==================== wb_port_arbiter
**wb_port_arbiter: M3 wires**

The bar under the picture is 20 um long.
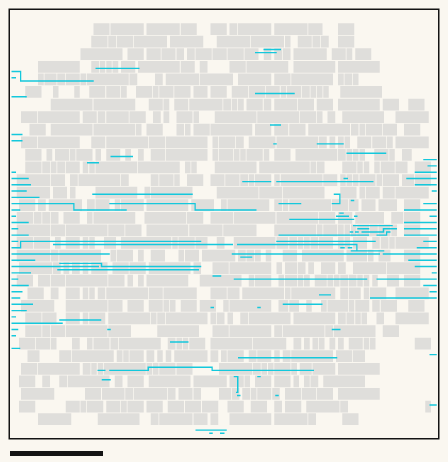
File: config.mk
export PLATFORM = sky130hd
export DESIGN_NAME = wb_port_arbiter
export DESIGN_NICKNAME = d
export VERILOG_FILES = /design/src/rtl/wb_arb_pkg.sv /design/src/rtl/wb_result_fifo.sv /design/src/rtl/wb_port_arbiter.sv
export SDC_FILE = /design/constraint.sdc
export NUM_CORES = 1
export LEC_CHECK = 0
export ABC_AREA = 1
export CAP_MARGIN = 15
export CORE_UTILIZATION = 53
export DETAILED_ROUTE_END_ITERATION = 10
export PLACE_DENSITY = 0.95
export SLEW_MARGIN = 40
export SYNTH_ARGS = -nofsm -noshare
export SYNTH_HDL_FRONTEND = slang
export SYNTH_SLANG_ARGS = --single-unit
export TNS_END_PERCENT = 30
File: constraint.sdc
create_clock -name clk -period 3 [get_ports clk]
set_clock_uncertainty 0.15 [all_clocks]
set_input_delay 0.6 -clock clk [delete_from_list [all_inputs] [get_ports clk]]
set_output_delay 0.6 -clock clk [all_outputs]
set_load 0.05 [all_outputs]
File: src/rtl/wb_arb_pkg.sv
// Shared types and defaults for the writeback port arbiter.
// Optional starvation guard: WB_ARB_STARVE_GUARD_EN.
package wb_arb_pkg;

  typedef logic [4:0] rf_addr_t;

  typedef enum logic [1:0] {
    GNT_NONE,
    GNT_PIPE,
    GNT_MDU
  } gnt_t;

  localparam int DEF_DATA_WIDTH   = 32;
  localparam int DEF_FIFO_DEPTH   = 2;
  localparam int DEF_STARVE_LIMIT = 8;

endpackage

File: src/rtl/wb_result_fifo.sv
// MDU result buffer with per-entry valid bits and a
// parallel rd-match kill port.
module wb_result_fifo
  import wb_arb_pkg::*;
#(
  parameter int DATA_WIDTH = DEF_DATA_WIDTH,
  parameter int DEPTH      = DEF_FIFO_DEPTH,
  localparam int PW        = $clog2(DEPTH),
  localparam int CW        = PW + 1
) (
  input  logic                  clk,
  input  logic                  rst_n,
  input  logic                  push,
  input  rf_addr_t              push_rd,
  input  logic [DATA_WIDTH-1:0] push_data,
  input  logic                  pop,
  input  logic                  kill,
  input  rf_addr_t              kill_rd,
  output logic                  head_valid,
  output rf_addr_t              head_rd,
  output logic [DATA_WIDTH-1:0] head_data,
  output logic [CW-1:0]         count,
  output logic                  full,
  output logic                  empty
);

  logic [DEPTH-1:0]      vld;
  rf_addr_t              rds [DEPTH];
  logic [DATA_WIDTH-1:0] dat [DEPTH];
  logic [PW-1:0]         wptr;
  logic [PW-1:0]         rptr;
  logic [CW-1:0]         cnt;

  always_ff @(posedge clk or negedge rst_n) begin
    if (!rst_n) begin
      vld  <= '0;
      wptr <= '0;
      rptr <= '0;
      cnt  <= '0;
      for (int i = 0; i < DEPTH; i++) begin
        rds[i] <= '0;
        dat[i] <= '0;
      end
    end else begin
      for (int i = 0; i < DEPTH; i++) begin
        if (kill && vld[i] && rds[i] == kill_rd)
          vld[i] <= 1'b0;
      end
      if (pop) begin
        vld[rptr] <= 1'b0;
        rptr      <= rptr + 1'b1;
      end
      // push never targets the popped slot: full blocks push
      if (push) begin
        vld[wptr] <= 1'b1;
        rds[wptr] <= push_rd;
        dat[wptr] <= push_data;
        wptr      <= wptr + 1'b1;
      end
      if (push && !pop)
        cnt <= cnt + 1'b1;
      else if (pop && !push)
        cnt <= cnt - 1'b1;
    end
  end

  assign head_valid = vld[rptr];
  assign head_rd    = rds[rptr];
  assign head_data  = dat[rptr];
  assign count      = cnt;
  assign full       = (cnt == CW'(DEPTH));
  assign empty      = (cnt == '0);

endmodule

File: src/rtl/wb_port_arbiter.sv
// Register-file write port arbiter: pipeline writeback vs MDU.
// Optional starvation guard: WB_ARB_STARVE_GUARD_EN.
module wb_port_arbiter
  import wb_arb_pkg::*;
#(
  parameter int DATA_WIDTH   = DEF_DATA_WIDTH,
  parameter int FIFO_DEPTH   = DEF_FIFO_DEPTH,
  parameter int STARVE_LIMIT = DEF_STARVE_LIMIT
) (
  input  logic                  clk,
  input  logic                  rst_n,
  input  logic                  reg_write_w,
  input  logic [4:0]            rd_w,
  input  logic [DATA_WIDTH-1:0] result_w,
  input  logic                  mdu_valid,
  input  logic [4:0]            mdu_rd,
  input  logic [DATA_WIDTH-1:0] mdu_result,
  output logic                  mdu_ready,
  output logic                  stall_w,
  output logic                  rf_we,
  output logic [4:0]            rf_rd,
  output logic [DATA_WIDTH-1:0] rf_wd
);

  localparam int CW = $clog2(FIFO_DEPTH) + 1;

  gnt_t                  gnt;
  logic                  push;
  logic                  pop;
  logic                  pipe_eff;
  logic                  head_live;
  logic                  head_valid;
  rf_addr_t              head_rd;
  logic [DATA_WIDTH-1:0] head_data;
  logic [CW-1:0]         count;
  logic                  full;
  logic                  empty;

  assign mdu_ready = !full;
  assign push      = mdu_valid && mdu_ready && (mdu_rd != '0);
  assign pipe_eff  = reg_write_w && (rd_w != '0);
  assign head_live = (count != '0) && head_valid;

  always_comb begin
    gnt = GNT_NONE;
    if (stall_w)
      gnt = GNT_MDU;
    else if (pipe_eff)
      gnt = GNT_PIPE;
    else if (head_live)
      gnt = GNT_MDU;
  end

  always_comb begin
    rf_we = 1'b0;
    rf_rd = '0;
    rf_wd = '0;
    unique case (gnt)
      GNT_PIPE: begin
        rf_we = 1'b1;
        rf_rd = rd_w;
        rf_wd = result_w;
      end
      GNT_MDU: begin
        rf_we = 1'b1;
        rf_rd = head_rd;
        rf_wd = head_data;
      end
      default: ;
    endcase
  end

  // killed heads are discarded silently alongside any grant
  assign pop = (gnt == GNT_MDU) || (!empty && !head_valid);

  wb_result_fifo #(
    .DATA_WIDTH (DATA_WIDTH),
    .DEPTH      (FIFO_DEPTH)
  ) u_fifo (
    .clk        (clk),
    .rst_n      (rst_n),
    .push       (push),
    .push_rd    (mdu_rd),
    .push_data  (mdu_result),
    .pop        (pop),
    .kill       (gnt == GNT_PIPE),
    .kill_rd    (rd_w),
    .head_valid (head_valid),
    .head_rd    (head_rd),
    .head_data  (head_data),
    .count      (count),
    .full       (full),
    .empty      (empty)
  );

`ifdef WB_ARB_STARVE_GUARD_EN
  localparam int SW = $clog2(STARVE_LIMIT + 1);

  logic [SW-1:0] starve;

  always_ff @(posedge clk or negedge rst_n) begin
    if (!rst_n)
      starve <= '0;
    else if (empty || gnt == GNT_MDU)
      starve <= '0;
    else if (starve != SW'(STARVE_LIMIT))
      starve <= starve + 1'b1;
  end

  assign stall_w = (starve == SW'(STARVE_LIMIT)) && head_live;
`else
  assign stall_w = 1'b0;
`endif

endmodule

==> impl_metrics.tcl <==
# flow metrics
set metrics [dict create \
    status "complete, no violations" \
    vias 3804 \
    ys_sh_adder_pct 0.288 \
    simple_gate_share_pct 14.7 \
    synth.distinct_cells 26 \
    ys_warn_count 0 \
    dominant_cells "sequential cells" \
    grt_pass1_vias 3941 \
    maxSlewViolCount 0 \
    clock_path_buffers 2 \
    pre_cts_ws_ns 0.0209 \
    clock_area_share_pct 3.36 \
    clock-sinks 80 \
    fillers 467 \
    p_leak_uw 0.00293 \
    dieArea_mm2 0.00856 \
    clk_latency_ns 0.35 \
    grt_max_degree 42 \
    top_area_cell "dfrtp_1" \
    grt-ovfl-total 0 \
    cp.required_ns 2.25 \
    seq-power_uw 1950 \
    nNetsFinal 668 \
    crit_path_max_fanout 17 \
    finalCriticalPeriod_ns 2.95 \
    worstMarginPinSlew_ns 0.519 \
    gp_congestion 0.939 \
    cap_violations 0 \
    top_register "u_fifo.dat" \
    wl_per_cell_um 16.5 \
    placed_cells 677 \
    ys_seq_share_pct 46.1 \
    comb_cells 315 \
]
Notes on 'M3 wires' of wb_port_arbiter above:
nets with wire on the layer: 93
share of all routed wire: 7.4%
main direction: horizontal
longest straight run: 38.9 um

worst max-delay path by stage:
stage                     cells after the start   endpoint  slack (ns)
after global placement                        8  rf_wd[15]        0.11
after CTS                                     8   rf_wd[6]        0.02
after global routing                          7   rf_wd[0]       -0.05
final                                         8   rf_wd[3]        0.05
after detailed placement                      8   rf_wd[6]        0.02
after floorplan                               5   rf_wd[0]        0.03
critical path, cell delays in order:
cell and delay, ns:
clkdlybuf4s50_1 0.44, nor2_1 0.16, nand3_2 0.13, nand2_4 0.13, nand3_4 0.16, buf_12 0.22
o21ai_2 0.18, buf_12 0.16
timing repair:
| action | CTS | global route |
|---|---|---|
| resized | 0 | 3 |
| endpoints found under the setup margin | 0 | 35 |
| hold buffers | 0 | 0 |
| buffers inserted | 0 | 2 |
per-layer routing:
layer  track usage, %  up-vias  part of all wire, %
li1                 -     1792                    -
met1             32.4     1825                   36
met2             49.7      157                   54
met3             6.16       30                  7.4
met4             10.8        0                  2.5
met5                0        -                    0

==================== counter_checker_sat
**counter_checker_sat: M1 wires**

The bar under the picture is 10 um long.
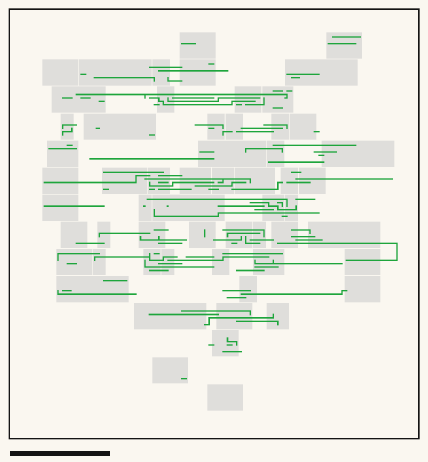
**counter_checker_sat: metal 2**

The bar under the picture is 10 um long.
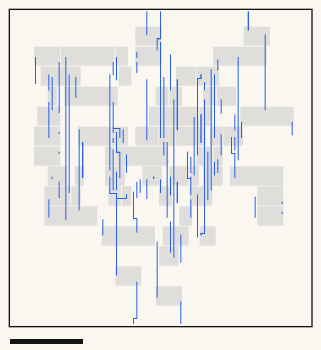
[src/rtl/counter_checker_sat.sv]
// Saturating incrementer with synchronous clear.
// Ports: clock, clear (sync), inc (step by one), value (holds at all-ones).
module counter_checker_sat #(
  parameter int unsigned Width = 8
) (
  input  logic             clock,
  input  logic             clear,
  input  logic             inc,
  output logic [Width-1:0] value
);

  always_ff @(posedge clock) begin
    if (clear) begin
      value <= '0;
    end else if (inc && (value != '1)) begin
      value <= value + Width'(1);
    end
  end

endmodule

[config.mk]
export PLATFORM = sky130hd
export DESIGN_NAME = counter_checker_sat
export DESIGN_NICKNAME = d
export VERILOG_FILES = /design/src/rtl/counter_checker_sat.sv
export SDC_FILE = /design/constraint.sdc
export NUM_CORES = 1
export LEC_CHECK = 0
export CAP_MARGIN = 20
export CELL_PAD_IN_SITES_DETAIL_PLACEMENT = 0
export CELL_PAD_IN_SITES_GLOBAL_PLACEMENT = 1
export CORE_AREA = 2 2 39 41
export DETAILED_ROUTE_END_ITERATION = 6
export DIE_AREA = 0 0 41 43
export PLACE_DENSITY_LB_ADDON = 0.3
export SLEW_MARGIN = 20
export SYNTH_ARGS = -nofsm -noshare
export SYNTH_HDL_FRONTEND = slang
export SYNTH_SLANG_ARGS = --single-unit
[constraint.sdc]
create_clock -name clock -period 2.4 [get_ports clock]
set_input_delay 0.36 -clock clock [delete_from_list [all_inputs] [get_ports clock]]
set_output_delay 0.36 -clock clock [all_outputs]
set_load 0.01 [all_outputs]
==> impl_metrics.tcl <==
# flow metrics
set metrics [dict create \
    clk_latency_ns 0.26 \
    drt-total-wl_um 962 \
    htreeDepth 1 \
    dp_hpwl_um 682 \
    ys_seq_share_pct 37.2 \
    rsz0062_at_grt "no" \
    area_share_nonclk_buffers_pct 17.8 \
    simple_gate_share_pct 24.7 \
    ys_warn_count 0 \
    top_cell "dfxtp_1" \
    seq_cells 8 \
    gp_congestion 0.709 \
    fin_worst_hold_slack_ns 0.517 \
    clock_buffers 3 \
    total_power_uw 275 \
    edf_count 0 \
    comb_cells 36 \
    dr.pass1.iters 4 \
    cp-end-kind "output pin" \
    logic_area_um2 255 \
    peakVddDrop_uv 346 \
    cts_root_buffer "clkbuf_4" \
    vias 397 \
    period_used_pct 68.9 \
    powerDensity_mw_per_mm2 489 \
    cp_num_buf_inv 1 \
    placed_cells 71 \
    cts_setup_buffers 0 \
    fmax_mhz 605 \
    fp.dieW_um 41 \
    path_clk_slew_ns 0.06 \
    whs_path_depth 2 \
    cpLargestDelayFamily "buffers and inverters" \
    finalCriticalPeriod_ns 1.65 \
    fin_cells 74 \
    register_area_um2 160 \
    rr_worst_depth 4 \
    reg.largest.list "value x8" \
    yosys-top-cells-area "dfxtp_1 37%, a21oi_1 5.8%, a21boi_4 4.4%" \
    hold_buffers 0 \
    status "complete, no violations" \
    grt-ovfl-total 0 \
    ys_cells 46 \
    design_area_um2 562 \
]
About 'M1 wires' of counter_checker_sat:
wire length on this layer: 444 um
longest straight run: 21.2 um
nets with wire on the layer: 55
share of all routed wire: 46%
main direction: horizontal

About 'metal 2' of counter_checker_sat:
share of all routed wire: 43%
main direction: vertical
wire length on this layer: 415 um
nets with wire on the layer: 51
longest straight run: 22.1 um

-- per-layer routing --
| layer | global-route usage (%) | share of wire (%) |
|---|---|---|
| met5 | 0 | 0 |
| met2 | 17.5 | 43 |
| met3 | 9.42 | 7.8 |
| met4 | 10.0 | 2.8 |
| met1 | 13.8 | 46 |
-- cells in the final DEF, fill, tap and decap left out --
cell type / instances
a211oi_1: 2
and2b_2: 1
ha_1: 1
a311oi_1: 1
nor3_1: 2
or3_2: 1
a21boi_0: 1
o21ai_1: 1
nand2_1: 5
o21bai_1: 2
and4_1: 2
clkbuf_4: 3
nand4_1: 2
nor2_1: 1
inv_1: 1
o311a_1: 1
mux2_4: 1
mux2i_1: 1
and3_4: 1
nand2b_1: 1
nand3_1: 2
a31oi_1: 1
clkdlybuf4s50_1: 10
dfxtp_1: 8
a21boi_4: 1
a21oi_1: 5
-- report_power, final --
part,internal [uW],switching [uW]
combinational,16.0,11.5
clock,57.4,49.1
sequential,136,4.51
total,210,65.2

==================== accum_n_bits
**accum_n_bits: M1 wires**

The bar under the picture is 20 um long.
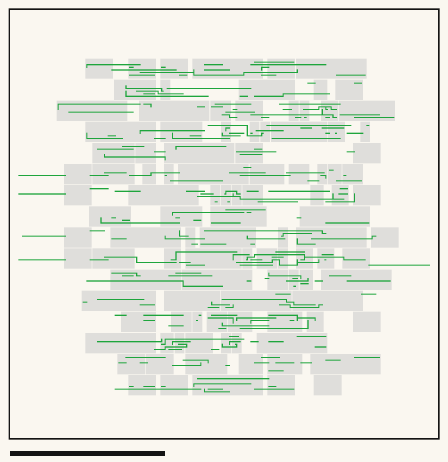
**accum_n_bits: metal 2**

The bar under the picture is 20 um long.
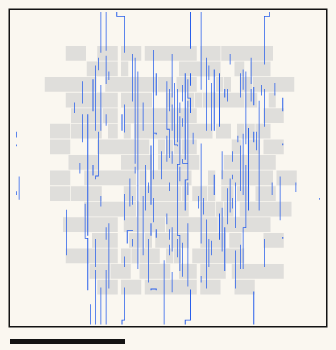
**accum_n_bits: M3 wires**

The bar under the picture is 20 um long.
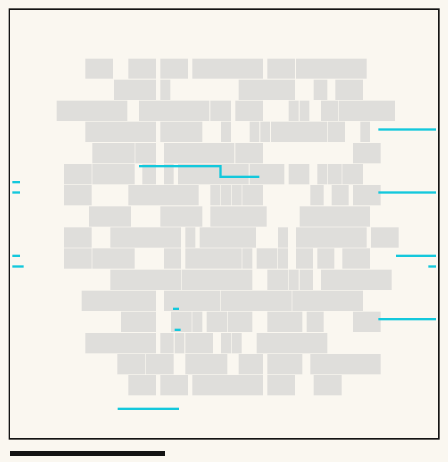
[src/rtl/accum_pkg.sv]
// -----------------------------------------------------------------------------
// accum_pkg
// Shared constants and helpers for the accum_n_bits accumulator.
//   N_DEFAULT  : default operand/accumulator width in bits
//   EN_Q_RESET : reset value of the En edge-detector history register. It is 1,
//                so an En held high across reset release makes no request.
//   full_add   : 1-bit full adder, returns {carry_out, sum}
// -----------------------------------------------------------------------------
package accum_pkg;

  localparam int   N_DEFAULT  = 8;
  localparam logic EN_Q_RESET = 1'b1;

  function automatic logic [1:0] full_add(input logic a, input logic b, input logic cin);
    return {(a & b) | (a & cin) | (b & cin), a ^ b ^ cin};
  endfunction

endpackage

[src/rtl/en_edge_detect.sv]
// -----------------------------------------------------------------------------
// en_edge_detect
// Rising-edge detector for the En push-button level. The request is
// combinational, so it is seen at the first Clk edge where En is high and the
// previous sample was low.
// Ports:
//   clk   : rising-edge clock
//   rst_n : asynchronous active-low reset (history forced to EN_Q_RESET)
//   en    : level input
//   req   : en & ~en_q, one cycle per low-to-high transition of en
// -----------------------------------------------------------------------------
module en_edge_detect
  import accum_pkg::*;
(
  input  logic clk,
  input  logic rst_n,
  input  logic en,
  output logic req
);

  logic en_q;

  always_ff @(posedge clk or negedge rst_n) begin
    if (!rst_n) begin
      en_q <= EN_Q_RESET;
    end else begin
      en_q <= en;
    end
  end

  assign req = en & ~en_q;

endmodule

[src/rtl/accum_n_bits.sv]
// -----------------------------------------------------------------------------
// accum_n_bits
// Two-stage accumulator driven by a push-button. A rising edge on En captures
// A into a_reg (stage 1, p1 set); the next edge adds a_reg into S (stage 2)
// and pulses Valid. Carry and Overflow are sticky until Clr or reset. Clr is
// synchronous and outranks everything, discarding any pending add.
// Build option: define ACCUM_SAT_EN to saturate S to all ones on carry-out
// instead of wrapping.
// Ports:
//   Clk      : rising-edge clock
//   Resetn   : asynchronous active-low reset
//   A        : operand (N bits)
//   En       : accumulate request level
//   Clr      : synchronous clear of S and flags
//   S        : registered accumulated sum (N bits)
//   Carry    : sticky unsigned carry-out
//   Overflow : sticky two's-complement overflow
//   Valid    : one-cycle pulse after S is updated by an accumulation
// -----------------------------------------------------------------------------
module accum_n_bits
  import accum_pkg::*;
#(
  parameter int N = N_DEFAULT
) (
  input  logic         Clk,
  input  logic         Resetn,
  input  logic [N-1:0] A,
  input  logic         En,
  input  logic         Clr,
  output logic [N-1:0] S,
  output logic         Carry,
  output logic         Overflow,
  output logic         Valid
);

  logic         req;
  logic         p1;
  logic [N-1:0] a_reg;
  logic [N:0]   c;
  logic [N-1:0] sum;
  logic [N-1:0] s_next;
  logic         ovf;

  en_edge_detect u_edge (
    .clk   (Clk),
    .rst_n (Resetn),
    .en    (En),
    .req   (req)
  );

  // Stage 1: operand capture.
  always_ff @(posedge Clk or negedge Resetn) begin
    if (!Resetn) begin
      a_reg <= '0;
      p1    <= 1'b0;
    end else if (Clr) begin
      p1 <= 1'b0;
    end else if (req) begin
      a_reg <= A;
      p1    <= 1'b1;
    end else begin
      p1 <= 1'b0;
    end
  end

  // Ripple-carry adder built from 1-bit full adders.
  always_comb begin
    c    = '0;
    sum  = '0;
    for (int i = 0; i < N; i++) begin
      {c[i+1], sum[i]} = full_add(S[i], a_reg[i], c[i]);
    end
  end

  // Signed overflow: operands share a sign that the result does not.
  assign ovf = (S[N-1] == a_reg[N-1]) && (sum[N-1] != S[N-1]);

`ifdef ACCUM_SAT_EN
  assign s_next = c[N] ? {N{1'b1}} : sum;
`else
  assign s_next = sum;
`endif

  // Stage 2: accumulate and flag update.
  always_ff @(posedge Clk or negedge Resetn) begin
    if (!Resetn) begin
      S        <= '0;
      Carry    <= 1'b0;
      Overflow <= 1'b0;
      Valid    <= 1'b0;
    end else if (Clr) begin
      S        <= '0;
      Carry    <= 1'b0;
      Overflow <= 1'b0;
      Valid    <= 1'b0;
    end else if (p1) begin
      S        <= s_next;
      Carry    <= Carry | c[N];
      Overflow <= Overflow | ovf;
      Valid    <= 1'b1;
    end else begin
      Valid <= 1'b0;
    end
  end

endmodule

[config.mk]
export PLATFORM = sky130hd
export DESIGN_NAME = accum_n_bits
export DESIGN_NICKNAME = d
export VERILOG_FILES = /design/src/rtl/accum_pkg.sv /design/src/rtl/en_edge_detect.sv /design/src/rtl/accum_n_bits.sv
export SDC_FILE = /design/constraint.sdc
export NUM_CORES = 1
export LEC_CHECK = 0
export CAP_MARGIN = 20
export CORE_MARGIN = 5
export CORE_UTILIZATION = 53
export CTS_CLUSTER_DIAMETER = 30
export DETAILED_ROUTE_END_ITERATION = 6
export HOLD_SLACK_MARGIN = 0.1
export PLACE_DENSITY = 0.87
export SYNTH_ARGS = -nofsm -noshare
export SYNTH_HDL_FRONTEND = slang
export SYNTH_SLANG_ARGS = --single-unit
[constraint.sdc]
create_clock -name Clk -period 7.75 [get_ports Clk]
set_input_delay 0.775 -clock Clk [delete_from_list [all_inputs] [get_ports Clk]]
set_output_delay 0.775 -clock Clk [all_outputs]
set_load 0.03 [all_outputs]
==> impl_metrics.tcl <==
# flow metrics
set metrics [dict create \
    p_comb_share_pct 24.4 \
    finalCriticalPeriod_ns 3.87 \
    fmax_mhz 258 \
    status "complete, no violations" \
    dr.pass1.iters 4 \
    worst_clock_skew_ns 0.00359 \
    drc_errors 0 \
    finalSetupViolations 0 \
    cts_resized 0 \
    grt.total_usage_pct 14.7 \
    max_stage_delay_ns 0.53 \
    simple_gate_share_pct 9.49 \
    grt_pass1_vias 695 \
    path_depth 11 \
    clock-sinks 21 \
    nNetsFinal 130 \
    pin_count 23 \
]
Notes on 'M1 wires' of accum_n_bits above:
share of all routed wire: 47%
longest straight run: 15.2 um

Notes on 'metal 2' of accum_n_bits above:
share of all routed wire: 49%
nets with wire on the layer: 111
longest straight run: 34.3 um

Notes on 'M3 wires' of accum_n_bits above:
share of all routed wire: 3.1%
longest straight run: 10.3 um

-- per-stage QoR --
| stage | area [um2] | instances | hold WS, ns | power, uW |
|---|---|---|---|---|
| floorplan | 1080 | 85 | 0.479 | 169 |
| detailed placement | 1310 | 131 | 0.502 | 191 |
| finish | 1340 | 135 | 0.523 | 241 |
| global placement | 1310 | 131 | 0.501 | 187 |
| CTS | 1340 | 135 | 0.526 | 244 |
| global route | 1340 | 135 | 0.557 | 257 |
-- worst min-delay path, delay by kind of cell, from the launching register on --
kind / cells / cell delay, ns
flip-flops: 1 / 0.39
buffers and inverters: 1 / 0.05
AND-OR/OR-AND: 1 / 0.05
-- routing by layer --
metal	vias to the layer above	global-route usage (%)	share of wire, %
li1	309	-	-
met1	314	19.6	47
met2	14	23.0	49
met4	0	7.29	1.6
met3	4	2.68	3.0
met5	-	0	0
-- area by class of cell --
type / instances / share of cell area (%)
Clock buffer: 3 / 1.68
Clock inverter: 1 / 0.374
Inverter: 17 / 4.77
Multi-Input combinational cell: 44 / 34.9
Sequential cell: 21 / 39.3
Tap cell: 27 / 2.52
Timing Repair Buffer: 22 / 16.4

==================== pipe_hazard_ctrl
===== src/rtl/pipe_ctrl_pkg.sv =====
// Shared types and constants for the pipeline sequencing controller and
// the pipeline-register wrappers that consume its stage controls.
package pipe_ctrl_pkg;

  typedef enum logic [1:0] {
    ST_RUN    = 2'd0,
    ST_FREEZE = 2'd1,
    ST_FLUSH  = 2'd2
  } state_e;

  localparam logic [4:0] XZR_IDX = 5'd31;

  typedef struct packed {
    logic pc_write;
    logic ifid_write;
    logic ifid_flush;
    logic idex_bubble;
    logic exmem_flush;
    logic freeze;
  } stage_ctrl_t;

  localparam stage_ctrl_t CTRL_RUN    = '{pc_write: 1'b1, ifid_write: 1'b1, default: 1'b0};
  localparam stage_ctrl_t CTRL_STALL  = '{idex_bubble: 1'b1, default: 1'b0};
  localparam stage_ctrl_t CTRL_FREEZE = '{freeze: 1'b1, default: 1'b0};
  localparam stage_ctrl_t CTRL_FLUSH  = '{freeze: 1'b0, default: 1'b1};

endpackage


===== src/rtl/sat_counter.sv =====
// Event counter that sticks at all-ones instead of wrapping.
module sat_counter #(
  parameter int W = 16
) (
  input  logic         clk_i,
  input  logic         rst_ni,
  input  logic         inc,
  input  logic         clr,
  output logic [W-1:0] cnt_o
);

  logic [W-1:0] cnt_q, cnt_d;

  always_comb begin
    cnt_d = cnt_q;
    if (clr) begin
      cnt_d = '0;
    end else if (inc && (cnt_q != '1)) begin
      cnt_d = cnt_q + 1'b1;
    end
  end

  always_ff @(posedge clk_i or negedge rst_ni) begin
    if (!rst_ni) begin
      cnt_q <= '0;
    end else begin
      cnt_q <= cnt_d;
    end
  end

  assign cnt_o = cnt_q;

endmodule


===== src/rtl/pipe_hazard_ctrl.sv =====
// Load-use stall, branch squash and memory-wait freeze sequencing for the
// IF/ID and ID/EX registers, with saturating debug counters.
module pipe_hazard_ctrl
  import pipe_ctrl_pkg::*;
#(
  parameter int CNT_W        = 16,
  parameter int WAIT_TIMEOUT = 64
) (
  input  logic             CLK,
  input  logic             RESET,
  input  logic             id_valid,
  input  logic [4:0]       id_rn,
  input  logic [4:0]       id_rm,
  input  logic             id_uses_rn,
  input  logic             id_uses_rm,
  input  logic [4:0]       id_rd,
  input  logic             id_mem_read,
  input  logic             id_reg_write,
  input  logic             branch_taken,
  input  logic             mem_wait,
  output logic             pc_write,
  output logic             ifid_write,
  output logic             ifid_flush,
  output logic             idex_bubble,
  output logic             exmem_flush,
  output logic             freeze,
  output logic [CNT_W-1:0] stall_cnt,
  output logic [CNT_W-1:0] flush_cnt,
  output logic             mem_timeout,
  output state_e           dbg_state
);

  // Handshake: no valid/ready pairs here; every control is a level that the
  // pipeline registers sample on the same rising edge it is decoded for.

  localparam int WCW = $clog2(WAIT_TIMEOUT + 1);
  localparam logic [WCW-1:0] WAIT_MAX = WCW'(WAIT_TIMEOUT);

  state_e      state_q, state_d;
  logic        pend_q, pend_d;
  logic        ex_valid_q, ex_mem_read_q;
  logic [4:0]  ex_rd_q;
  logic [WCW-1:0] wait_ctr_q, wait_ctr_d;
  logic        mem_timeout_q, mem_timeout_d;
  logic        hazard, do_stall, do_flush;
  stage_ctrl_t ctrl;

  assign hazard = ex_valid_q && ex_mem_read_q && id_valid && (ex_rd_q != XZR_IDX) &&
                  ((id_uses_rn && (id_rn == ex_rd_q)) || (id_uses_rm && (id_rm == ex_rd_q)));

  // Reset gates the decode so the outputs read as free-running while RESET is low.
  always_comb begin
    ctrl     = CTRL_RUN;
    do_stall = 1'b0;
    do_flush = 1'b0;
    state_d  = state_q;
    pend_d   = pend_q;
    if (RESET) begin
      case (state_q)
        ST_RUN: begin
          if (mem_wait) begin
            ctrl    = CTRL_FREEZE;
            state_d = ST_FREEZE;
            pend_d  = branch_taken;
          end else if (branch_taken) begin
            ctrl     = CTRL_FLUSH;
            do_flush = 1'b1;
          end else if (hazard) begin
            ctrl     = CTRL_STALL;
            do_stall = 1'b1;
          end
        end
        ST_FREEZE: begin
          ctrl   = CTRL_FREEZE;
          pend_d = pend_q | branch_taken;
          if (!mem_wait) begin
            state_d = (pend_q | branch_taken) ? ST_FLUSH : ST_RUN;
          end
        end
        ST_FLUSH: begin
          ctrl     = CTRL_FLUSH;
          do_flush = 1'b1;
          pend_d   = 1'b0;
          state_d  = ST_RUN;
        end
        default: state_d = ST_RUN;
      endcase
    end
  end

  always_comb begin
    wait_ctr_d = '0;
    if (mem_wait) begin
      wait_ctr_d = (wait_ctr_q == WAIT_MAX) ? wait_ctr_q : wait_ctr_q + 1'b1;
    end
    mem_timeout_d = mem_timeout_q | (wait_ctr_d == WAIT_MAX);
  end

  always_ff @(posedge CLK or negedge RESET) begin
    if (!RESET) begin
      state_q       <= ST_RUN;
      pend_q        <= 1'b0;
      ex_valid_q    <= 1'b0;
      ex_rd_q       <= 5'd0;
      ex_mem_read_q <= 1'b0;
      wait_ctr_q    <= '0;
      mem_timeout_q <= 1'b0;
    end else begin
      state_q       <= state_d;
      pend_q        <= pend_d;
      wait_ctr_q    <= wait_ctr_d;
      mem_timeout_q <= mem_timeout_d;
      // EX shadow mirrors what the ID/EX register captures on this edge.
      if (!ctrl.freeze) begin
        if (ctrl.idex_bubble) begin
          ex_valid_q <= 1'b0;
        end else begin
          ex_valid_q    <= id_valid & id_reg_write;
          ex_rd_q       <= id_rd;
          ex_mem_read_q <= id_mem_read;
        end
      end
    end
  end

  sat_counter #(.W(CNT_W)) u_stall_cnt (
    .clk_i (CLK),
    .rst_ni(RESET),
    .inc   (do_stall),
    .clr   (1'b0),
    .cnt_o (stall_cnt)
  );

  sat_counter #(.W(CNT_W)) u_flush_cnt (
    .clk_i (CLK),
    .rst_ni(RESET),
    .inc   (do_flush),
    .clr   (1'b0),
    .cnt_o (flush_cnt)
  );

  assign pc_write    = ctrl.pc_write;
  assign ifid_write  = ctrl.ifid_write;
  assign ifid_flush  = ctrl.ifid_flush;
  assign idex_bubble = ctrl.idex_bubble;
  assign exmem_flush = ctrl.exmem_flush;
  assign freeze      = ctrl.freeze;
  assign mem_timeout = mem_timeout_q;
  assign dbg_state   = state_q;

endmodule

===== config.mk =====
export PLATFORM = sky130hd
export DESIGN_NAME = pipe_hazard_ctrl
export DESIGN_NICKNAME = d
export VERILOG_FILES = /design/src/rtl/pipe_ctrl_pkg.sv /design/src/rtl/sat_counter.sv /design/src/rtl/pipe_hazard_ctrl.sv
export SDC_FILE = /design/constraint.sdc
export NUM_CORES = 1
export LEC_CHECK = 0
export CAP_MARGIN = 15
export CORE_ASPECT_RATIO = 0.9
export CORE_MARGIN = 3
export CORE_UTILIZATION = 45
export CTS_BUF_LIST = sky130_fd_sc_hd__clkbuf_8
export DETAILED_ROUTE_END_ITERATION = 10
export GPL_ROUTABILITY_DRIVEN = 0
export GPL_TIMING_DRIVEN = 0
export PLACE_DENSITY_LB_ADDON = 0.2
export SYNTH_ARGS = -nofsm -noshare
export SYNTH_HDL_FRONTEND = slang
export SYNTH_SLANG_ARGS = --single-unit

===== constraint.sdc =====
create_clock -name CLK -period 2.65 [get_ports CLK]
set_clock_uncertainty 0.05 [all_clocks]
set_input_delay 0.265 -clock CLK [delete_from_list [all_inputs] [get_ports CLK]]
set_output_delay 0.265 -clock CLK [all_outputs]
set_load 0.005 [all_outputs]

**pipe_hazard_ctrl: routing congestion map**

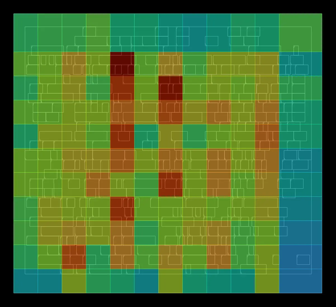
GR Layer Usage met2: 27.0%
GRT Max-Usage Layer: met2

**pipe_hazard_ctrl: M1 wires**

The bar under the picture is 20 um long.
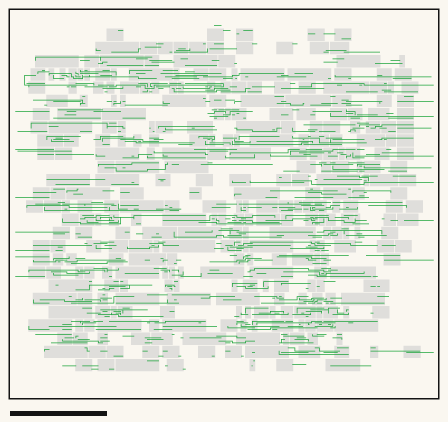
wire length on this layer: 2,850 um
main direction: horizontal
share of all routed wire: 49%
longest straight run: 24.4 um
nets with wire on the layer: 328

==> impl_metrics.tcl <==
# flow metrics
set metrics [dict create \
    hp-start "mem_timeout$_DFF_PN0_" \
    area_share_nonclk_buffers_pct 20.3 \
    pin_count 65 \
    nWellTaps 70 \
    grt_max_degree 32 \
    drt_iter0_markers 111 \
    cts_buffers 5 \
    clock_buffers 5 \
    fin_cells 404 \
    logic_area_mm2 0.00142 \
    postRouteAntennaNets 0 \
    dieArea_mm2 0.00704 \
    dominant_cells "logic gates" \
    fin_tns_setup_ns 0 \
    drive_above_1_share_pct 16.8 \
    worstMarginPinSlew_ns 0.954 \
    ys_async_sr_fraction_pct 100 \
    wl_met1_mm 2.85 \
    p_leak_uw 0.00159 \
    synthTopCellsByCount "50 x dfrtp_1, 28 x xnor2_1, 19 x nand2_1, 18 x nor2_1, 16 x xor2_1" \
    drc_errors 0 \
    status "complete, no violations" \
    seq_cells 50 \
    ys_sh_adder_pct 3.66 \
    clk_latency_ns 0.30 \
    antenna_found_initial 0 \
    n_antenna_cell 0 \
    rr_startpoint "dbg_state[0]$_DFFE_PN0P_" \
    comb_cells 186 \
    grt.total_usage_pct 17.6 \
    post-route-util_pct 63.7 \
    pre_cts_ws_ns -0.0936 \
    register_area_mm2 0.00126 \
    core_mm2 0.00579 \
]
[critical path: stages, from the launching register on]
cell and delay, ns:
dfrtp_2 0.46, xnor2_2 0.15, nand4_1 0.12, o22ai_2 0.21, nand2b_1 0.12, o211ai_1 0.24
o2111ai_2 0.17, clkdlybuf4s50_1 0.47
[what timing repair did]
| item | in CTS | in global routing |
|---|---|---|
| endpoints found under the setup margin | 3 | 3 |
| hold endpoints to repair | 21 | 0 |
| resized | 2 | 12 |
| setup buffers | 2 | 1 |
| pin swaps | 1 | 5 |
| hold buffers | 2 | 0 |
[state kept, by name, indices dropped and copies added, names as in the netlist]
signal             flops
pend_q                 1
mem_timeout            1
ex_valid_q             1
wait_ctr_q             7
dbg_state              2
u_stall_cnt.cnt_o     16
u_flush_cnt.cnt_o     16
ex_rd_q                5
ex_mem_read_q          1
[report_power, final]
| part | total, uW | internal, uW | switching, uW |
|---|---|---|---|
| logic | 771 | 442 | 330 |
| clock network | 555 | 288 | 266 |
| registers | 1010 | 866 | 140 |
[per-stage QoR]
step,total power (uW),instance area [um2]
after global routing,2480,3690
after CTS,2290,3630
after floorplan,1400,2730
after global placement,1690,3460
final,2330,3690
after detailed placement,1720,3470

==================== sonar_tof_capture_flat
$ cat src/rtl/sonar_tof_capture_if.sv
// Register bus between a host and the sonar time-of-flight capture block.
// Latency: single-cycle registered acknowledge; every request is answered on the next clk.
// Backpressure: none; the slave accepts every valid cycle.
interface sonar_tof_capture_if;
    logic        wb_valid_i;
    logic [3:0]  wbs_adr_i;
    logic        wbs_strb_i;
    logic [15:0] wbs_dat_i;
    logic        wbs_ack_o;
    logic [15:0] wbs_dat_o;

    modport master (
        output wb_valid_i, wbs_adr_i, wbs_strb_i, wbs_dat_i,
        input  wbs_ack_o, wbs_dat_o
    );

    modport slave (
        input  wb_valid_i, wbs_adr_i, wbs_strb_i, wbs_dat_i,
        output wbs_ack_o, wbs_dat_o
    );
endinterface

$ cat src/rtl/sonar_tof_capture.sv
// Multi-channel sonar echo detector: blanking, threshold+hold detection, per-channel TOF capture.
// Latency: detection and state updates land on the clk edge of the ce_pcm tick; bus ack/data one clk after request.
// Backpressure: none; every bus request is acknowledged and every ce_pcm tick is consumed.
module sonar_tof_capture #(
    parameter int CHANNELS = 4,
    parameter int DATA_W   = 16,
    parameter int TIMER_W  = 16
) (
    input  logic                         clk,
    input  logic                         rst,
    input  logic                         ce_pcm,
    input  logic                         mclear,
    input  logic [CHANNELS*DATA_W-1:0]   env_i,
    sonar_tof_capture_if.slave           bus,
    output logic [CHANNELS-1:0]          det_o,
    output logic                         irq_o
);

    localparam logic [1:0] S_IDLE   = 2'd0;
    localparam logic [1:0] S_BLANK  = 2'd1;
    localparam logic [1:0] S_LISTEN = 2'd2;
    localparam logic [1:0] S_DONE   = 2'd3;

    // Compare width wide enough for both envelope samples and the 16-bit threshold.
    localparam int CMP_W = (DATA_W > 16) ? DATA_W : 16;

    logic [1:0]          state_q, state_d;
    logic [TIMER_W-1:0]  timer_q, timer_d;
    logic [TIMER_W-1:0]  tof_q [CHANNELS];
    logic [TIMER_W-1:0]  tof_d [CHANNELS];
    logic [15:0]         run_q [CHANNELS];
    logic [15:0]         run_d [CHANNELS];
    logic [CHANNELS-1:0] det_q, det_d;
    logic [CHANNELS-1:0] ch_en_q, ch_en_d;
    logic                timeout_q, timeout_d;
    logic                irq_pend_q, irq_pend_d;
    logic                irq_en_q, irq_en_d;
    logic [15:0]         thr_q, thr_d;
    logic [15:0]         blank_q, blank_d;
    logic [15:0]         window_q, window_d;
    logic [15:0]         hold_q, hold_d;
    logic                ack_q, ack_d;
    logic [15:0]         rdat_q, rdat_d;

    logic                wr_en;
    logic                wr_ctrl;
    logic                do_start;
    logic                do_abort;
    logic [15:0]         rd_mux;

    // Read mux: returns the pre-edge value of the addressed register; unmapped addresses read 0.
    always_comb begin
        rd_mux = 16'd0;
        case (bus.wbs_adr_i)
            4'd0: rd_mux = {14'd0, irq_en_q, 1'b0};
            4'd1: rd_mux = {8'(det_q), 4'd0, irq_pend_q, timeout_q, state_q};
            4'd2: rd_mux = thr_q;
            4'd3: rd_mux = blank_q;
            4'd4: rd_mux = window_q;
            4'd5: rd_mux = hold_q;
            4'd6: rd_mux = 16'(ch_en_q);
            4'd7: rd_mux = 16'(timer_q);
            default: begin
                for (int i = 0; i < CHANNELS; i++) begin
                    if (bus.wbs_adr_i == 4'(8 + i)) begin
                        rd_mux = 16'(tof_q[i]);
                    end
                end
            end
        endcase
    end

    // Next-state logic: bus writes, capture FSM, per-channel detection, interrupt pending.
    always_comb begin
        logic [TIMER_W-1:0] timer_inc;
        logic [15:0]        hold_eff;
        logic [15:0]        hold_m1;
        logic [16:0]        run_inc;
        logic               all_det;
        logic               expired;
        logic               done_entry;

        state_d    = state_q;
        timer_d    = timer_q;
        det_d      = det_q;
        ch_en_d    = ch_en_q;
        timeout_d  = timeout_q;
        irq_pend_d = irq_pend_q;
        irq_en_d   = irq_en_q;
        thr_d      = thr_q;
        blank_d    = blank_q;
        window_d   = window_q;
        hold_d     = hold_q;
        for (int i = 0; i < CHANNELS; i++) begin
            tof_d[i] = tof_q[i];
            run_d[i] = run_q[i];
        end
        done_entry = 1'b0;
        all_det    = 1'b0;
        expired    = 1'b0;
        run_inc    = 17'd0;

        // Bus response is registered for every request cycle.
        ack_d  = bus.wb_valid_i;
        rdat_d = bus.wb_valid_i ? rd_mux : 16'd0;

        wr_en    = bus.wb_valid_i & bus.wbs_strb_i;
        wr_ctrl  = wr_en && (bus.wbs_adr_i == 4'd0);
        do_start = wr_ctrl & bus.wbs_dat_i[0];
        do_abort = (wr_ctrl & bus.wbs_dat_i[2]) | mclear;

        if (wr_ctrl) irq_en_d = bus.wbs_dat_i[1];
        if (wr_en) begin
            case (bus.wbs_adr_i)
                4'd2: thr_d    = bus.wbs_dat_i;
                4'd3: blank_d  = bus.wbs_dat_i;
                4'd4: window_d = bus.wbs_dat_i;
                4'd5: hold_d   = bus.wbs_dat_i;
                4'd6: ch_en_d  = bus.wbs_dat_i[CHANNELS-1:0];
                default: ;
            endcase
        end

        // Timer saturates rather than wrapping so a long listen never aliases to a short TOF.
        timer_inc = (timer_q == '1) ? timer_q : timer_q + 1'b1;
        hold_eff  = (hold_q == 16'd0) ? 16'd1 : hold_q;
        hold_m1   = hold_eff - 16'd1;

        case (state_q)
            S_BLANK: begin
                if (ce_pcm) begin
                    timer_d = timer_inc;
                    if (({1'b0, 16'(timer_q)} + 17'd1) >= {1'b0, blank_q}) begin
                        state_d = S_LISTEN;
                    end
                end
            end
            S_LISTEN: begin
                if (ce_pcm) begin
                    timer_d = timer_inc;
                    for (int i = 0; i < CHANNELS; i++) begin
                        if (ch_en_q[i] && !det_q[i]) begin
                            if (CMP_W'(env_i[i*DATA_W +: DATA_W]) >= CMP_W'(thr_q)) begin
                                run_inc  = {1'b0, run_q[i]} + 17'd1;
                                run_d[i] = run_inc[15:0];
                                if (run_inc >= {1'b0, hold_eff}) begin
                                    det_d[i] = 1'b1;
                                    // Report the first tick of the qualifying run.
                                    tof_d[i] = TIMER_W'({1'b0, 16'(timer_q)} - {1'b0, hold_m1});
                                end
                            end else begin
                                run_d[i] = 16'd0;
                            end
                        end
                    end
                    // Detections on this tick count before judging completion or expiry.
                    all_det = ((det_d & ch_en_q) == ch_en_q);
                    expired = (16'(timer_inc) >= window_q);
                    if (all_det || expired) begin
                        state_d    = S_DONE;
                        timeout_d  = ~all_det;
                        done_entry = 1'b1;
                    end
                end
            end
            default: ;
        endcase

        // Completion beats a coincident software clear so an interrupt is never lost.
        if (done_entry) begin
            irq_pend_d = 1'b1;
        end else if (wr_en && (bus.wbs_adr_i == 4'd1) && bus.wbs_dat_i[3]) begin
            irq_pend_d = 1'b0;
        end

        // Abort/master clear outrank start; both wipe results.
        if (do_abort || do_start) begin
            state_d    = do_abort ? S_IDLE : S_BLANK;
            timer_d    = '0;
            det_d      = '0;
            timeout_d  = 1'b0;
            irq_pend_d = 1'b0;
            for (int i = 0; i < CHANNELS; i++) begin
                tof_d[i] = '0;
                run_d[i] = 16'd0;
            end
        end
    end

    // State registers with synchronous reset.
    always_ff @(posedge clk) begin
        if (rst) begin
            state_q    <= S_IDLE;
            timer_q    <= '0;
            det_q      <= '0;
            ch_en_q    <= '1;
            timeout_q  <= 1'b0;
            irq_pend_q <= 1'b0;
            irq_en_q   <= 1'b0;
            thr_q      <= 16'h00F0;
            blank_q    <= 16'd0;
            window_q   <= 16'hFFFF;
            hold_q     <= 16'd1;
            ack_q      <= 1'b0;
            rdat_q     <= 16'd0;
            for (int i = 0; i < CHANNELS; i++) begin
                tof_q[i] <= '0;
                run_q[i] <= 16'd0;
            end
        end else begin
            state_q    <= state_d;
            timer_q    <= timer_d;
            det_q      <= det_d;
            ch_en_q    <= ch_en_d;
            timeout_q  <= timeout_d;
            irq_pend_q <= irq_pend_d;
            irq_en_q   <= irq_en_d;
            thr_q      <= thr_d;
            blank_q    <= blank_d;
            window_q   <= window_d;
            hold_q     <= hold_d;
            ack_q      <= ack_d;
            rdat_q     <= rdat_d;
            for (int i = 0; i < CHANNELS; i++) begin
                tof_q[i] <= tof_d[i];
                run_q[i] <= run_d[i];
            end
        end
    end

    assign bus.wbs_ack_o = ack_q;
    assign bus.wbs_dat_o = rdat_q;
    assign det_o         = det_q;
    assign irq_o         = irq_pend_q & irq_en_q;

endmodule

$ cat src/flat_wrapper.sv
// flat-port wrapper written by rule: the top's interface ports become plain ports
module sonar_tof_capture_flat 
#(
    parameter int CHANNELS = 4,
    parameter int DATA_W   = 16,
    parameter int TIMER_W  = 16
)
  (clk, rst, ce_pcm, mclear, env_i, det_o, irq_o, bus_wb_valid_i, bus_wbs_adr_i, bus_wbs_strb_i, bus_wbs_dat_i, bus_wbs_ack_o, bus_wbs_dat_o);
  sonar_tof_capture_if bus_i ();
  input  logic clk;
  input  logic rst;
  input  logic ce_pcm;
  input  logic mclear;
  input  logic [CHANNELS*DATA_W-1:0] env_i;
  output logic [CHANNELS-1:0] det_o;
  output logic irq_o;
  input wire logic [$bits(bus_i.wb_valid_i)-1:0] bus_wb_valid_i;
  input wire logic [$bits(bus_i.wbs_adr_i)-1:0] bus_wbs_adr_i;
  input wire logic [$bits(bus_i.wbs_strb_i)-1:0] bus_wbs_strb_i;
  input wire logic [$bits(bus_i.wbs_dat_i)-1:0] bus_wbs_dat_i;
  output wire logic [$bits(bus_i.wbs_ack_o)-1:0] bus_wbs_ack_o;
  output wire logic [$bits(bus_i.wbs_dat_o)-1:0] bus_wbs_dat_o;
  assign bus_i.wb_valid_i = bus_wb_valid_i;
  assign bus_i.wbs_adr_i = bus_wbs_adr_i;
  assign bus_i.wbs_strb_i = bus_wbs_strb_i;
  assign bus_i.wbs_dat_i = bus_wbs_dat_i;
  assign bus_wbs_ack_o = bus_i.wbs_ack_o;
  assign bus_wbs_dat_o = bus_i.wbs_dat_o;
  sonar_tof_capture #(.CHANNELS(CHANNELS), .DATA_W(DATA_W), .TIMER_W(TIMER_W)) u_core (.clk(clk), .rst(rst), .ce_pcm(ce_pcm), .mclear(mclear), .env_i(env_i), .bus(bus_i), .det_o(det_o), .irq_o(irq_o));
endmodule
$ cat config.mk
export PLATFORM = sky130hd
export DESIGN_NAME = sonar_tof_capture_flat
export DESIGN_NICKNAME = d
export VERILOG_FILES = /design/src/rtl/sonar_tof_capture_if.sv /design/src/rtl/sonar_tof_capture.sv /design/src/flat_wrapper.sv
export SDC_FILE = /design/constraint.sdc
export NUM_CORES = 1
export LEC_CHECK = 0
export CORE_ASPECT_RATIO = 0.7
export CORE_MARGIN = 10
export CORE_UTILIZATION = 35
export DETAILED_ROUTE_END_ITERATION = 7
export SLEW_MARGIN = 20
export SYNTH_ARGS = -nofsm -noshare
export SYNTH_HDL_FRONTEND = slang
export SYNTH_SLANG_ARGS = --single-unit
$ cat constraint.sdc
create_clock -name clk -period 5.1 [get_ports clk]
set_input_delay 0.51 -clock clk [delete_from_list [all_inputs] [get_ports clk]]
set_output_delay 0.51 -clock clk [all_outputs]
set_load 0.005 [all_outputs]
**sonar_tof_capture_flat: M1 wires**

The bar under the picture is 100 um long.
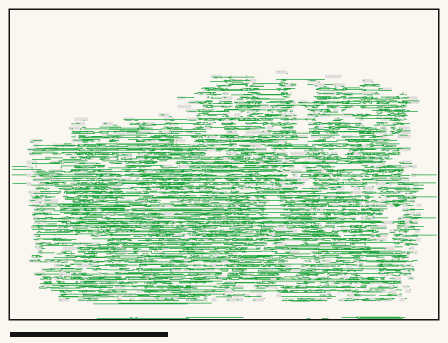
nets with wire on the layer: 2,178
main direction: horizontal
wire length on this layer: 25.2 mm
share of all routed wire: 46%
longest straight run: 78.7 um

==> impl_metrics.tcl <==
# flow metrics
set metrics [dict create \
    status "complete, no violations" \
    p_sw_uw 1070 \
    worst_clock_skew_ns 0.0106 \
    top_cell_area_share_pct 30.9 \
    whs_path_depth 2 \
    gp_congestion 0.984 \
    simple_gate_share_pct 20.2 \
    critical_path.startpoint_type "flop" \
    worstMarginPinSlew_ns 1.13 \
    ys_cells 1902 \
    rr_startpoint "u_core.run_q[3][0]$_SDFFE_PP0P_" \
    via_per_inst 5.62 \
    max_stage_delay_ns 0.69 \
    drc_errors 0 \
    total_power_uw 4210 \
    wl_met1_mm 25.2 \
    pg_comb_uw 375 \
    power_frac_seq_pct 44.5 \
    switching_share_pct 25.5 \
    htreeDepth 1 \
    met2_length_mm 22.5 \
    rows 64 \
    cts_setup_buffers 0 \
    dr.pass1.iters 6 \
    finalCriticalPeriod_ns 4.30 \
    n_antenna_cell 0 \
    grt_pass1_vias 13783 \
    hold_buffers 0 \
    p_comb_share_pct 8.9 \
    worstPathArrival_ns 4.72 \
    maxSlewViolCount 0 \
    cp-end-kind "flop" \
    synthCells 1902 \
    register_area_mm2 0.00476 \
    warnings 27 \
    drt-total-wl_mm 54.4 \
    dieArea_mm2 0.0531 \
    fin_worst_hold_slack_ns 0.466 \
    antenna_found_initial 0 \
]
## area by class of cell
class                   count  share of cell area (%)
multi-input cells        1467                    54.9
repair buffers            145                    7.54
well taps                 594                    4.12
clock buffers              32                    3.83
clock inverters            13                   0.908
flip-flops and latches    238                    26.4
inverters                 109                    2.27
## state kept, by name (all words and copies together) (netlist names)
register	count
u_core.blank_q	16
u_core.bus.wbs_ack_o	1
u_core.bus.wbs_dat_o	16
u_core.ch_en_q	4
u_core.det_o	4
u_core.hold_q	16
u_core.irq_en_q	1
u_core.irq_pend_q	1
u_core.run_q	64
u_core.state_q	2
u_core.thr_q	16
u_core.timeout_q	1
u_core.timer_q	16
u_core.tof_q	64
u_core.window_q	16
## worst min-delay path, delay by kind of cell, from the launching register on
family / cells / cell delay (ns)
AND/OR/NAND/NOR: 1 / 0.05
flip-flops: 1 / 0.32
multiplexers: 1 / 0.05
## metrics by stage
stage	utilization (%)	cell area [um2]	cells	worst slack, ns
2_1_floorplan	-	15400	1902	1.49
3_3_place_gp	39.4	17200	2553	0.929
3_5_place_dp	39.4	17200	2553	0.840
4_1_cts	41.4	18000	2598	0.811
5_1_grt	41.4	18000	2598	0.473
6_report	41.4	18000	2598	0.802

==================== mic4_pulse_sequencer_flat
## src/rtl/mic4_pulse_sequencer_if.sv

```systemverilog
`default_nettype none
// ============================================================================
// Module   : mic4_pulse_sequencer_if
// Function : Control/status bundle between software registers and the Mic4
//            pulse sequencer.
// Revision : 1.0 - initial release
// ============================================================================
interface mic4_pulse_sequencer_if #(
    parameter int CNT_WIDTH = 16,
    parameter int REP_WIDTH = 16
);
    logic                 start;
    logic                 abort;
    logic [3:0]           step_en;
    logic [CNT_WIDTH-1:0] dly_grst;
    logic [CNT_WIDTH-1:0] dly_a;
    logic [CNT_WIDTH-1:0] dly_s;
    logic [CNT_WIDTH-1:0] dly_d;
    logic [REP_WIDTH-1:0] n_rep;
    logic                 pulse_grst;
    logic                 pulse_a;
    logic                 pulse_s;
    logic                 pulse_d;
    logic                 busy;
    logic                 done;
    logic                 aborted;
    logic [REP_WIDTH-1:0] rep_count;

    modport master (
        output start, abort, step_en, dly_grst, dly_a, dly_s, dly_d, n_rep,
        input  pulse_grst, pulse_a, pulse_s, pulse_d, busy, done, aborted, rep_count
    );

    modport slave (
        input  start, abort, step_en, dly_grst, dly_a, dly_s, dly_d, n_rep,
        output pulse_grst, pulse_a, pulse_s, pulse_d, busy, done, aborted, rep_count
    );
endinterface
`default_nettype wire

```

## src/rtl/mic4_pulse_sequencer.sv

```systemverilog
`default_nettype none
// ============================================================================
// Module   : mic4_pulse_sequencer
// Function : Cycle-exact GRST / A / strobe / D request sequencer with
//            programmable gaps and iteration count.
// Revision : 1.0 - initial release
// ============================================================================
module mic4_pulse_sequencer #(
    parameter int CNT_WIDTH = 16,
    parameter int REP_WIDTH = 16
) (
    input  wire logic               clk_in,
    input  wire logic               rst_n,
    mic4_pulse_sequencer_if.slave   bus
);

    typedef enum logic [3:0] {
        ST_IDLE   = 4'd0,
        ST_P_GRST = 4'd1,
        ST_W_GRST = 4'd2,
        ST_P_A    = 4'd3,
        ST_W_A    = 4'd4,
        ST_P_S    = 4'd5,
        ST_W_S    = 4'd6,
        ST_P_D    = 4'd7,
        ST_W_D    = 4'd8
    } state_t;

    state_t               state_q, state_d;
    logic [CNT_WIDTH-1:0] cnt_q, cnt_d;
    logic [REP_WIDTH-1:0] rep_q, rep_d;
    logic [REP_WIDTH-1:0] w_rep_inc;
    logic                 aborted_q, aborted_d;
    logic                 done_q, done_d;
    logic                 busy_q, busy_d;
    logic                 pulse_grst_q, pulse_a_q, pulse_s_q, pulse_d_q;
    logic                 pulse_grst_d, pulse_a_d, pulse_s_d, pulse_d_d;
    logic                 w_load;
    logic                 w_iter_end;
    logic [3:0]           w_en;

    // Shadow copies of the run configuration, captured on an accepted start
    logic [3:0]           en_q;
    logic [CNT_WIDTH-1:0] dg_q, da_q, ds_q, dd_q;
    logic [REP_WIDTH-1:0] nrep_q;

    assign w_rep_inc = rep_q + REP_WIDTH'(1);

    always_comb begin
        state_d    = state_q;
        cnt_d      = cnt_q;
        rep_d      = rep_q;
        aborted_d  = aborted_q;
        done_d     = 1'b0;
        w_load     = 1'b0;
        w_iter_end = 1'b0;

        case (state_q)
            ST_IDLE: begin
                if (bus.start && !bus.abort) begin
                    w_load    = 1'b1;
                    rep_d     = '0;
                    aborted_d = 1'b0;
                    state_d   = ST_P_GRST;
                end
            end
            ST_P_GRST: begin
                if (dg_q != '0) begin
                    state_d = ST_W_GRST;
                    cnt_d   = dg_q - CNT_WIDTH'(1);
                end else begin
                    state_d = ST_P_A;
                end
            end
            ST_W_GRST: begin
                if (cnt_q == '0) state_d = ST_P_A;
                else             cnt_d   = cnt_q - CNT_WIDTH'(1);
            end
            ST_P_A: begin
                if (da_q != '0) begin
                    state_d = ST_W_A;
                    cnt_d   = da_q - CNT_WIDTH'(1);
                end else begin
                    state_d = ST_P_S;
                end
            end
            ST_W_A: begin
                if (cnt_q == '0) state_d = ST_P_S;
                else             cnt_d   = cnt_q - CNT_WIDTH'(1);
            end
            ST_P_S: begin
                if (ds_q != '0) begin
                    state_d = ST_W_S;
                    cnt_d   = ds_q - CNT_WIDTH'(1);
                end else begin
                    state_d = ST_P_D;
                end
            end
            ST_W_S: begin
                if (cnt_q == '0) state_d = ST_P_D;
                else             cnt_d   = cnt_q - CNT_WIDTH'(1);
            end
            ST_P_D: begin
                if (dd_q != '0) begin
                    state_d = ST_W_D;
                    cnt_d   = dd_q - CNT_WIDTH'(1);
                end else begin
                    w_iter_end = 1'b1;
                end
            end
            ST_W_D: begin
                if (cnt_q == '0) w_iter_end = 1'b1;
                else             cnt_d      = cnt_q - CNT_WIDTH'(1);
            end
            default: state_d = ST_IDLE;
        endcase

        // n_rep of zero never matches, so continuous runs simply wrap
        if (w_iter_end) begin
            rep_d = w_rep_inc;
            if (nrep_q != '0 && w_rep_inc == nrep_q) begin
                state_d = ST_IDLE;
                done_d  = 1'b1;
            end else begin
                state_d = ST_P_A;
            end
        end

        // Abort wins over everything, including a finishing iteration
        if (state_q != ST_IDLE && bus.abort) begin
            state_d   = ST_IDLE;
            cnt_d     = cnt_q;
            rep_d     = rep_q;
            done_d    = 1'b1;
            aborted_d = 1'b1;
        end
    end

    assign w_en         = w_load ? bus.step_en : en_q;
    assign pulse_grst_d = (state_d == ST_P_GRST) && w_en[0];
    assign pulse_a_d    = (state_d == ST_P_A)    && w_en[1];
    assign pulse_s_d    = (state_d == ST_P_S)    && w_en[2];
    assign pulse_d_d    = (state_d == ST_P_D)    && w_en[3];
    assign busy_d       = (state_d != ST_IDLE);

    always_ff @(posedge clk_in or negedge rst_n) begin
        if (!rst_n) begin
            state_q      <= ST_IDLE;
            cnt_q        <= '0;
            rep_q        <= '0;
            aborted_q    <= 1'b0;
            done_q       <= 1'b0;
            busy_q       <= 1'b0;
            pulse_grst_q <= 1'b0;
            pulse_a_q    <= 1'b0;
            pulse_s_q    <= 1'b0;
            pulse_d_q    <= 1'b0;
            en_q         <= '0;
            dg_q         <= '0;
            da_q         <= '0;
            ds_q         <= '0;
            dd_q         <= '0;
            nrep_q       <= '0;
        end else begin
            state_q      <= state_d;
            cnt_q        <= cnt_d;
            rep_q        <= rep_d;
            aborted_q    <= aborted_d;
            done_q       <= done_d;
            busy_q       <= busy_d;
            pulse_grst_q <= pulse_grst_d;
            pulse_a_q    <= pulse_a_d;
            pulse_s_q    <= pulse_s_d;
            pulse_d_q    <= pulse_d_d;
            if (w_load) begin
                en_q   <= bus.step_en;
                dg_q   <= bus.dly_grst;
                da_q   <= bus.dly_a;
                ds_q   <= bus.dly_s;
                dd_q   <= bus.dly_d;
                nrep_q <= bus.n_rep;
            end
        end
    end

    assign bus.pulse_grst = pulse_grst_q;
    assign bus.pulse_a    = pulse_a_q;
    assign bus.pulse_s    = pulse_s_q;
    assign bus.pulse_d    = pulse_d_q;
    assign bus.busy       = busy_q;
    assign bus.done       = done_q;
    assign bus.aborted    = aborted_q;
    assign bus.rep_count  = rep_q;

endmodule
`default_nettype wire

```

## src/flat_wrapper.sv

```systemverilog
// flat-port wrapper written by rule: the top's interface ports become plain ports
module mic4_pulse_sequencer_flat 
#(
    parameter int CNT_WIDTH = 16,
    parameter int REP_WIDTH = 16
)
  (clk_in, rst_n, bus_start, bus_abort, bus_step_en, bus_dly_grst, bus_dly_a, bus_dly_s, bus_dly_d, bus_n_rep, bus_pulse_grst, bus_pulse_a, bus_pulse_s, bus_pulse_d, bus_busy, bus_done, bus_aborted, bus_rep_count);
  mic4_pulse_sequencer_if #(.CNT_WIDTH(CNT_WIDTH), .REP_WIDTH(REP_WIDTH)) bus_i ();
  input  wire logic clk_in;
  input  wire logic rst_n;
  input wire logic [$bits(bus_i.start)-1:0] bus_start;
  input wire logic [$bits(bus_i.abort)-1:0] bus_abort;
  input wire logic [$bits(bus_i.step_en)-1:0] bus_step_en;
  input wire logic [$bits(bus_i.dly_grst)-1:0] bus_dly_grst;
  input wire logic [$bits(bus_i.dly_a)-1:0] bus_dly_a;
  input wire logic [$bits(bus_i.dly_s)-1:0] bus_dly_s;
  input wire logic [$bits(bus_i.dly_d)-1:0] bus_dly_d;
  input wire logic [$bits(bus_i.n_rep)-1:0] bus_n_rep;
  output wire logic [$bits(bus_i.pulse_grst)-1:0] bus_pulse_grst;
  output wire logic [$bits(bus_i.pulse_a)-1:0] bus_pulse_a;
  output wire logic [$bits(bus_i.pulse_s)-1:0] bus_pulse_s;
  output wire logic [$bits(bus_i.pulse_d)-1:0] bus_pulse_d;
  output wire logic [$bits(bus_i.busy)-1:0] bus_busy;
  output wire logic [$bits(bus_i.done)-1:0] bus_done;
  output wire logic [$bits(bus_i.aborted)-1:0] bus_aborted;
  output wire logic [$bits(bus_i.rep_count)-1:0] bus_rep_count;
  assign bus_i.start = bus_start;
  assign bus_i.abort = bus_abort;
  assign bus_i.step_en = bus_step_en;
  assign bus_i.dly_grst = bus_dly_grst;
  assign bus_i.dly_a = bus_dly_a;
  assign bus_i.dly_s = bus_dly_s;
  assign bus_i.dly_d = bus_dly_d;
  assign bus_i.n_rep = bus_n_rep;
  assign bus_pulse_grst = bus_i.pulse_grst;
  assign bus_pulse_a = bus_i.pulse_a;
  assign bus_pulse_s = bus_i.pulse_s;
  assign bus_pulse_d = bus_i.pulse_d;
  assign bus_busy = bus_i.busy;
  assign bus_done = bus_i.done;
  assign bus_aborted = bus_i.aborted;
  assign bus_rep_count = bus_i.rep_count;
  mic4_pulse_sequencer #(.CNT_WIDTH(CNT_WIDTH), .REP_WIDTH(REP_WIDTH)) u_core (.clk_in(clk_in), .rst_n(rst_n), .bus(bus_i));
endmodule
```

## config.mk

```make
export PLATFORM = sky130hd
export DESIGN_NAME = mic4_pulse_sequencer_flat
export DESIGN_NICKNAME = d
export VERILOG_FILES = /design/src/rtl/mic4_pulse_sequencer_if.sv /design/src/rtl/mic4_pulse_sequencer.sv /design/src/flat_wrapper.sv
export SDC_FILE = /design/constraint.sdc
export NUM_CORES = 1
export LEC_CHECK = 0
export ABC_AREA = 1
export CAP_MARGIN = 10
export CORE_MARGIN = 1.5
export CORE_UTILIZATION = 54
export DETAILED_ROUTE_END_ITERATION = 8
export GPL_TIMING_DRIVEN = 0
export HOLD_SLACK_MARGIN = 0.06
export PLACE_DENSITY = 0.81
export SKIP_CTS_REPAIR_TIMING = 1
export SLEW_MARGIN = 40
export SYNTH_ARGS = -nofsm -noshare
export SYNTH_HDL_FRONTEND = slang
export SYNTH_SLANG_ARGS = --single-unit
```

## constraint.sdc

```tcl
create_clock -name clk_in -period 3 [get_ports clk_in]
set_clock_uncertainty 0.15 [all_clocks]
set_input_delay 0.6 -clock clk_in [delete_from_list [all_inputs] [get_ports clk_in]]
set_output_delay 0.6 -clock clk_in [all_outputs]
set_load 0.05 [all_outputs]
```

**mic4_pulse_sequencer_flat: M1 wires**

The bar under the picture is 20 um long.
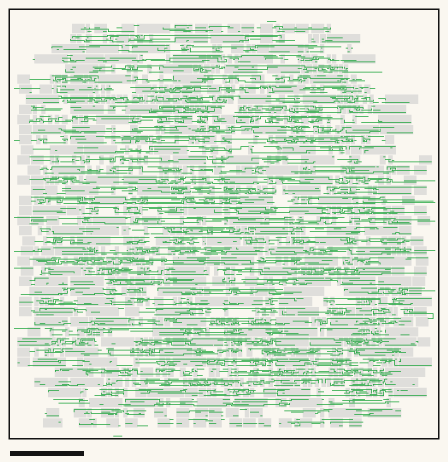
main direction: horizontal
wire length on this layer: 8,770 um
share of all routed wire: 44%

**mic4_pulse_sequencer_flat: metal 2**

The bar under the picture is 20 um long.
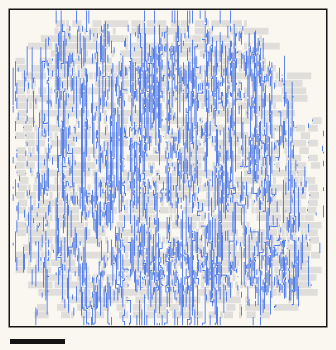
main direction: vertical
wire length on this layer: 8,650 um
nets with wire on the layer: 944
longest straight run: 62.9 um
share of all routed wire: 44%

==> impl_metrics.tcl <==
# flow metrics
set metrics [dict create \
    status "complete, no violations" \
    clock_path_buffers 2 \
    pin_count 111 \
    sh_seq_area_pct 36.1 \
    grt.total_usage_pct 31.9 \
    numPortBuffers 110 \
    cp-end-kind "flop" \
    rows 40 \
    nNetsFinal 1166 \
    finalCriticalPeriod_ns 2.69 \
    flop_cell "dfrtp_1" \
    ys_async_sr_fraction_pct 100 \
    powerDensity_mw_per_mm2 959 \
    dr.pass1.iters 6 \
    syn_to_final_growth_pct 28.7 \
    via_per_inst 5.36 \
    fin_cells 1257 \
    comb_cells 680 \
    signal_buffers 140 \
    grt-ovfl-total 0 \
    drt-total-wl_mm 19.8 \
    dominant_cells "sequential cells" \
    hp-start "u_core.en_q[2]$_DFF_PN0_" \
    crit_path_max_fanout 8 \
    ys.flops 126 \
    ys_warn_count 0 \
    nWellTaps 168 \
    path_common_cell "nand2_1" \
    cp-startpoint "u_core.bus.rep_count[0]$_DFFE_PN0P_" \
    ys_seq_share_pct 46.4 \
    top_cell "nand2_1" \
    rsz0062_at_grt "no" \
    clock-sinks 126 \
    vias 6734 \
    comb_area_share_pct 35.1 \
]
## where the power goes
part           total, uW  switching (uW)  internal [uW]
sequential          2900             497           2400
combinational       3410            2220           1180
clock               2080             810           1270
total               8380            3530           4850
## cells by family (layout without fill, tap and decap cells)
family          after synthesis  count (layout)  synth area share (%)
buf+inv                     139             283                  8.44
fa+ha+maj                     2               2                 0.368
flops                       126             126                  46.4
simple gates                558             558                  35.0
compound gates              112             112                  8.77
xor+xnor                      8               8                  1.03
## sequential cells by signal, summed over array words and instances, names as in the netlist
register	cells
u_core.ds_q	16
u_core.bus.rep_count	16
u_core.state_q	4
u_core.bus.pulse_s	1
u_core.bus.busy	1
u_core.bus.pulse_d	1
u_core.bus.done	1
u_core.bus.pulse_grst	1
u_core.da_q	16
u_core.bus.aborted	1
u_core.dg_q	16
u_core.cnt_q	16
u_core.dd_q	16
u_core.en_q	3
u_core.bus.pulse_a	1
u_core.nrep_q	16
## worst min-delay path: stages (launching register included)
cell	delay [ns]
dfrtp_1	0.32
nand2_1	0.05
nand2_1	0.07
## routing by layer
layer	routed length [um]	part of all wire [%]	global-route usage, %
met4	592	3.0	12.7
met5	0	0	0
met3	1770	8.9	6.48
met1	8770	44	46.7
met2	8650	44	46.6

==================== id_stage_p_flat
[config.mk]
export PLATFORM = sky130hd
export DESIGN_NAME = id_stage_p_flat
export DESIGN_NICKNAME = d
export VERILOG_FILES = /design/src/rtl/id_stage_p_pkg.sv /design/src/rtl/id_stage_p_if.sv /design/src/rtl/id_stage_p_rf_bypass.sv /design/src/rtl/id_stage_p.sv /design/src/flat_wrapper.sv
export SDC_FILE = /design/constraint.sdc
export NUM_CORES = 1
export LEC_CHECK = 0
export CORE_UTILIZATION = 61
export CTS_CLUSTER_SIZE = 8
export DETAILED_ROUTE_END_ITERATION = 8
export GPL_TIMING_DRIVEN = 0
export PLACE_DENSITY = 0.8
export SYNTH_ARGS = -nofsm -noshare
export SYNTH_HDL_FRONTEND = slang
export SYNTH_SLANG_ARGS = --single-unit
[constraint.sdc]
create_clock -name clk -period 7.4 [get_ports clk]
set_input_delay 1.48 -clock clk [delete_from_list [all_inputs] [get_ports clk]]
set_output_delay 1.48 -clock clk [all_outputs]
set_load 0.02 [all_outputs]
[src/rtl/id_stage_p_pkg.sv]
// Shared decode constants and FSM state type for the ID stage.
// Optional same-cycle WB bypass is selected with ID_RF_BYPASS_EN.
package id_stage_p_pkg;

  localparam logic [3:0] OP_ALU_LO = 4'h0;
  localparam logic [3:0] OP_ALU_HI = 4'h4;
  localparam logic [3:0] OP_SHF_LO = 4'h5;
  localparam logic [3:0] OP_SHF_HI = 4'h7;
  localparam logic [3:0] OP_LW     = 4'h8;
  localparam logic [3:0] OP_SW     = 4'h9;
  localparam logic [3:0] OP_LHB    = 4'hA;
  localparam logic [3:0] OP_LLB    = 4'hB;
  localparam logic [3:0] OP_BR     = 4'hC;
  localparam logic [3:0] OP_JAL    = 4'hD;
  localparam logic [3:0] OP_JR     = 4'hE;
  localparam logic [3:0] OP_HLT    = 4'hF;

  localparam int OP_MSB = 15;
  localparam int OP_LSB = 12;
  localparam int RD_LSB = 8;
  localparam int RS_LSB = 4;
  localparam int RT_LSB = 0;

  typedef enum logic [1:0] {RUN, STALL, HALT} state_e;

endpackage

[src/rtl/id_stage_p_if.sv]
// IF/ID, writeback, forwarding and ID/EX signals of the decode stage.
interface id_stage_p_if #(
  parameter int DATA_W   = 16,
  parameter int NUM_REGS = 16
);
  localparam int ADDR_W = $clog2(NUM_REGS);

  logic [15:0]       instr_i;
  logic [DATA_W-1:0] pc_i;
  logic              instr_valid_i;
  logic              wb_we_i;
  logic [ADDR_W-1:0] wb_dst_i;
  logic [DATA_W-1:0] wb_data_i;
  logic              mem_we_i;
  logic [ADDR_W-1:0] mem_dst_i;
  logic [DATA_W-1:0] mem_data_i;
  logic [DATA_W-1:0] ex_data_i;

  logic              stall_o;
  logic              flush_o;
  logic [DATA_W-1:0] j_pc_o;
  logic              halted_o;
  logic              ex_valid_o;
  logic [DATA_W-1:0] ex_p0_o;
  logic [DATA_W-1:0] ex_p1_o;
  logic [ADDR_W-1:0] ex_p0_addr_o;
  logic [ADDR_W-1:0] ex_p1_addr_o;
  logic [ADDR_W-1:0] ex_dst_o;
  logic              ex_we_rf_o;
  logic              ex_we_mem_o;
  logic              ex_re_mem_o;
  logic              ex_wb_sel_o;
  logic              ex_src1sel_o;
  logic              ex_hlt_o;
  logic [2:0]        ex_func_o;
  logic [3:0]        ex_shamt_o;
  logic [7:0]        ex_imm8_o;

  modport master (
    output instr_i, pc_i, instr_valid_i, wb_we_i, wb_dst_i, wb_data_i,
           mem_we_i, mem_dst_i, mem_data_i, ex_data_i,
    input  stall_o, flush_o, j_pc_o, halted_o, ex_valid_o, ex_p0_o, ex_p1_o,
           ex_p0_addr_o, ex_p1_addr_o, ex_dst_o, ex_we_rf_o, ex_we_mem_o,
           ex_re_mem_o, ex_wb_sel_o, ex_src1sel_o, ex_hlt_o, ex_func_o,
           ex_shamt_o, ex_imm8_o
  );

  modport slave (
    input  instr_i, pc_i, instr_valid_i, wb_we_i, wb_dst_i, wb_data_i,
           mem_we_i, mem_dst_i, mem_data_i, ex_data_i,
    output stall_o, flush_o, j_pc_o, halted_o, ex_valid_o, ex_p0_o, ex_p1_o,
           ex_p0_addr_o, ex_p1_addr_o, ex_dst_o, ex_we_rf_o, ex_we_mem_o,
           ex_re_mem_o, ex_wb_sel_o, ex_src1sel_o, ex_hlt_o, ex_func_o,
           ex_shamt_o, ex_imm8_o
  );
endinterface

[src/rtl/id_stage_p_rf_bypass.sv]
// Two-read, one-write register file with hard-wired R0.
// ID_RF_BYPASS_EN enables write-through of a same-cycle WB write.
module rf_bypass #(
  parameter int DATA_W   = 16,
  parameter int NUM_REGS = 16,
  parameter int ADDR_W   = $clog2(NUM_REGS)
) (
  input  logic              clk,
  input  logic              rst_n,
  input  logic              we,
  input  logic [ADDR_W-1:0] waddr,
  input  logic [DATA_W-1:0] wdata,
  input  logic [ADDR_W-1:0] raddr0,
  input  logic [ADDR_W-1:0] raddr1,
  output logic [DATA_W-1:0] rdata0,
  output logic [DATA_W-1:0] rdata1
);

  logic [DATA_W-1:0] regs [NUM_REGS];

  always_ff @(posedge clk) begin
    if (!rst_n) begin
      for (int unsigned i = 0; i < NUM_REGS; i++) regs[i] <= '0;
    end else if (we && waddr != '0) begin
      regs[waddr] <= wdata;
    end
  end

  always_comb begin
    rdata0 = regs[raddr0];
    rdata1 = regs[raddr1];
`ifdef ID_RF_BYPASS_EN
    if (we && waddr == raddr0) rdata0 = wdata;
    if (we && waddr == raddr1) rdata1 = wdata;
`endif
    // R0 reads zero even while a write to it is being presented
    if (raddr0 == '0) rdata0 = '0;
    if (raddr1 == '0) rdata1 = '0;
  end

endmodule

[src/rtl/id_stage_p.sv]
// Decode stage: decode, operand forwarding, load-use stall, ID jumps, halt FSM, ID/EX register.
// Define ID_RF_BYPASS_EN for register-file write-through on same-cycle WB.
module id_stage_p #(
  parameter int DATA_W   = 16,
  parameter int NUM_REGS = 16
) (
  input logic         clk,
  input logic         rst_n,
  id_stage_p_if.slave bus
);
  import id_stage_p_pkg::*;

  localparam int ADDR_W = $clog2(NUM_REGS);

  typedef struct packed {
    logic              valid;
    logic [DATA_W-1:0] p0;
    logic [DATA_W-1:0] p1;
    logic [ADDR_W-1:0] p0_addr;
    logic [ADDR_W-1:0] p1_addr;
    logic [ADDR_W-1:0] dst;
    logic              we_rf;
    logic              we_mem;
    logic              re_mem;
    logic              wb_sel;
    logic              src1sel;
    logic              hlt;
    logic [2:0]        func;
    logic [3:0]        shamt;
    logic [7:0]        imm8;
  } idex_t;

  logic [3:0]        op;
  logic [ADDR_W-1:0] rd, rs, rt;
  logic              p0_en, p1_en, is_jal, is_jr;
  logic [ADDR_W-1:0] p0_sel, p1_sel;
  idex_t             dec, idex_d, idex_q;
  logic [DATA_W-1:0] rf_p0, rf_p1, p0_fwd, p1_fwd;
  logic              ex_fwd_ok, load_in_ex, hazard;
  logic              stall, flush, issue;
  state_e            state_q, state_d;

  assign op = bus.instr_i[OP_MSB:OP_LSB];
  assign rd = bus.instr_i[RD_LSB +: ADDR_W];
  assign rs = bus.instr_i[RS_LSB +: ADDR_W];
  assign rt = bus.instr_i[RT_LSB +: ADDR_W];

  always_comb begin
    p0_en  = 1'b0;
    p1_en  = 1'b0;
    p0_sel = rs;
    p1_sel = rt;
    is_jal = 1'b0;
    is_jr  = 1'b0;
    dec       = '0;
    dec.valid = 1'b1;
    case (op) inside
      [OP_ALU_LO:OP_ALU_HI]: begin
        p0_en = 1'b1; p1_en = 1'b1;
        dec.we_rf = 1'b1; dec.dst = rd; dec.func = op[2:0];
      end
      [OP_SHF_LO:OP_SHF_HI]: begin
        p0_en = 1'b1;
        dec.we_rf = 1'b1; dec.dst = rd; dec.func = op[2:0];
        dec.shamt = bus.instr_i[RT_LSB +: 4]; dec.src1sel = 1'b1;
      end
      OP_LW: begin
        p0_en = 1'b1;
        dec.we_rf = 1'b1; dec.dst = rd; dec.re_mem = 1'b1; dec.wb_sel = 1'b1;
      end
      OP_SW: begin
        p0_en = 1'b1; p1_en = 1'b1; p1_sel = rd; dec.we_mem = 1'b1;
      end
      OP_LHB: begin
        p0_en = 1'b1; p0_sel = rd;
        dec.we_rf = 1'b1; dec.dst = rd; dec.imm8 = bus.instr_i[7:0];
      end
      OP_LLB: begin
        dec.we_rf = 1'b1; dec.dst = rd; dec.imm8 = bus.instr_i[7:0];
      end
      OP_BR:  dec.imm8 = bus.instr_i[7:0];
      OP_JAL: begin
        dec.we_rf = 1'b1; dec.dst = ADDR_W'(NUM_REGS - 1); is_jal = 1'b1;
      end
      OP_JR: begin
        p0_en = 1'b1; is_jr = 1'b1;
      end
      OP_HLT:  dec.hlt = 1'b1;
      default: ;
    endcase
    // Unused source slots read R0 so they never forward or trigger a stall
    dec.p0_addr = p0_en ? p0_sel : '0;
    dec.p1_addr = p1_en ? p1_sel : '0;
  end

  rf_bypass #(
    .DATA_W  (DATA_W),
    .NUM_REGS(NUM_REGS),
    .ADDR_W  (ADDR_W)
  ) u_rf (
    .clk   (clk),
    .rst_n (rst_n),
    .we    (bus.wb_we_i),
    .waddr (bus.wb_dst_i),
    .wdata (bus.wb_data_i),
    .raddr0(dec.p0_addr),
    .raddr1(dec.p1_addr),
    .rdata0(rf_p0),
    .rdata1(rf_p1)
  );

  // A load in EX has no data yet; it stalls instead of forwarding
  assign ex_fwd_ok  = idex_q.valid && idex_q.we_rf && !idex_q.re_mem;
  assign load_in_ex = idex_q.valid && idex_q.re_mem && (idex_q.dst != '0);

  assign p0_fwd = (dec.p0_addr == '0) ? '0 :
                  (ex_fwd_ok && idex_q.dst == dec.p0_addr) ? bus.ex_data_i :
                  (bus.mem_we_i && bus.mem_dst_i == dec.p0_addr) ? bus.mem_data_i : rf_p0;
  assign p1_fwd = (dec.p1_addr == '0) ? '0 :
                  (ex_fwd_ok && idex_q.dst == dec.p1_addr) ? bus.ex_data_i :
                  (bus.mem_we_i && bus.mem_dst_i == dec.p1_addr) ? bus.mem_data_i : rf_p1;

  assign hazard = bus.instr_valid_i && load_in_ex &&
                  ((dec.p0_addr == idex_q.dst) || (dec.p1_addr == idex_q.dst));

  always_comb begin
    idex_d    = dec;
    idex_d.p0 = is_jal ? bus.pc_i + DATA_W'(1) : p0_fwd;
    idex_d.p1 = p1_fwd;
  end

  always_ff @(posedge clk) begin
    if (!rst_n) state_q <= RUN;
    else        state_q <= state_d;
  end

  always_comb begin
    state_d = state_q;
    stall   = 1'b0;
    flush   = 1'b0;
    issue   = 1'b0;
    case (state_q)
      HALT: stall = 1'b1;
      default: begin
        if (hazard) begin
          stall   = 1'b1;
          state_d = STALL;
        end else begin
          issue   = bus.instr_valid_i;
          flush   = bus.instr_valid_i && (is_jal || is_jr);
          state_d = (bus.instr_valid_i && dec.hlt) ? HALT : RUN;
        end
      end
    endcase
  end

  always_ff @(posedge clk) begin
    if (!rst_n)     idex_q <= '0;
    else if (issue) idex_q <= idex_d;
    else            idex_q <= '0;
  end

  assign bus.stall_o  = stall;
  assign bus.flush_o  = flush;
  assign bus.j_pc_o   = is_jr ? p0_fwd
                              : bus.pc_i + {{(DATA_W-12){bus.instr_i[11]}}, bus.instr_i[11:0]};
  assign bus.halted_o = (state_q == HALT);

  assign bus.ex_valid_o   = idex_q.valid;
  assign bus.ex_p0_o      = idex_q.p0;
  assign bus.ex_p1_o      = idex_q.p1;
  assign bus.ex_p0_addr_o = idex_q.p0_addr;
  assign bus.ex_p1_addr_o = idex_q.p1_addr;
  assign bus.ex_dst_o     = idex_q.dst;
  assign bus.ex_we_rf_o   = idex_q.we_rf;
  assign bus.ex_we_mem_o  = idex_q.we_mem;
  assign bus.ex_re_mem_o  = idex_q.re_mem;
  assign bus.ex_wb_sel_o  = idex_q.wb_sel;
  assign bus.ex_src1sel_o = idex_q.src1sel;
  assign bus.ex_hlt_o     = idex_q.hlt;
  assign bus.ex_func_o    = idex_q.func;
  assign bus.ex_shamt_o   = idex_q.shamt;
  assign bus.ex_imm8_o    = idex_q.imm8;

endmodule

[src/flat_wrapper.sv]
// flat-port wrapper written by rule: the top's interface ports become plain ports
module id_stage_p_flat import id_stage_p_pkg::*;
#(
  parameter int DATA_W   = 16,
  parameter int NUM_REGS = 16
)
  (clk, rst_n, bus_instr_i, bus_pc_i, bus_instr_valid_i, bus_wb_we_i, bus_wb_dst_i, bus_wb_data_i, bus_mem_we_i, bus_mem_dst_i, bus_mem_data_i, bus_ex_data_i, bus_stall_o, bus_flush_o, bus_j_pc_o, bus_halted_o, bus_ex_valid_o, bus_ex_p0_o, bus_ex_p1_o, bus_ex_p0_addr_o, bus_ex_p1_addr_o, bus_ex_dst_o, bus_ex_we_rf_o, bus_ex_we_mem_o, bus_ex_re_mem_o, bus_ex_wb_sel_o, bus_ex_src1sel_o, bus_ex_hlt_o, bus_ex_func_o, bus_ex_shamt_o, bus_ex_imm8_o);
  id_stage_p_if #(.DATA_W(DATA_W), .NUM_REGS(NUM_REGS)) bus_i ();
  input logic clk;
  input logic rst_n;
  input wire logic [$bits(bus_i.instr_i)-1:0] bus_instr_i;
  input wire logic [$bits(bus_i.pc_i)-1:0] bus_pc_i;
  input wire logic [$bits(bus_i.instr_valid_i)-1:0] bus_instr_valid_i;
  input wire logic [$bits(bus_i.wb_we_i)-1:0] bus_wb_we_i;
  input wire logic [$bits(bus_i.wb_dst_i)-1:0] bus_wb_dst_i;
  input wire logic [$bits(bus_i.wb_data_i)-1:0] bus_wb_data_i;
  input wire logic [$bits(bus_i.mem_we_i)-1:0] bus_mem_we_i;
  input wire logic [$bits(bus_i.mem_dst_i)-1:0] bus_mem_dst_i;
  input wire logic [$bits(bus_i.mem_data_i)-1:0] bus_mem_data_i;
  input wire logic [$bits(bus_i.ex_data_i)-1:0] bus_ex_data_i;
  output wire logic [$bits(bus_i.stall_o)-1:0] bus_stall_o;
  output wire logic [$bits(bus_i.flush_o)-1:0] bus_flush_o;
  output wire logic [$bits(bus_i.j_pc_o)-1:0] bus_j_pc_o;
  output wire logic [$bits(bus_i.halted_o)-1:0] bus_halted_o;
  output wire logic [$bits(bus_i.ex_valid_o)-1:0] bus_ex_valid_o;
  output wire logic [$bits(bus_i.ex_p0_o)-1:0] bus_ex_p0_o;
  output wire logic [$bits(bus_i.ex_p1_o)-1:0] bus_ex_p1_o;
  output wire logic [$bits(bus_i.ex_p0_addr_o)-1:0] bus_ex_p0_addr_o;
  output wire logic [$bits(bus_i.ex_p1_addr_o)-1:0] bus_ex_p1_addr_o;
  output wire logic [$bits(bus_i.ex_dst_o)-1:0] bus_ex_dst_o;
  output wire logic [$bits(bus_i.ex_we_rf_o)-1:0] bus_ex_we_rf_o;
  output wire logic [$bits(bus_i.ex_we_mem_o)-1:0] bus_ex_we_mem_o;
  output wire logic [$bits(bus_i.ex_re_mem_o)-1:0] bus_ex_re_mem_o;
  output wire logic [$bits(bus_i.ex_wb_sel_o)-1:0] bus_ex_wb_sel_o;
  output wire logic [$bits(bus_i.ex_src1sel_o)-1:0] bus_ex_src1sel_o;
  output wire logic [$bits(bus_i.ex_hlt_o)-1:0] bus_ex_hlt_o;
  output wire logic [$bits(bus_i.ex_func_o)-1:0] bus_ex_func_o;
  output wire logic [$bits(bus_i.ex_shamt_o)-1:0] bus_ex_shamt_o;
  output wire logic [$bits(bus_i.ex_imm8_o)-1:0] bus_ex_imm8_o;
  assign bus_i.instr_i = bus_instr_i;
  assign bus_i.pc_i = bus_pc_i;
  assign bus_i.instr_valid_i = bus_instr_valid_i;
  assign bus_i.wb_we_i = bus_wb_we_i;
  assign bus_i.wb_dst_i = bus_wb_dst_i;
  assign bus_i.wb_data_i = bus_wb_data_i;
  assign bus_i.mem_we_i = bus_mem_we_i;
  assign bus_i.mem_dst_i = bus_mem_dst_i;
  assign bus_i.mem_data_i = bus_mem_data_i;
  assign bus_i.ex_data_i = bus_ex_data_i;
  assign bus_stall_o = bus_i.stall_o;
  assign bus_flush_o = bus_i.flush_o;
  assign bus_j_pc_o = bus_i.j_pc_o;
  assign bus_halted_o = bus_i.halted_o;
  assign bus_ex_valid_o = bus_i.ex_valid_o;
  assign bus_ex_p0_o = bus_i.ex_p0_o;
  assign bus_ex_p1_o = bus_i.ex_p1_o;
  assign bus_ex_p0_addr_o = bus_i.ex_p0_addr_o;
  assign bus_ex_p1_addr_o = bus_i.ex_p1_addr_o;
  assign bus_ex_dst_o = bus_i.ex_dst_o;
  assign bus_ex_we_rf_o = bus_i.ex_we_rf_o;
  assign bus_ex_we_mem_o = bus_i.ex_we_mem_o;
  assign bus_ex_re_mem_o = bus_i.ex_re_mem_o;
  assign bus_ex_wb_sel_o = bus_i.ex_wb_sel_o;
  assign bus_ex_src1sel_o = bus_i.ex_src1sel_o;
  assign bus_ex_hlt_o = bus_i.ex_hlt_o;
  assign bus_ex_func_o = bus_i.ex_func_o;
  assign bus_ex_shamt_o = bus_i.ex_shamt_o;
  assign bus_ex_imm8_o = bus_i.ex_imm8_o;
  id_stage_p #(.DATA_W(DATA_W), .NUM_REGS(NUM_REGS)) u_core (.clk(clk), .rst_n(rst_n), .bus(bus_i));
endmodule
**id_stage_p_flat: M1 wires**

The bar under the picture is 50 um long.
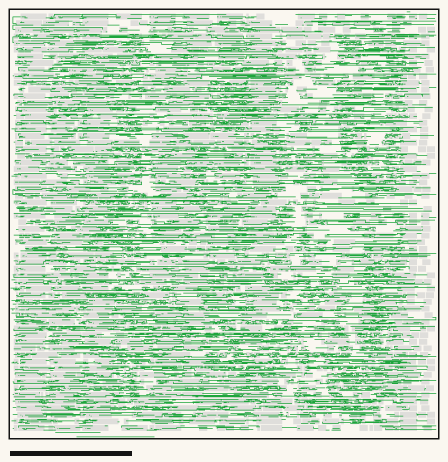
nets with wire on the layer: 1,869
wire length on this layer: 24.7 mm
share of all routed wire: 36%

==> impl_metrics.tcl <==
# flow metrics
set metrics [dict create \
    dp_hpwl_mm 51.3 \
    top_area_cell "edfxtp_1" \
    via_per_inst 6.87 \
    synthCells 1649 \
    grt_max_degree 20 \
    synth.distinct_cells 72 \
    pre_cts_ws_ns -0.341 \
    cap_violations 0 \
    syn_to_final_growth_pct 20.0 \
    status "finished, violations left" \
    cp-startpoint "bus_instr_i[13]" \
    ys_chip_area_mm2 0.0183 \
    wl_per_cell_um 30.0 \
    dpl_cell_area_mm2 0.0207 \
    hold_viol 0 \
    antenna_found_initial 2 \
    finalCriticalPeriod_ns 7.48 \
    largest_reg_flops 256 \
    synthTopCellsByCount "268 x and2_1, 256 x edfxtp_1, 192 x mux2i_1, 167 x nand2_1, 79 x nor2_1" \
    pin_count 178 \
    syn_avg_cell_area_um2 11.1 \
    rows 63 \
    p_clk_share_pct 37.9 \
    htreeDepth 2 \
    finalSetupViolations 4 \
    core_util_floorplan_pct 61.9 \
    layout_setup_ws_ns -0.0804 \
    relSlewSlack_pct 30.1 \
    cpLargestDelayFamily "buffers and inverters" \
    grt_pass1_wl_mm 98.6 \
    violations "negative setup slack" \
    dr.pass1.iters 9 \
    grt_pass1_vias 15033 \
    whs_path_depth 4 \
]
**id_stage_p_flat: metal 2**

The bar under the picture is 50 um long.
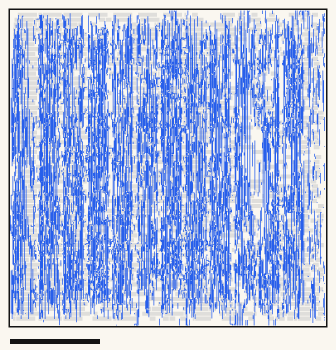
nets with wire on the layer: 1,724
longest straight run: 92.5 um
wire length on this layer: 30.8 mm

[kinds of logic (layout without fill, tap and decap cells)]
logic type / after synthesis / in the layout / synth area share (%)
compound gates: 276 / 276 / 11.0
xor+xnor: 35 / 35 / 1.67
fa+ha+maj: 17 / 17 / 1.20
buf+inv: 141 / 380 / 3.47
flops: 323 / 323 / 49.2
mux: 240 / 240 / 15.8
other cells: 1 / 19 / 0.0204
simple gates: 616 / 616 / 17.7
[cell type report]
cell class | instances | share of cell area, %
sequential | 323 | 41.0
clock inverter | 3 | 0.188
inverter | 16 | 0.273
tap | 390 | 2.22
buffer | 123 | 2.63
antenna | 3 | 0.0341
clock buffer | 59 | 5.50
multi-input combinational | 1200 | 39.9
timing repair buffer | 179 | 8.23
[routing by layer]
| metal | global-route usage (%) | vias to the layer above | part of all wire, % |
|---|---|---|---|
| li1 | - | 6553 | - |
| met1 | 56.2 | 7520 | 36 |
| met2 | 71.3 | 1407 | 45 |
| met3 | 10.2 | 288 | 13 |
| met4 | 24.6 | 0 | 6.6 |
| met5 | 0 | - | 0 |

==================== instr_fetch_unit
## src/rtl/instr_fetch_unit.sv

```systemverilog
// PC register and single-word instruction fetch over a wait-state handshake into the IR.
// Define FETCH_TIMEOUT_EN to abort fetches that are never acknowledged and flag FETCH_ERR.
module instr_fetch_unit #(
  parameter int unsigned PC_W    = 8,
  parameter int unsigned INSTR_W = 16,
  parameter int unsigned TIMEOUT = 15
) (
  input  logic               CLK,
  input  logic               RESET,
  input  logic               PC_CLR,
  input  logic               PC_LD,
  input  logic               PC_IC,
  input  logic [7:0]         PC_OFF,
  input  logic               FETCH_REQ,
  output logic [PC_W-1:0]    IM_ADDR,
  output logic               IM_RD,
  input  logic [INSTR_W-1:0] IM_RDATA,
  input  logic               IM_ACK,
  output logic [INSTR_W-1:0] IR,
  output logic               IR_VALID,
  output logic               BUSY,
  output logic [PC_W-1:0]    PC,
  output logic               FETCH_ERR
);

  typedef enum logic [0:0] {StIdle, StWait} state_e;

  // Offset is sign-extended to at least PC_W bits before the modular add.
  localparam int unsigned OffW = (PC_W > 8) ? PC_W : 8;

  state_e             state_q, state_d;
  logic [PC_W-1:0]    pc_q, pc_d;
  logic [PC_W-1:0]    addr_q, addr_d;
  logic [INSTR_W-1:0] ir_q, ir_d;
  logic               valid_q, valid_d;
  logic [OffW-1:0]    off_ext;
  logic               abort;

  assign off_ext = OffW'($signed(PC_OFF));

  always_comb begin
    pc_d = pc_q;
    if (PC_CLR) begin
      pc_d = '0;
    end else if (PC_LD) begin
      pc_d = pc_q + off_ext[PC_W-1:0];
    end else if (PC_IC) begin
      pc_d = pc_q + PC_W'(1);
    end
  end

`ifdef FETCH_TIMEOUT_EN
  localparam int unsigned CntW = (TIMEOUT < 1) ? 1 : $clog2(TIMEOUT + 1);

  logic [CntW-1:0] cnt_q, cnt_d;
  logic            err_q, err_d;

  // Abort on the edge that completes the TIMEOUT-th WAIT cycle; an ACK on that edge wins.
  assign abort = (state_q == StWait) && !IM_ACK && (cnt_q == CntW'(TIMEOUT - 1));

  always_comb begin
    cnt_d = cnt_q;
    err_d = err_q;
    if (state_q == StIdle && FETCH_REQ) begin
      cnt_d = '0;
    end else if (state_q == StWait && !IM_ACK) begin
      cnt_d = cnt_q + CntW'(1);
    end
    if (PC_CLR || (state_q == StIdle && FETCH_REQ)) begin
      err_d = 1'b0;
    end
    if (abort) begin
      err_d = 1'b1;
    end
  end

  always_ff @(posedge CLK or posedge RESET) begin
    if (RESET) begin
      cnt_q <= '0;
      err_q <= 1'b0;
    end else begin
      cnt_q <= cnt_d;
      err_q <= err_d;
    end
  end

  assign FETCH_ERR = err_q;
`else
  assign abort     = 1'b0;
  assign FETCH_ERR = 1'b0;
`endif

  always_comb begin
    state_d = state_q;
    addr_d  = addr_q;
    ir_d    = ir_q;
    valid_d = 1'b0;
    case (state_q)
      StIdle: begin
        if (FETCH_REQ) begin
          addr_d  = pc_q;
          state_d = StWait;
        end
      end
      StWait: begin
        if (IM_ACK) begin
          ir_d    = IM_RDATA;
          valid_d = 1'b1;
          state_d = StIdle;
        end else if (abort) begin
          state_d = StIdle;
        end
      end
      default: state_d = StIdle;
    endcase
  end

  always_ff @(posedge CLK or posedge RESET) begin
    if (RESET) begin
      state_q <= StIdle;
      pc_q    <= '0;
      addr_q  <= '0;
      ir_q    <= '0;
      valid_q <= 1'b0;
    end else begin
      state_q <= state_d;
      pc_q    <= pc_d;
      addr_q  <= addr_d;
      ir_q    <= ir_d;
      valid_q <= valid_d;
    end
  end

  assign PC       = pc_q;
  assign IM_ADDR  = addr_q;
  assign IM_RD    = (state_q == StWait);
  assign BUSY     = (state_q == StWait);
  assign IR       = ir_q;
  assign IR_VALID = valid_q;

  a_timeout_nonzero: assert property (@(posedge CLK) TIMEOUT != 0);

endmodule

```

## config.mk

```make
export PLATFORM = sky130hd
export DESIGN_NAME = instr_fetch_unit
export DESIGN_NICKNAME = d
export VERILOG_FILES = /design/src/rtl/instr_fetch_unit.sv
export SDC_FILE = /design/constraint.sdc
export NUM_CORES = 1
export LEC_CHECK = 0
export CAP_MARGIN = 25
export CORE_ASPECT_RATIO = 0.8
export CORE_UTILIZATION = 40
export DETAILED_ROUTE_END_ITERATION = 16
export GPL_TIMING_DRIVEN = 0
export HOLD_SLACK_MARGIN = 0.05
export PLACE_DENSITY = 0.72
export SYNTH_ARGS = -nofsm -noshare
export SYNTH_HDL_FRONTEND = slang
export SYNTH_SLANG_ARGS = --single-unit
```

## constraint.sdc

```tcl
create_clock -name CLK -period 2.7 [get_ports CLK]
set_input_delay 0.405 -clock CLK [delete_from_list [all_inputs] [get_ports CLK]]
set_output_delay 0.405 -clock CLK [all_outputs]
set_load 0.01 [all_outputs]
```

==> impl_metrics.tcl <==
# flow metrics
set metrics [dict create \
    status "complete, no violations" \
    clock-sinks 34 \
    gp_congestion 0.829 \
    nWellTaps 55 \
    design_area_mm2 0.00256 \
    fp.dieW_um 74.9 \
    cts_root_buffer "clkbuf_8" \
    period_used_pct 91.8 \
    drt_iter0_markers 92 \
    cp_cell_sequence "clkdlybuf4s50_1, buf_6, or2b_1, ha_1, fa_1, a21o_1, a211oi_1, or3b_1, nand3_1" \
    nNetsFinal 272 \
    critPathSlowestCell "clkdlybuf4s50_1" \
    dominant_cells "sequential cells" \
    grt.total_usage_pct 19.7 \
    clk_latency_ns 0.28 \
    rows 20 \
    area_share_nonclk_buffers_pct 28.3 \
    dieArea_mm2 0.00452 \
    top_cell_area_share_pct 50.0 \
    worstPathArrival_ns 2.62 \
    crit_end "PC[6]$_DFFE_PP0P_" \
    edf_count 0 \
    path_clk_slew_ns 0.06 \
    p_sw_uw 446 \
    postRouteAntennaNets 0 \
    fin_tns_setup_ns 0 \
    critical_path.startpoint_type "primary input" \
    relSlewSlack_pct 64.0 \
    rsz0062_at_grt "no" \
    wl_met1_mm 1.82 \
    p_clk_share_pct 27.6 \
    max_stage_delay_ns 0.49 \
    fillers 330 \
    drc_errors 0 \
    sh_seq_area_pct 33.2 \
    pre_cts_ws_ns -0.0504 \
    ys_cells 160 \
    wl_per_cell_um 13.6 \
]
flip-flops by register name (all words and copies together) (netlist names):
name,count
BUSY,1
IM_ADDR,8
IR,16
IR_VALID,1
PC,8
kinds of logic (layout without fill, tap and decap cells):
group / count (synthesis) / in the layout / synth area share, %
and+or+nand+nor: 66 / 66 / 19.4
DFF: 34 / 34 / 50.0
AOI/OAI and AO/OA: 22 / 22 / 8.98
muxes: 16 / 16 / 10.6
buffers and inverters: 11 / 84 / 3.38
adders and majority gates: 8 / 8 / 6.33
xor gates and xnor gates: 2 / 2 / 1.03
other: 1 / 1 / 0.221
worst max-delay path, delay by kind of cell:
kind	cells	cell delay, ns
compound gates	2	0.48
fa+ha+maj	2	0.64
buf+inv	2	0.62
simple gates	3	0.47
power by group through the flow:
stage / clock network (uW) / registers, uW / logic, uW
2_1_floorplan: 0 / 718 / 197
3_3_place_gp: 0 / 675 / 524
3_5_place_dp: 0 / 681 / 541
4_1_cts: 475 / 671 / 545
5_1_grt: 496 / 684 / 583
6_report: 460 / 670 / 539
**instr_fetch_unit: M1 wires**

The bar under the picture is 20 um long.
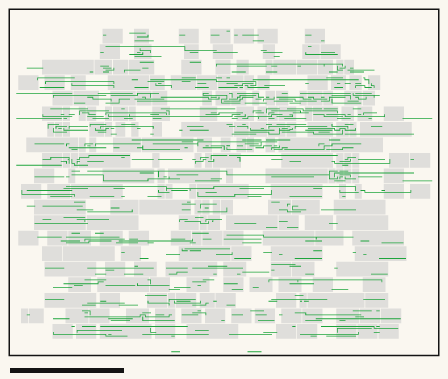
nets with wire on the layer: 247
wire length on this layer: 1,820 um
longest straight run: 24.8 um
main direction: horizontal

**instr_fetch_unit: metal 2**

The bar under the picture is 20 um long.
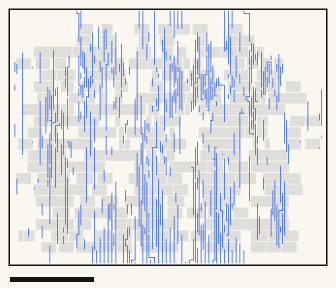
share of all routed wire: 50%
wire length on this layer: 1,950 um


==================== axon_delay_scheduler
`config.mk`:
```
export PLATFORM = sky130hd
export DESIGN_NAME = axon_delay_scheduler
export DESIGN_NICKNAME = d
export VERILOG_FILES = /design/src/rtl/axon_pkg.sv /design/src/rtl/axon_delay_slot.sv /design/src/rtl/axon_delay_scheduler.sv
export SDC_FILE = /design/constraint.sdc
export NUM_CORES = 1
export LEC_CHECK = 0
export CAP_MARGIN = 30
export CORE_MARGIN = 2
export CORE_UTILIZATION = 30
export CTS_CLUSTER_SIZE = 8
export DETAILED_ROUTE_END_ITERATION = 12
export SYNTH_ARGS = -nofsm -noshare
export SYNTH_HDL_FRONTEND = slang
export SYNTH_SLANG_ARGS = --single-unit
```
`constraint.sdc`:
```
create_clock -name clock -period 2.9 [get_ports clock]
set_input_delay 0.435 -clock clock [delete_from_list [all_inputs] [get_ports clock]]
set_output_delay 0.435 -clock clock [all_outputs]
set_load 0.01 [all_outputs]
```
`src/rtl/axon_pkg.sv`:
```
// axon_pkg: shared definitions for the axon delay scheduler.
//   DEF_* constants : default widths for the neuron id and the delay counter.
//   slot_t          : record of one delay timer (valid, source id, countdown).
//   rr_pick()       : round-robin search over a request vector.
package axon_pkg;

  localparam int DEF_NUM_NEURONS = 4;
  localparam int DEF_DELAY_W     = 6;
  localparam int DEF_ID_W        = $clog2(DEF_NUM_NEURONS);

  // Widest request vector rr_pick() can search.
  localparam int RR_MAX = 64;

  typedef struct packed {
    logic                   valid;
    logic [DEF_ID_W-1:0]    id;
    logic [DEF_DELAY_W-1:0] count;
  } slot_t;

  typedef struct packed {
    logic        found;
    logic [31:0] idx;
  } rr_pick_t;

  // Returns the first set bit of req[n-1:0], searching upward from ptr and
  // wrapping to 0. The upper search window [ptr, n) wins over the wrapped
  // window; otherwise the lowest set bit overall is the wrapped winner.
  function automatic rr_pick_t rr_pick(input logic [RR_MAX-1:0] req,
                                       input int ptr, input int n);
    rr_pick_t res;
    logic     found_lo;
    logic     found_hi;
    int       lo;
    int       hi;
    found_lo = 1'b0;
    found_hi = 1'b0;
    lo       = 0;
    hi       = 0;
    for (int j = RR_MAX - 1; j >= 0; j--) begin
      if (j < n && req[j]) begin
        found_lo = 1'b1;
        lo       = j;
      end
      if (j < n && j >= ptr && req[j]) begin
        found_hi = 1'b1;
        hi       = j;
      end
    end
    res.found = found_lo;
    res.idx   = found_hi ? 32'(hi) : 32'(lo);
    return res;
  endfunction

endpackage

```
`src/rtl/axon_delay_slot.sv`:
```
// axon_delay_slot: one shared axon delay timer.
//   clock, reset_n : clock and asynchronous active-low reset.
//   load           : capture load_id/load_delay and become valid.
//   pop            : release the slot (its spike is being emitted).
//   valid          : slot holds an in-flight spike.
//   expired        : valid and the countdown has reached 0.
//   id             : source neuron of the in-flight spike.
module axon_delay_slot
  import axon_pkg::*;
#(
  parameter int ID_W    = DEF_ID_W,
  parameter int DELAY_W = DEF_DELAY_W
) (
  input  logic               clock,
  input  logic               reset_n,
  input  logic               load,
  input  logic [ID_W-1:0]    load_id,
  input  logic [DELAY_W-1:0] load_delay,
  input  logic               pop,
  output logic               valid,
  output logic               expired,
  output logic [ID_W-1:0]    id
);

  logic               valid_q, valid_d;
  logic [ID_W-1:0]    id_q, id_d;
  logic [DELAY_W-1:0] count_q, count_d;

  // load and pop never coincide: loads target free slots, pops valid ones.
  always_comb begin
    valid_d = valid_q;
    id_d    = id_q;
    count_d = count_q;
    if (load) begin
      valid_d = 1'b1;
      id_d    = load_id;
      count_d = load_delay;
    end else if (pop) begin
      valid_d = 1'b0;
    end else if (valid_q && count_q != '0) begin
      // Stops at 0 and waits there until the expiry selector picks it.
      count_d = count_q - 1'b1;
    end
  end

  always_ff @(posedge clock or negedge reset_n) begin
    if (!reset_n) begin
      valid_q <= 1'b0;
      id_q    <= '0;
      count_q <= '0;
    end else begin
      valid_q <= valid_d;
      id_q    <= id_d;
      count_q <= count_d;
    end
  end

  assign valid   = valid_q;
  assign expired = valid_q && (count_q == '0);
  assign id      = id_q;

endmodule

```
`src/rtl/axon_delay_scheduler.sv`:
```
// axon_delay_scheduler: shares NUM_SLOTS axon delay timers among NUM_NEURONS
// neurons. One request per cycle is accepted round-robin into the lowest free
// slot; the lowest-index expired slot emits one tagged spike per cycle.
//   clock, reset_n : clock and asynchronous active-low reset.
//   spike_req      : per-neuron request level, held until acked.
//   delay_cfg      : per-neuron delay, neuron n at [n*DELAY_W +: DELAY_W].
//   spike_ack      : one-hot combinational accept strobe.
//   spike_out      : registered one-cycle delayed-spike pulse.
//   spike_out_id   : source neuron of spike_out, 0 when idle.
//   busy           : registered, any slot in flight.
//   full           : combinational, no slot free.
//
// Handshake: spike_req[n] is a level; the cycle in which spike_ack[n] is high
// is the transfer. The requester drops spike_req[n] in the following cycle;
// a request still high after that is a new spike. With full=1 no ack is
// given and requests simply wait, so no spike is ever dropped.
module axon_delay_scheduler
  import axon_pkg::*;
#(
  parameter int NUM_NEURONS = DEF_NUM_NEURONS,
  parameter int NUM_SLOTS   = 4,
  parameter int DELAY_W     = DEF_DELAY_W,
  parameter int ID_W        = $clog2(NUM_NEURONS)
) (
  input  logic                           clock,
  input  logic                           reset_n,
  input  logic [NUM_NEURONS-1:0]         spike_req,
  input  logic [NUM_NEURONS*DELAY_W-1:0] delay_cfg,
  output logic [NUM_NEURONS-1:0]         spike_ack,
  output logic                           spike_out,
  output logic [ID_W-1:0]                spike_out_id,
  output logic                           busy,
  output logic                           full
);

  logic [NUM_SLOTS-1:0] slot_valid;
  logic [NUM_SLOTS-1:0] slot_expired;
  logic [NUM_SLOTS-1:0] slot_load;
  logic [NUM_SLOTS-1:0] slot_pop;
  logic [ID_W-1:0]      slot_id [NUM_SLOTS];

  logic [ID_W-1:0]      rr_ptr_q, rr_ptr_d;
  logic                 spike_out_q, spike_out_d;
  logic [ID_W-1:0]      spike_out_id_q, spike_out_id_d;
  logic                 busy_q, busy_d;

  rr_pick_t             rr_res;
  logic                 grant_valid;
  logic [ID_W-1:0]      grant_id;
  logic [DELAY_W-1:0]   load_delay;

  // Full uses the current valid bits, so a slot emitting this cycle is not
  // yet available to a grant.
  assign full   = &slot_valid;
  assign rr_res = rr_pick(RR_MAX'(spike_req), int'(rr_ptr_q), NUM_NEURONS);

  // Arbiter. Ack is gated by reset_n so it is 0 while reset is asserted.
  always_comb begin
    grant_valid = rr_res.found && !full && reset_n;
    grant_id    = ID_W'(rr_res.idx);
    spike_ack   = '0;
    load_delay  = '0;
    for (int n = 0; n < NUM_NEURONS; n++) begin
      if (int'(grant_id) == n) begin
        spike_ack[n] = grant_valid;
        load_delay   = delay_cfg[n*DELAY_W +: DELAY_W];
      end
    end
    rr_ptr_d = rr_ptr_q;
    if (grant_valid) begin
      rr_ptr_d = (int'(grant_id) == NUM_NEURONS - 1) ? '0 : grant_id + 1'b1;
    end
  end

  // Free-slot and expiry priority encoders. Scanning downward leaves the
  // lowest matching index as the final winner.
  always_comb begin
    slot_load = '0;
    slot_pop  = '0;
    for (int i = NUM_SLOTS - 1; i >= 0; i--) begin
      if (!slot_valid[i]) begin
        slot_load    = '0;
        slot_load[i] = grant_valid;
      end
      if (slot_expired[i]) begin
        slot_pop    = '0;
        slot_pop[i] = 1'b1;
      end
    end
  end

  // Output registers.
  always_comb begin
    spike_out_d    = |slot_pop;
    spike_out_id_d = '0;
    for (int i = 0; i < NUM_SLOTS; i++) begin
      if (slot_pop[i]) begin
        spike_out_id_d = slot_id[i];
      end
    end
    busy_d = |((slot_valid & ~slot_pop) | slot_load);
  end

  for (genvar gi = 0; gi < NUM_SLOTS; gi++) begin : g_slot
    axon_delay_slot #(
      .ID_W    (ID_W),
      .DELAY_W (DELAY_W)
    ) u_slot (
      .clock      (clock),
      .reset_n    (reset_n),
      .load       (slot_load[gi]),
      .load_id    (grant_id),
      .load_delay (load_delay),
      .pop        (slot_pop[gi]),
      .valid      (slot_valid[gi]),
      .expired    (slot_expired[gi]),
      .id         (slot_id[gi])
    );
  end

  always_ff @(posedge clock or negedge reset_n) begin
    if (!reset_n) begin
      rr_ptr_q       <= '0;
      spike_out_q    <= 1'b0;
      spike_out_id_q <= '0;
      busy_q         <= 1'b0;
    end else begin
      rr_ptr_q       <= rr_ptr_d;
      spike_out_q    <= spike_out_d;
      spike_out_id_q <= spike_out_id_d;
      busy_q         <= busy_d;
    end
  end

  assign spike_out    = spike_out_q;
  assign spike_out_id = spike_out_id_q;
  assign busy         = busy_q;

endmodule
```
**axon_delay_scheduler: M1 wires**

The bar under the picture is 20 um long.
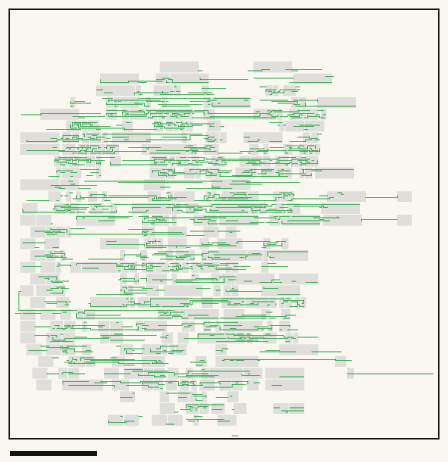
wire length on this layer: 3,260 um
main direction: horizontal
share of all routed wire: 47%
nets with wire on the layer: 346
longest straight run: 31.7 um

**axon_delay_scheduler: metal 2**

The bar under the picture is 20 um long.
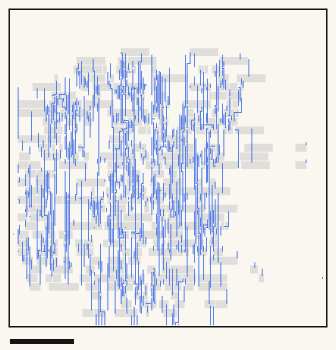
wire length on this layer: 3,270 um
main direction: vertical
longest straight run: 44.9 um
share of all routed wire: 47%
nets with wire on the layer: 340

==> impl_metrics.tcl <==
# flow metrics
set metrics [dict create \
    fp.dieW_um 98.9 \
    htreeDepth 2 \
    p_leak_uw 0.00146 \
    synthCells 295 \
    worstMarginPinSlew_ns 0.657 \
    post-route-util_pct 39.4 \
    wl_met3_um 366 \
    fin_worst_hold_slack_ns 0.164 \
    ys_sh_adder_pct 5.56 \
    met2_length_mm 3.27 \
    flop_cell "dfrtp_1" \
    ys_chip_area_mm2 0.00270 \
    final_common_cell "dfrtp_1" \
    cts_root_buffer "clkbuf_8" \
    crit_path_max_fanout 6 \
    worstPathArrival_ns 2.29 \
    finalCriticalPeriod_ns 2.72 \
    layout_setup_ws_ns 0.177 \
    vias 2534 \
    cp_num_buf_inv 4 \
    clock_path_buffers 2 \
    highest_layer "met4" \
    die_y_um 98.9 \
    status "complete, no violations" \
    core_mm2 0.00872 \
    ys.flops 42 \
    dieArea_mm2 0.00978 \
]
==> area by class of cell <==
| class | count | share of cell area [%] |
|---|---|---|
| tap | 108 | 3.93 |
| sequential | 42 | 30.6 |
| multi-input combinational | 230 | 44.4 |
| clock buffer | 6 | 2.11 |
| timing repair buffer | 65 | 16.9 |
| clock inverter | 2 | 0.400 |
| inverter | 15 | 1.64 |
==> final timing paths <==
check / startpoint / to / slack (ns) / cells after the start
max: rr_ptr_q[1]$_DFFE_PN0P_ / spike_ack[2] / 0.18 / 9
min reg2reg: g_slot[3].u_slot.id[0]$_DFFE_PN0N_ / g_slot[3].u_slot.id[0]$_DFFE_PN0N_ / 0.48 / 2
min in group clock: g_slot[3].u_slot.id[0]$_DFFE_PN0N_ / g_slot[3].u_slot.id[0]$_DFFE_PN0N_ / 0.48 / 2
max reg2reg: rr_ptr_q[1]$_DFFE_PN0P_ / g_slot[3].u_slot.count_q[0]$_DFFE_PN0P_ / 0.36 / 11
max in group asynchronous: reset_n / g_slot[0].u_slot.count_q[5]$_DFFE_PN0P_ / 2.40 / 2
min: reset_n / g_slot[3].u_slot.count_q[1]$_DFFE_PN0P_ / 0.16 / 2

==================== wb_arbiter_rr
`config.mk`:
```
export PLATFORM = sky130hd
export DESIGN_NAME = wb_arbiter_rr
export DESIGN_NICKNAME = d
export VERILOG_FILES = /design/src/rtl/wb_arbiter_rr.sv
export SDC_FILE = /design/constraint.sdc
export NUM_CORES = 1
export LEC_CHECK = 0
export CELL_PAD_IN_SITES_DETAIL_PLACEMENT = 1
export CELL_PAD_IN_SITES_GLOBAL_PLACEMENT = 2
export CORE_UTILIZATION = 10
export DETAILED_ROUTE_END_ITERATION = 6
export PLACE_DENSITY = 0.94
export SLEW_MARGIN = 30
export SYNTH_ARGS = -nofsm -noshare
export SYNTH_HDL_FRONTEND = slang
export SYNTH_SLANG_ARGS = --single-unit
```
`constraint.sdc`:
```
create_clock -name clk_i -period 1.5 [get_ports clk_i]
set_input_delay 0.3 -clock clk_i [delete_from_list [all_inputs] [get_ports clk_i]]
set_output_delay 0.3 -clock clk_i [all_outputs]
set_load 0.02 [all_outputs]
```
`src/rtl/wb_arbiter_rr.sv`:
```
// N-master Wishbone classic arbiter with fixed-priority or round-robin selection,
// owner-only response routing and a slave-response watchdog.
module wb_arbiter_rr #(
  parameter int NUM_MASTERS = 2,
  parameter int AW          = 23,
  parameter int DW          = 32,
  parameter int ARB_MODE    = 1,
  parameter int TIMEOUT     = 255
) (
  input  logic                        clk_i,
  input  logic                        rst_ni,
  input  logic [NUM_MASTERS-1:0]      m_cyc_i,
  input  logic [NUM_MASTERS-1:0]      m_stb_i,
  input  logic [NUM_MASTERS-1:0]      m_we_i,
  input  logic [NUM_MASTERS*DW/8-1:0] m_sel_i,
  input  logic [NUM_MASTERS*AW-1:0]   m_adr_i,
  input  logic [NUM_MASTERS*DW-1:0]   m_dat_i,
  output logic [DW-1:0]               m_dat_o,
  output logic [NUM_MASTERS-1:0]      m_ack_o,
  output logic [NUM_MASTERS-1:0]      m_err_o,
  output logic                        s_cyc_o,
  output logic                        s_stb_o,
  output logic                        s_we_o,
  output logic [DW/8-1:0]             s_sel_o,
  output logic [AW-1:0]               s_adr_o,
  output logic [DW-1:0]               s_dat_o,
  input  logic                        s_ack_i,
  input  logic                        s_err_i,
  input  logic [DW-1:0]               s_dat_i,
  output logic [NUM_MASTERS-1:0]      gnt_o,
  output logic                        timeout_o
);

  localparam int SW = DW / 8;
  localparam int IW = (NUM_MASTERS > 1) ? $clog2(NUM_MASTERS) : 1;

  logic [NUM_MASTERS-1:0] gnt_r;
  logic [NUM_MASTERS-1:0] gnt_nxt_s;
  logic [NUM_MASTERS-1:0] req_s;
  logic [IW-1:0]          last_r;
  logic [IW-1:0]          win_idx_s;
  logic                   hold_s;
  logic                   new_gnt_s;
  logic                   fire_s;

  function automatic logic [IW-1:0] pick_fixed(input logic [NUM_MASTERS-1:0] req);
    logic [IW-1:0] pick;
    pick = '0;
    for (int i = NUM_MASTERS - 1; i >= 0; i--) begin
      if (req[i]) pick = IW'(i);
      else        pick = pick;
    end
    return pick;
  endfunction

  // Search upward from the slot after the last winner, wrapping around.
  function automatic logic [IW-1:0] pick_rr(input logic [NUM_MASTERS-1:0] req,
                                            input logic [IW-1:0]          last);
    logic [IW-1:0] pick;
    logic          found;
    int            idx;
    pick  = last;
    found = 1'b0;
    for (int i = 1; i <= NUM_MASTERS; i++) begin
      idx = (int'(last) + i) % NUM_MASTERS;
      if (!found && req[idx]) begin
        pick  = IW'(idx);
        found = 1'b1;
      end else begin
        found = found;
      end
    end
    return pick;
  endfunction

  // A timed-out owner may not win the re-arbitration on the edge that releases it.
  assign req_s     = m_cyc_i & ~(gnt_r & {NUM_MASTERS{fire_s}});
  assign hold_s    = (|(gnt_r & m_cyc_i)) & ~fire_s;
  assign win_idx_s = (ARB_MODE == 0) ? pick_fixed(req_s) : pick_rr(req_s, last_r);

  // Next-grant selection: hold, re-arbitrate, or go idle.
  always_comb begin
    gnt_nxt_s = '0;
    new_gnt_s = 1'b0;
    if (hold_s) begin
      gnt_nxt_s = gnt_r;
      new_gnt_s = 1'b0;
    end else if (|req_s) begin
      gnt_nxt_s = NUM_MASTERS'(1) << win_idx_s;
      new_gnt_s = 1'b1;
    end else begin
      gnt_nxt_s = '0;
      new_gnt_s = 1'b0;
    end
  end

  // Grant and round-robin pointer registers.
  always_ff @(posedge clk_i or negedge rst_ni) begin
    if (!rst_ni) begin
      gnt_r  <= '0;
      last_r <= IW'(NUM_MASTERS - 1);
    end else begin
      gnt_r <= gnt_nxt_s;
      if (new_gnt_s) last_r <= win_idx_s;
      else           last_r <= last_r;
    end
  end

  // Owner-to-slave multiplexer; grant is one-hot so an AND-OR tree suffices.
  always_comb begin
    s_cyc_o = 1'b0;
    s_stb_o = 1'b0;
    s_we_o  = 1'b0;
    s_sel_o = '0;
    s_adr_o = '0;
    s_dat_o = '0;
    for (int k = 0; k < NUM_MASTERS; k++) begin
      s_cyc_o = s_cyc_o | (m_cyc_i[k] & gnt_r[k]);
      s_stb_o = s_stb_o | (m_stb_i[k] & gnt_r[k]);
      s_we_o  = s_we_o  | (m_we_i[k]  & gnt_r[k]);
      s_sel_o = s_sel_o | (m_sel_i[k*SW +: SW] & {SW{gnt_r[k]}});
      s_adr_o = s_adr_o | (m_adr_i[k*AW +: AW] & {AW{gnt_r[k]}});
      s_dat_o = s_dat_o | (m_dat_i[k*DW +: DW] & {DW{gnt_r[k]}});
    end
  end

  assign m_ack_o   = {NUM_MASTERS{s_ack_i}} & gnt_r;
  assign m_err_o   = {NUM_MASTERS{s_err_i | fire_s}} & gnt_r;
  assign m_dat_o   = s_dat_i;
  assign gnt_o     = gnt_r;
  assign timeout_o = fire_s;

  generate
    if (TIMEOUT > 0) begin : g_wdog
      localparam int CW = $clog2(TIMEOUT + 1);
      logic [CW-1:0] cnt_r;
      logic          busy_s;

      // A response in the firing cycle masks busy, so ack wins over the watchdog.
      assign busy_s = s_cyc_o & s_stb_o & ~s_ack_i & ~s_err_i;
      assign fire_s = busy_s & (cnt_r == CW'(TIMEOUT - 1));

      // Wait-state counter for the current strobe.
      always_ff @(posedge clk_i or negedge rst_ni) begin
        if (!rst_ni) begin
          cnt_r <= '0;
        end else if (!busy_s || fire_s || (gnt_nxt_s != gnt_r)) begin
          cnt_r <= '0;
        end else begin
          cnt_r <= cnt_r + CW'(1);
        end
      end
    end else begin : g_no_wdog
      assign fire_s = 1'b0;
    end
  endgenerate

endmodule

```
**wb_arbiter_rr: M1 wires**

The bar under the picture is 20 um long.
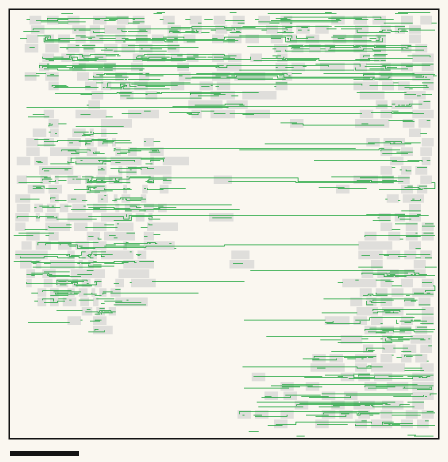
wire length on this layer: 5,850 um
share of all routed wire: 42%
main direction: horizontal
longest straight run: 86.7 um
nets with wire on the layer: 455

**wb_arbiter_rr: metal 2**

The bar under the picture is 20 um long.
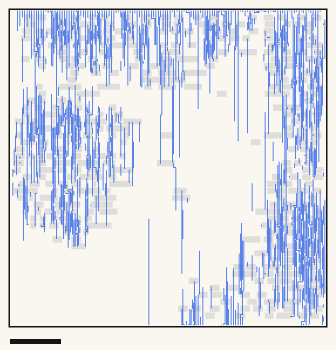
longest straight run: 54.2 um
wire length on this layer: 6,910 um
share of all routed wire: 49%

**wb_arbiter_rr: M3 wires**

The bar under the picture is 20 um long.
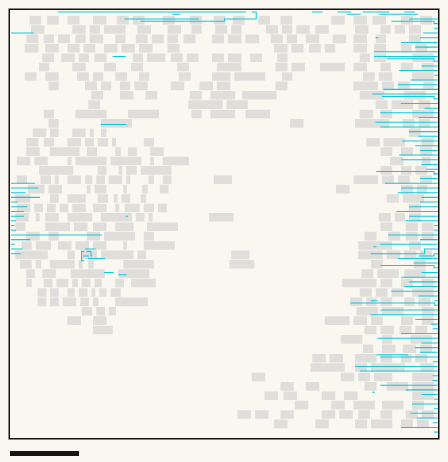
nets with wire on the layer: 125
longest straight run: 54.3 um
main direction: horizontal
share of all routed wire: 7.8%
wire length on this layer: 1,090 um

==> impl_metrics.tcl <==
# flow metrics
set metrics [dict create \
    fmax_mhz 507 \
    cp_cell_sequence "buf_6, a22oi_2, buf_4, a2111oi_4, buf_4, and2_4, buf_6" \
    synthCells 178 \
    r2r-end "gnt_o[0]$_DFF_PN0_" \
    die_y_um 124 \
    peakVddDrop_uv 1060 \
    top_area_cell "a22o_1" \
    layout_setup_ws_ns -0.471 \
    violations "negative setup slack" \
    cts_tree "built" \
    status "finished, violations left" \
    gp_congestion 0.803 \
    finalSetupViolations 78 \
    period_used_pct 131 \
    drt_iter0_markers 58 \
    ys.flops 11 \
    antenna_found_initial 0 \
    critical_path.startpoint_type "flop" \
    worst_hold_path_type "in2async" \
    ys_chip_area_mm2 0.00149 \
    use_met3_pct 2.93 \
    cts_root_buffer "clkbuf_16" \
    nNetsFinal 571 \
    ys_cells 178 \
    yosys-top-cells-area "a22o_1 35%, dfrtp_1 17%, buf_4 16%" \
]
[power by group]
group          switching [uW]  internal (uW)  leakage (uW)
registers                72.8            357      0.000144
logic                    3750           4790       0.00198
clock network             153            355     0.0000409
[final cells by class]
class / count / area (um2) / share of cell area [%]
Inverter: 4 / 15.0 / 0.304
Multi-Input combinational cell: 117 / 1220 / 24.7
Timing Repair Buffer: 272 / 3120 / 63.1
Clock inverter: 1 / 5.00 / 0.101
Clock buffer: 3 / 75.1 / 1.52
Tap cell: 184 / 230 / 4.66
Sequential cell: 11 / 279 / 5.64
[synth_stat cells, drive strengths merged]
| library cell | n |
|---|---|
| a22o | 60 |
| buf | 33 |
| clkbuf | 13 |
| nor2 | 12 |
| dfrtp | 10 |
| nand2 | 6 |
| inv | 4 |
| nand3 | 4 |
| xnor2 | 4 |
| a21oi | 3 |
| and2 | 3 |
| nand2b | 3 |
| o21ai | 3 |
| ha | 2 |
| nand3b | 2 |
| nor2b | 2 |
| xor2 | 2 |
| a2111oi | 1 |
| a22oi | 1 |
| a31oi | 1 |
| dfstp | 1 |
| mux2i | 1 |
| nand4 | 1 |
| nor3 | 1 |
| nor3b | 1 |
| nor4b | 1 |
| o22ai | 1 |
| o32ai | 1 |
| or3 | 1 |


## Gallery

Metal 4.
picture 1
The bar under the picture is 50 um long.
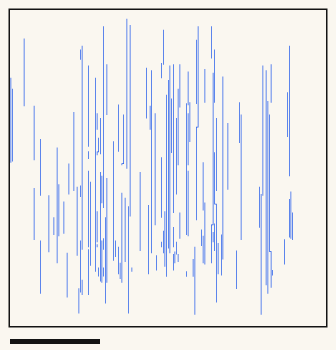
picture 2
The bar under the picture is 20 um long.
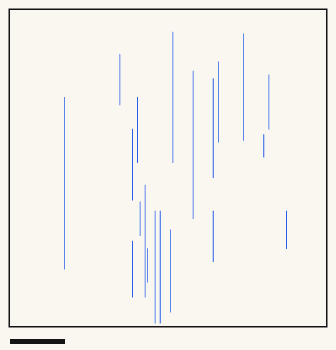
picture 3
The bar under the picture is 20 um long.
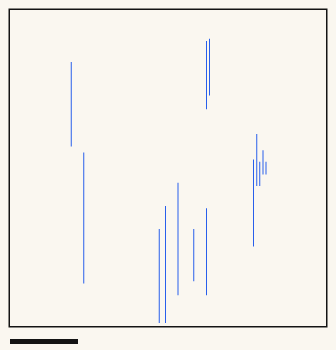
picture 4
The bar under the picture is 100 um long.
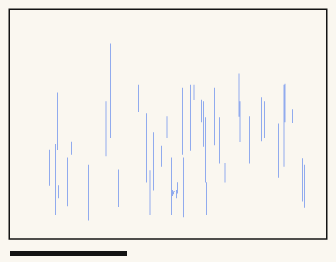
- smallest die: picture 3
Picture 4 comes from sonar_tof_capture_flat.
Picture 1 comes from id_stage_p_flat.
Picture 2 comes from mic4_pulse_sequencer_flat.
Picture 3 comes from wb_port_arbiter.

Key to picture 1:
main direction: vertical
longest straight run: 119 um


==> layout pictures side by side <==
I/O pins on the die edge.
(a)
The bar under the picture is 20 um long. Pins as bars across the die edge, other pins in gray.
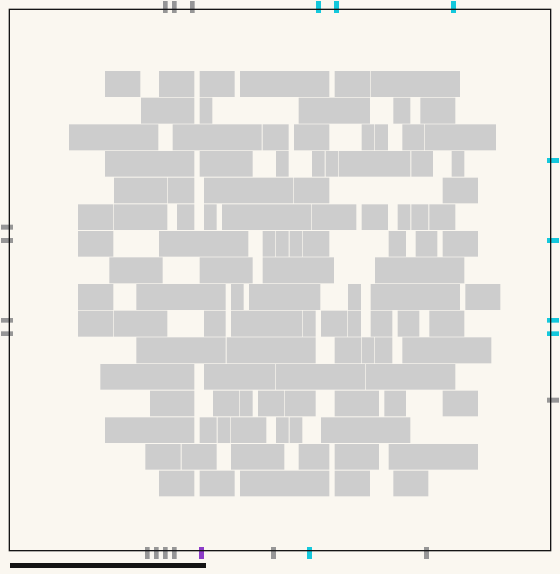
(b)
The bar under the picture is 10 um long. Pins as bars across the die edge, other pins in gray.
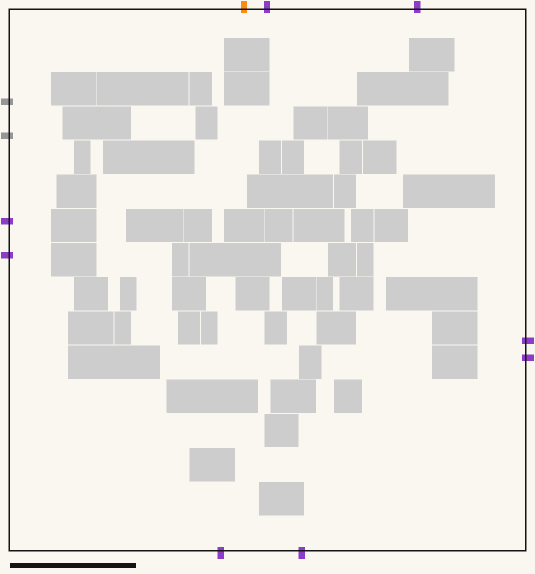
(c)
The bar under the picture is 20 um long. Pins as bars across the die edge, other pins in gray.
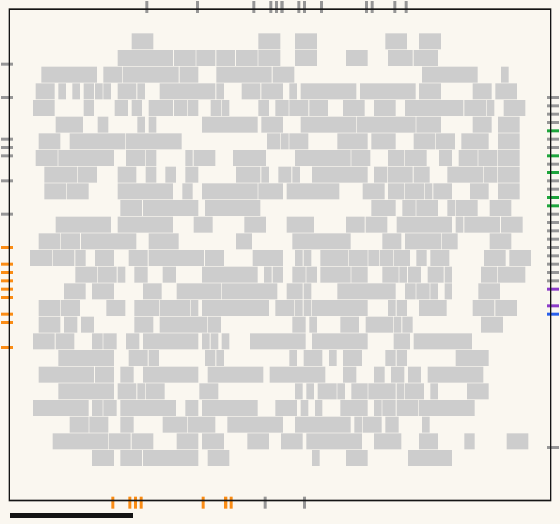
(d)
The bar under the picture is 20 um long. Pins as bars across the die edge, other pins in gray.
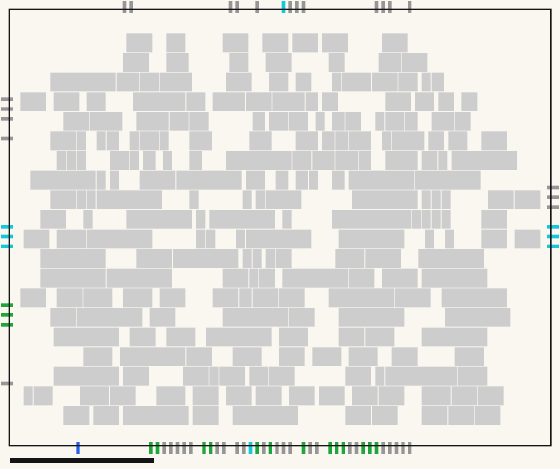
(e)
The bar under the picture is 20 um long. Pins as bars across the die edge, other pins in gray.
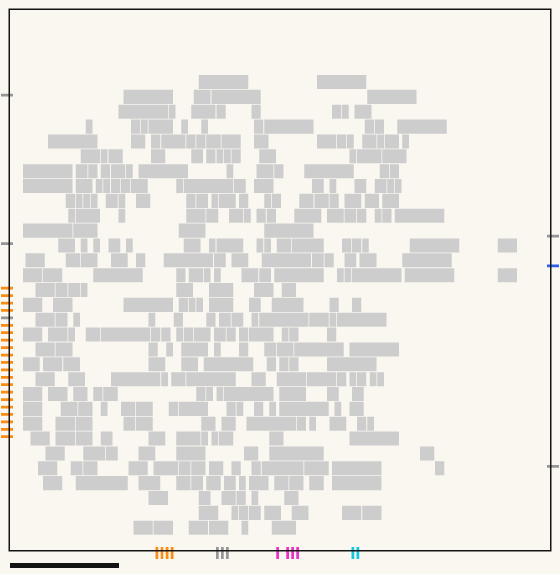
(f)
The bar under the picture is 20 um long. Pins as bars across the die edge, other pins in gray.
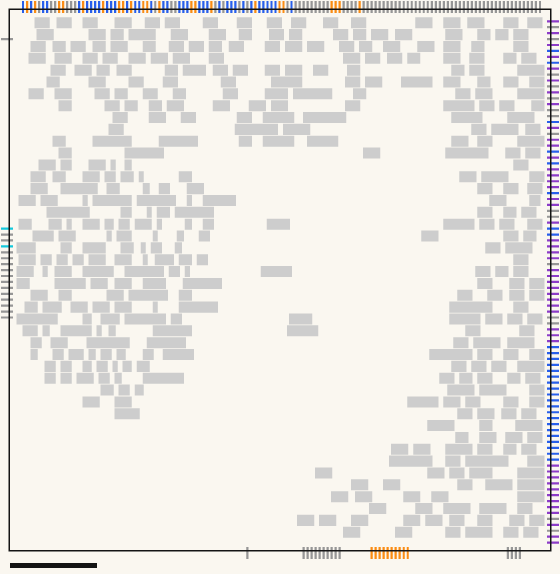
- fewest pins: (b)
(f) -> wb_arbiter_rr
(c) -> pipe_hazard_ctrl
(a) -> accum_n_bits
(d) -> instr_fetch_unit
(b) -> counter_checker_sat
(e) -> axon_delay_scheduler

Power and IR drop assume default switching activity.
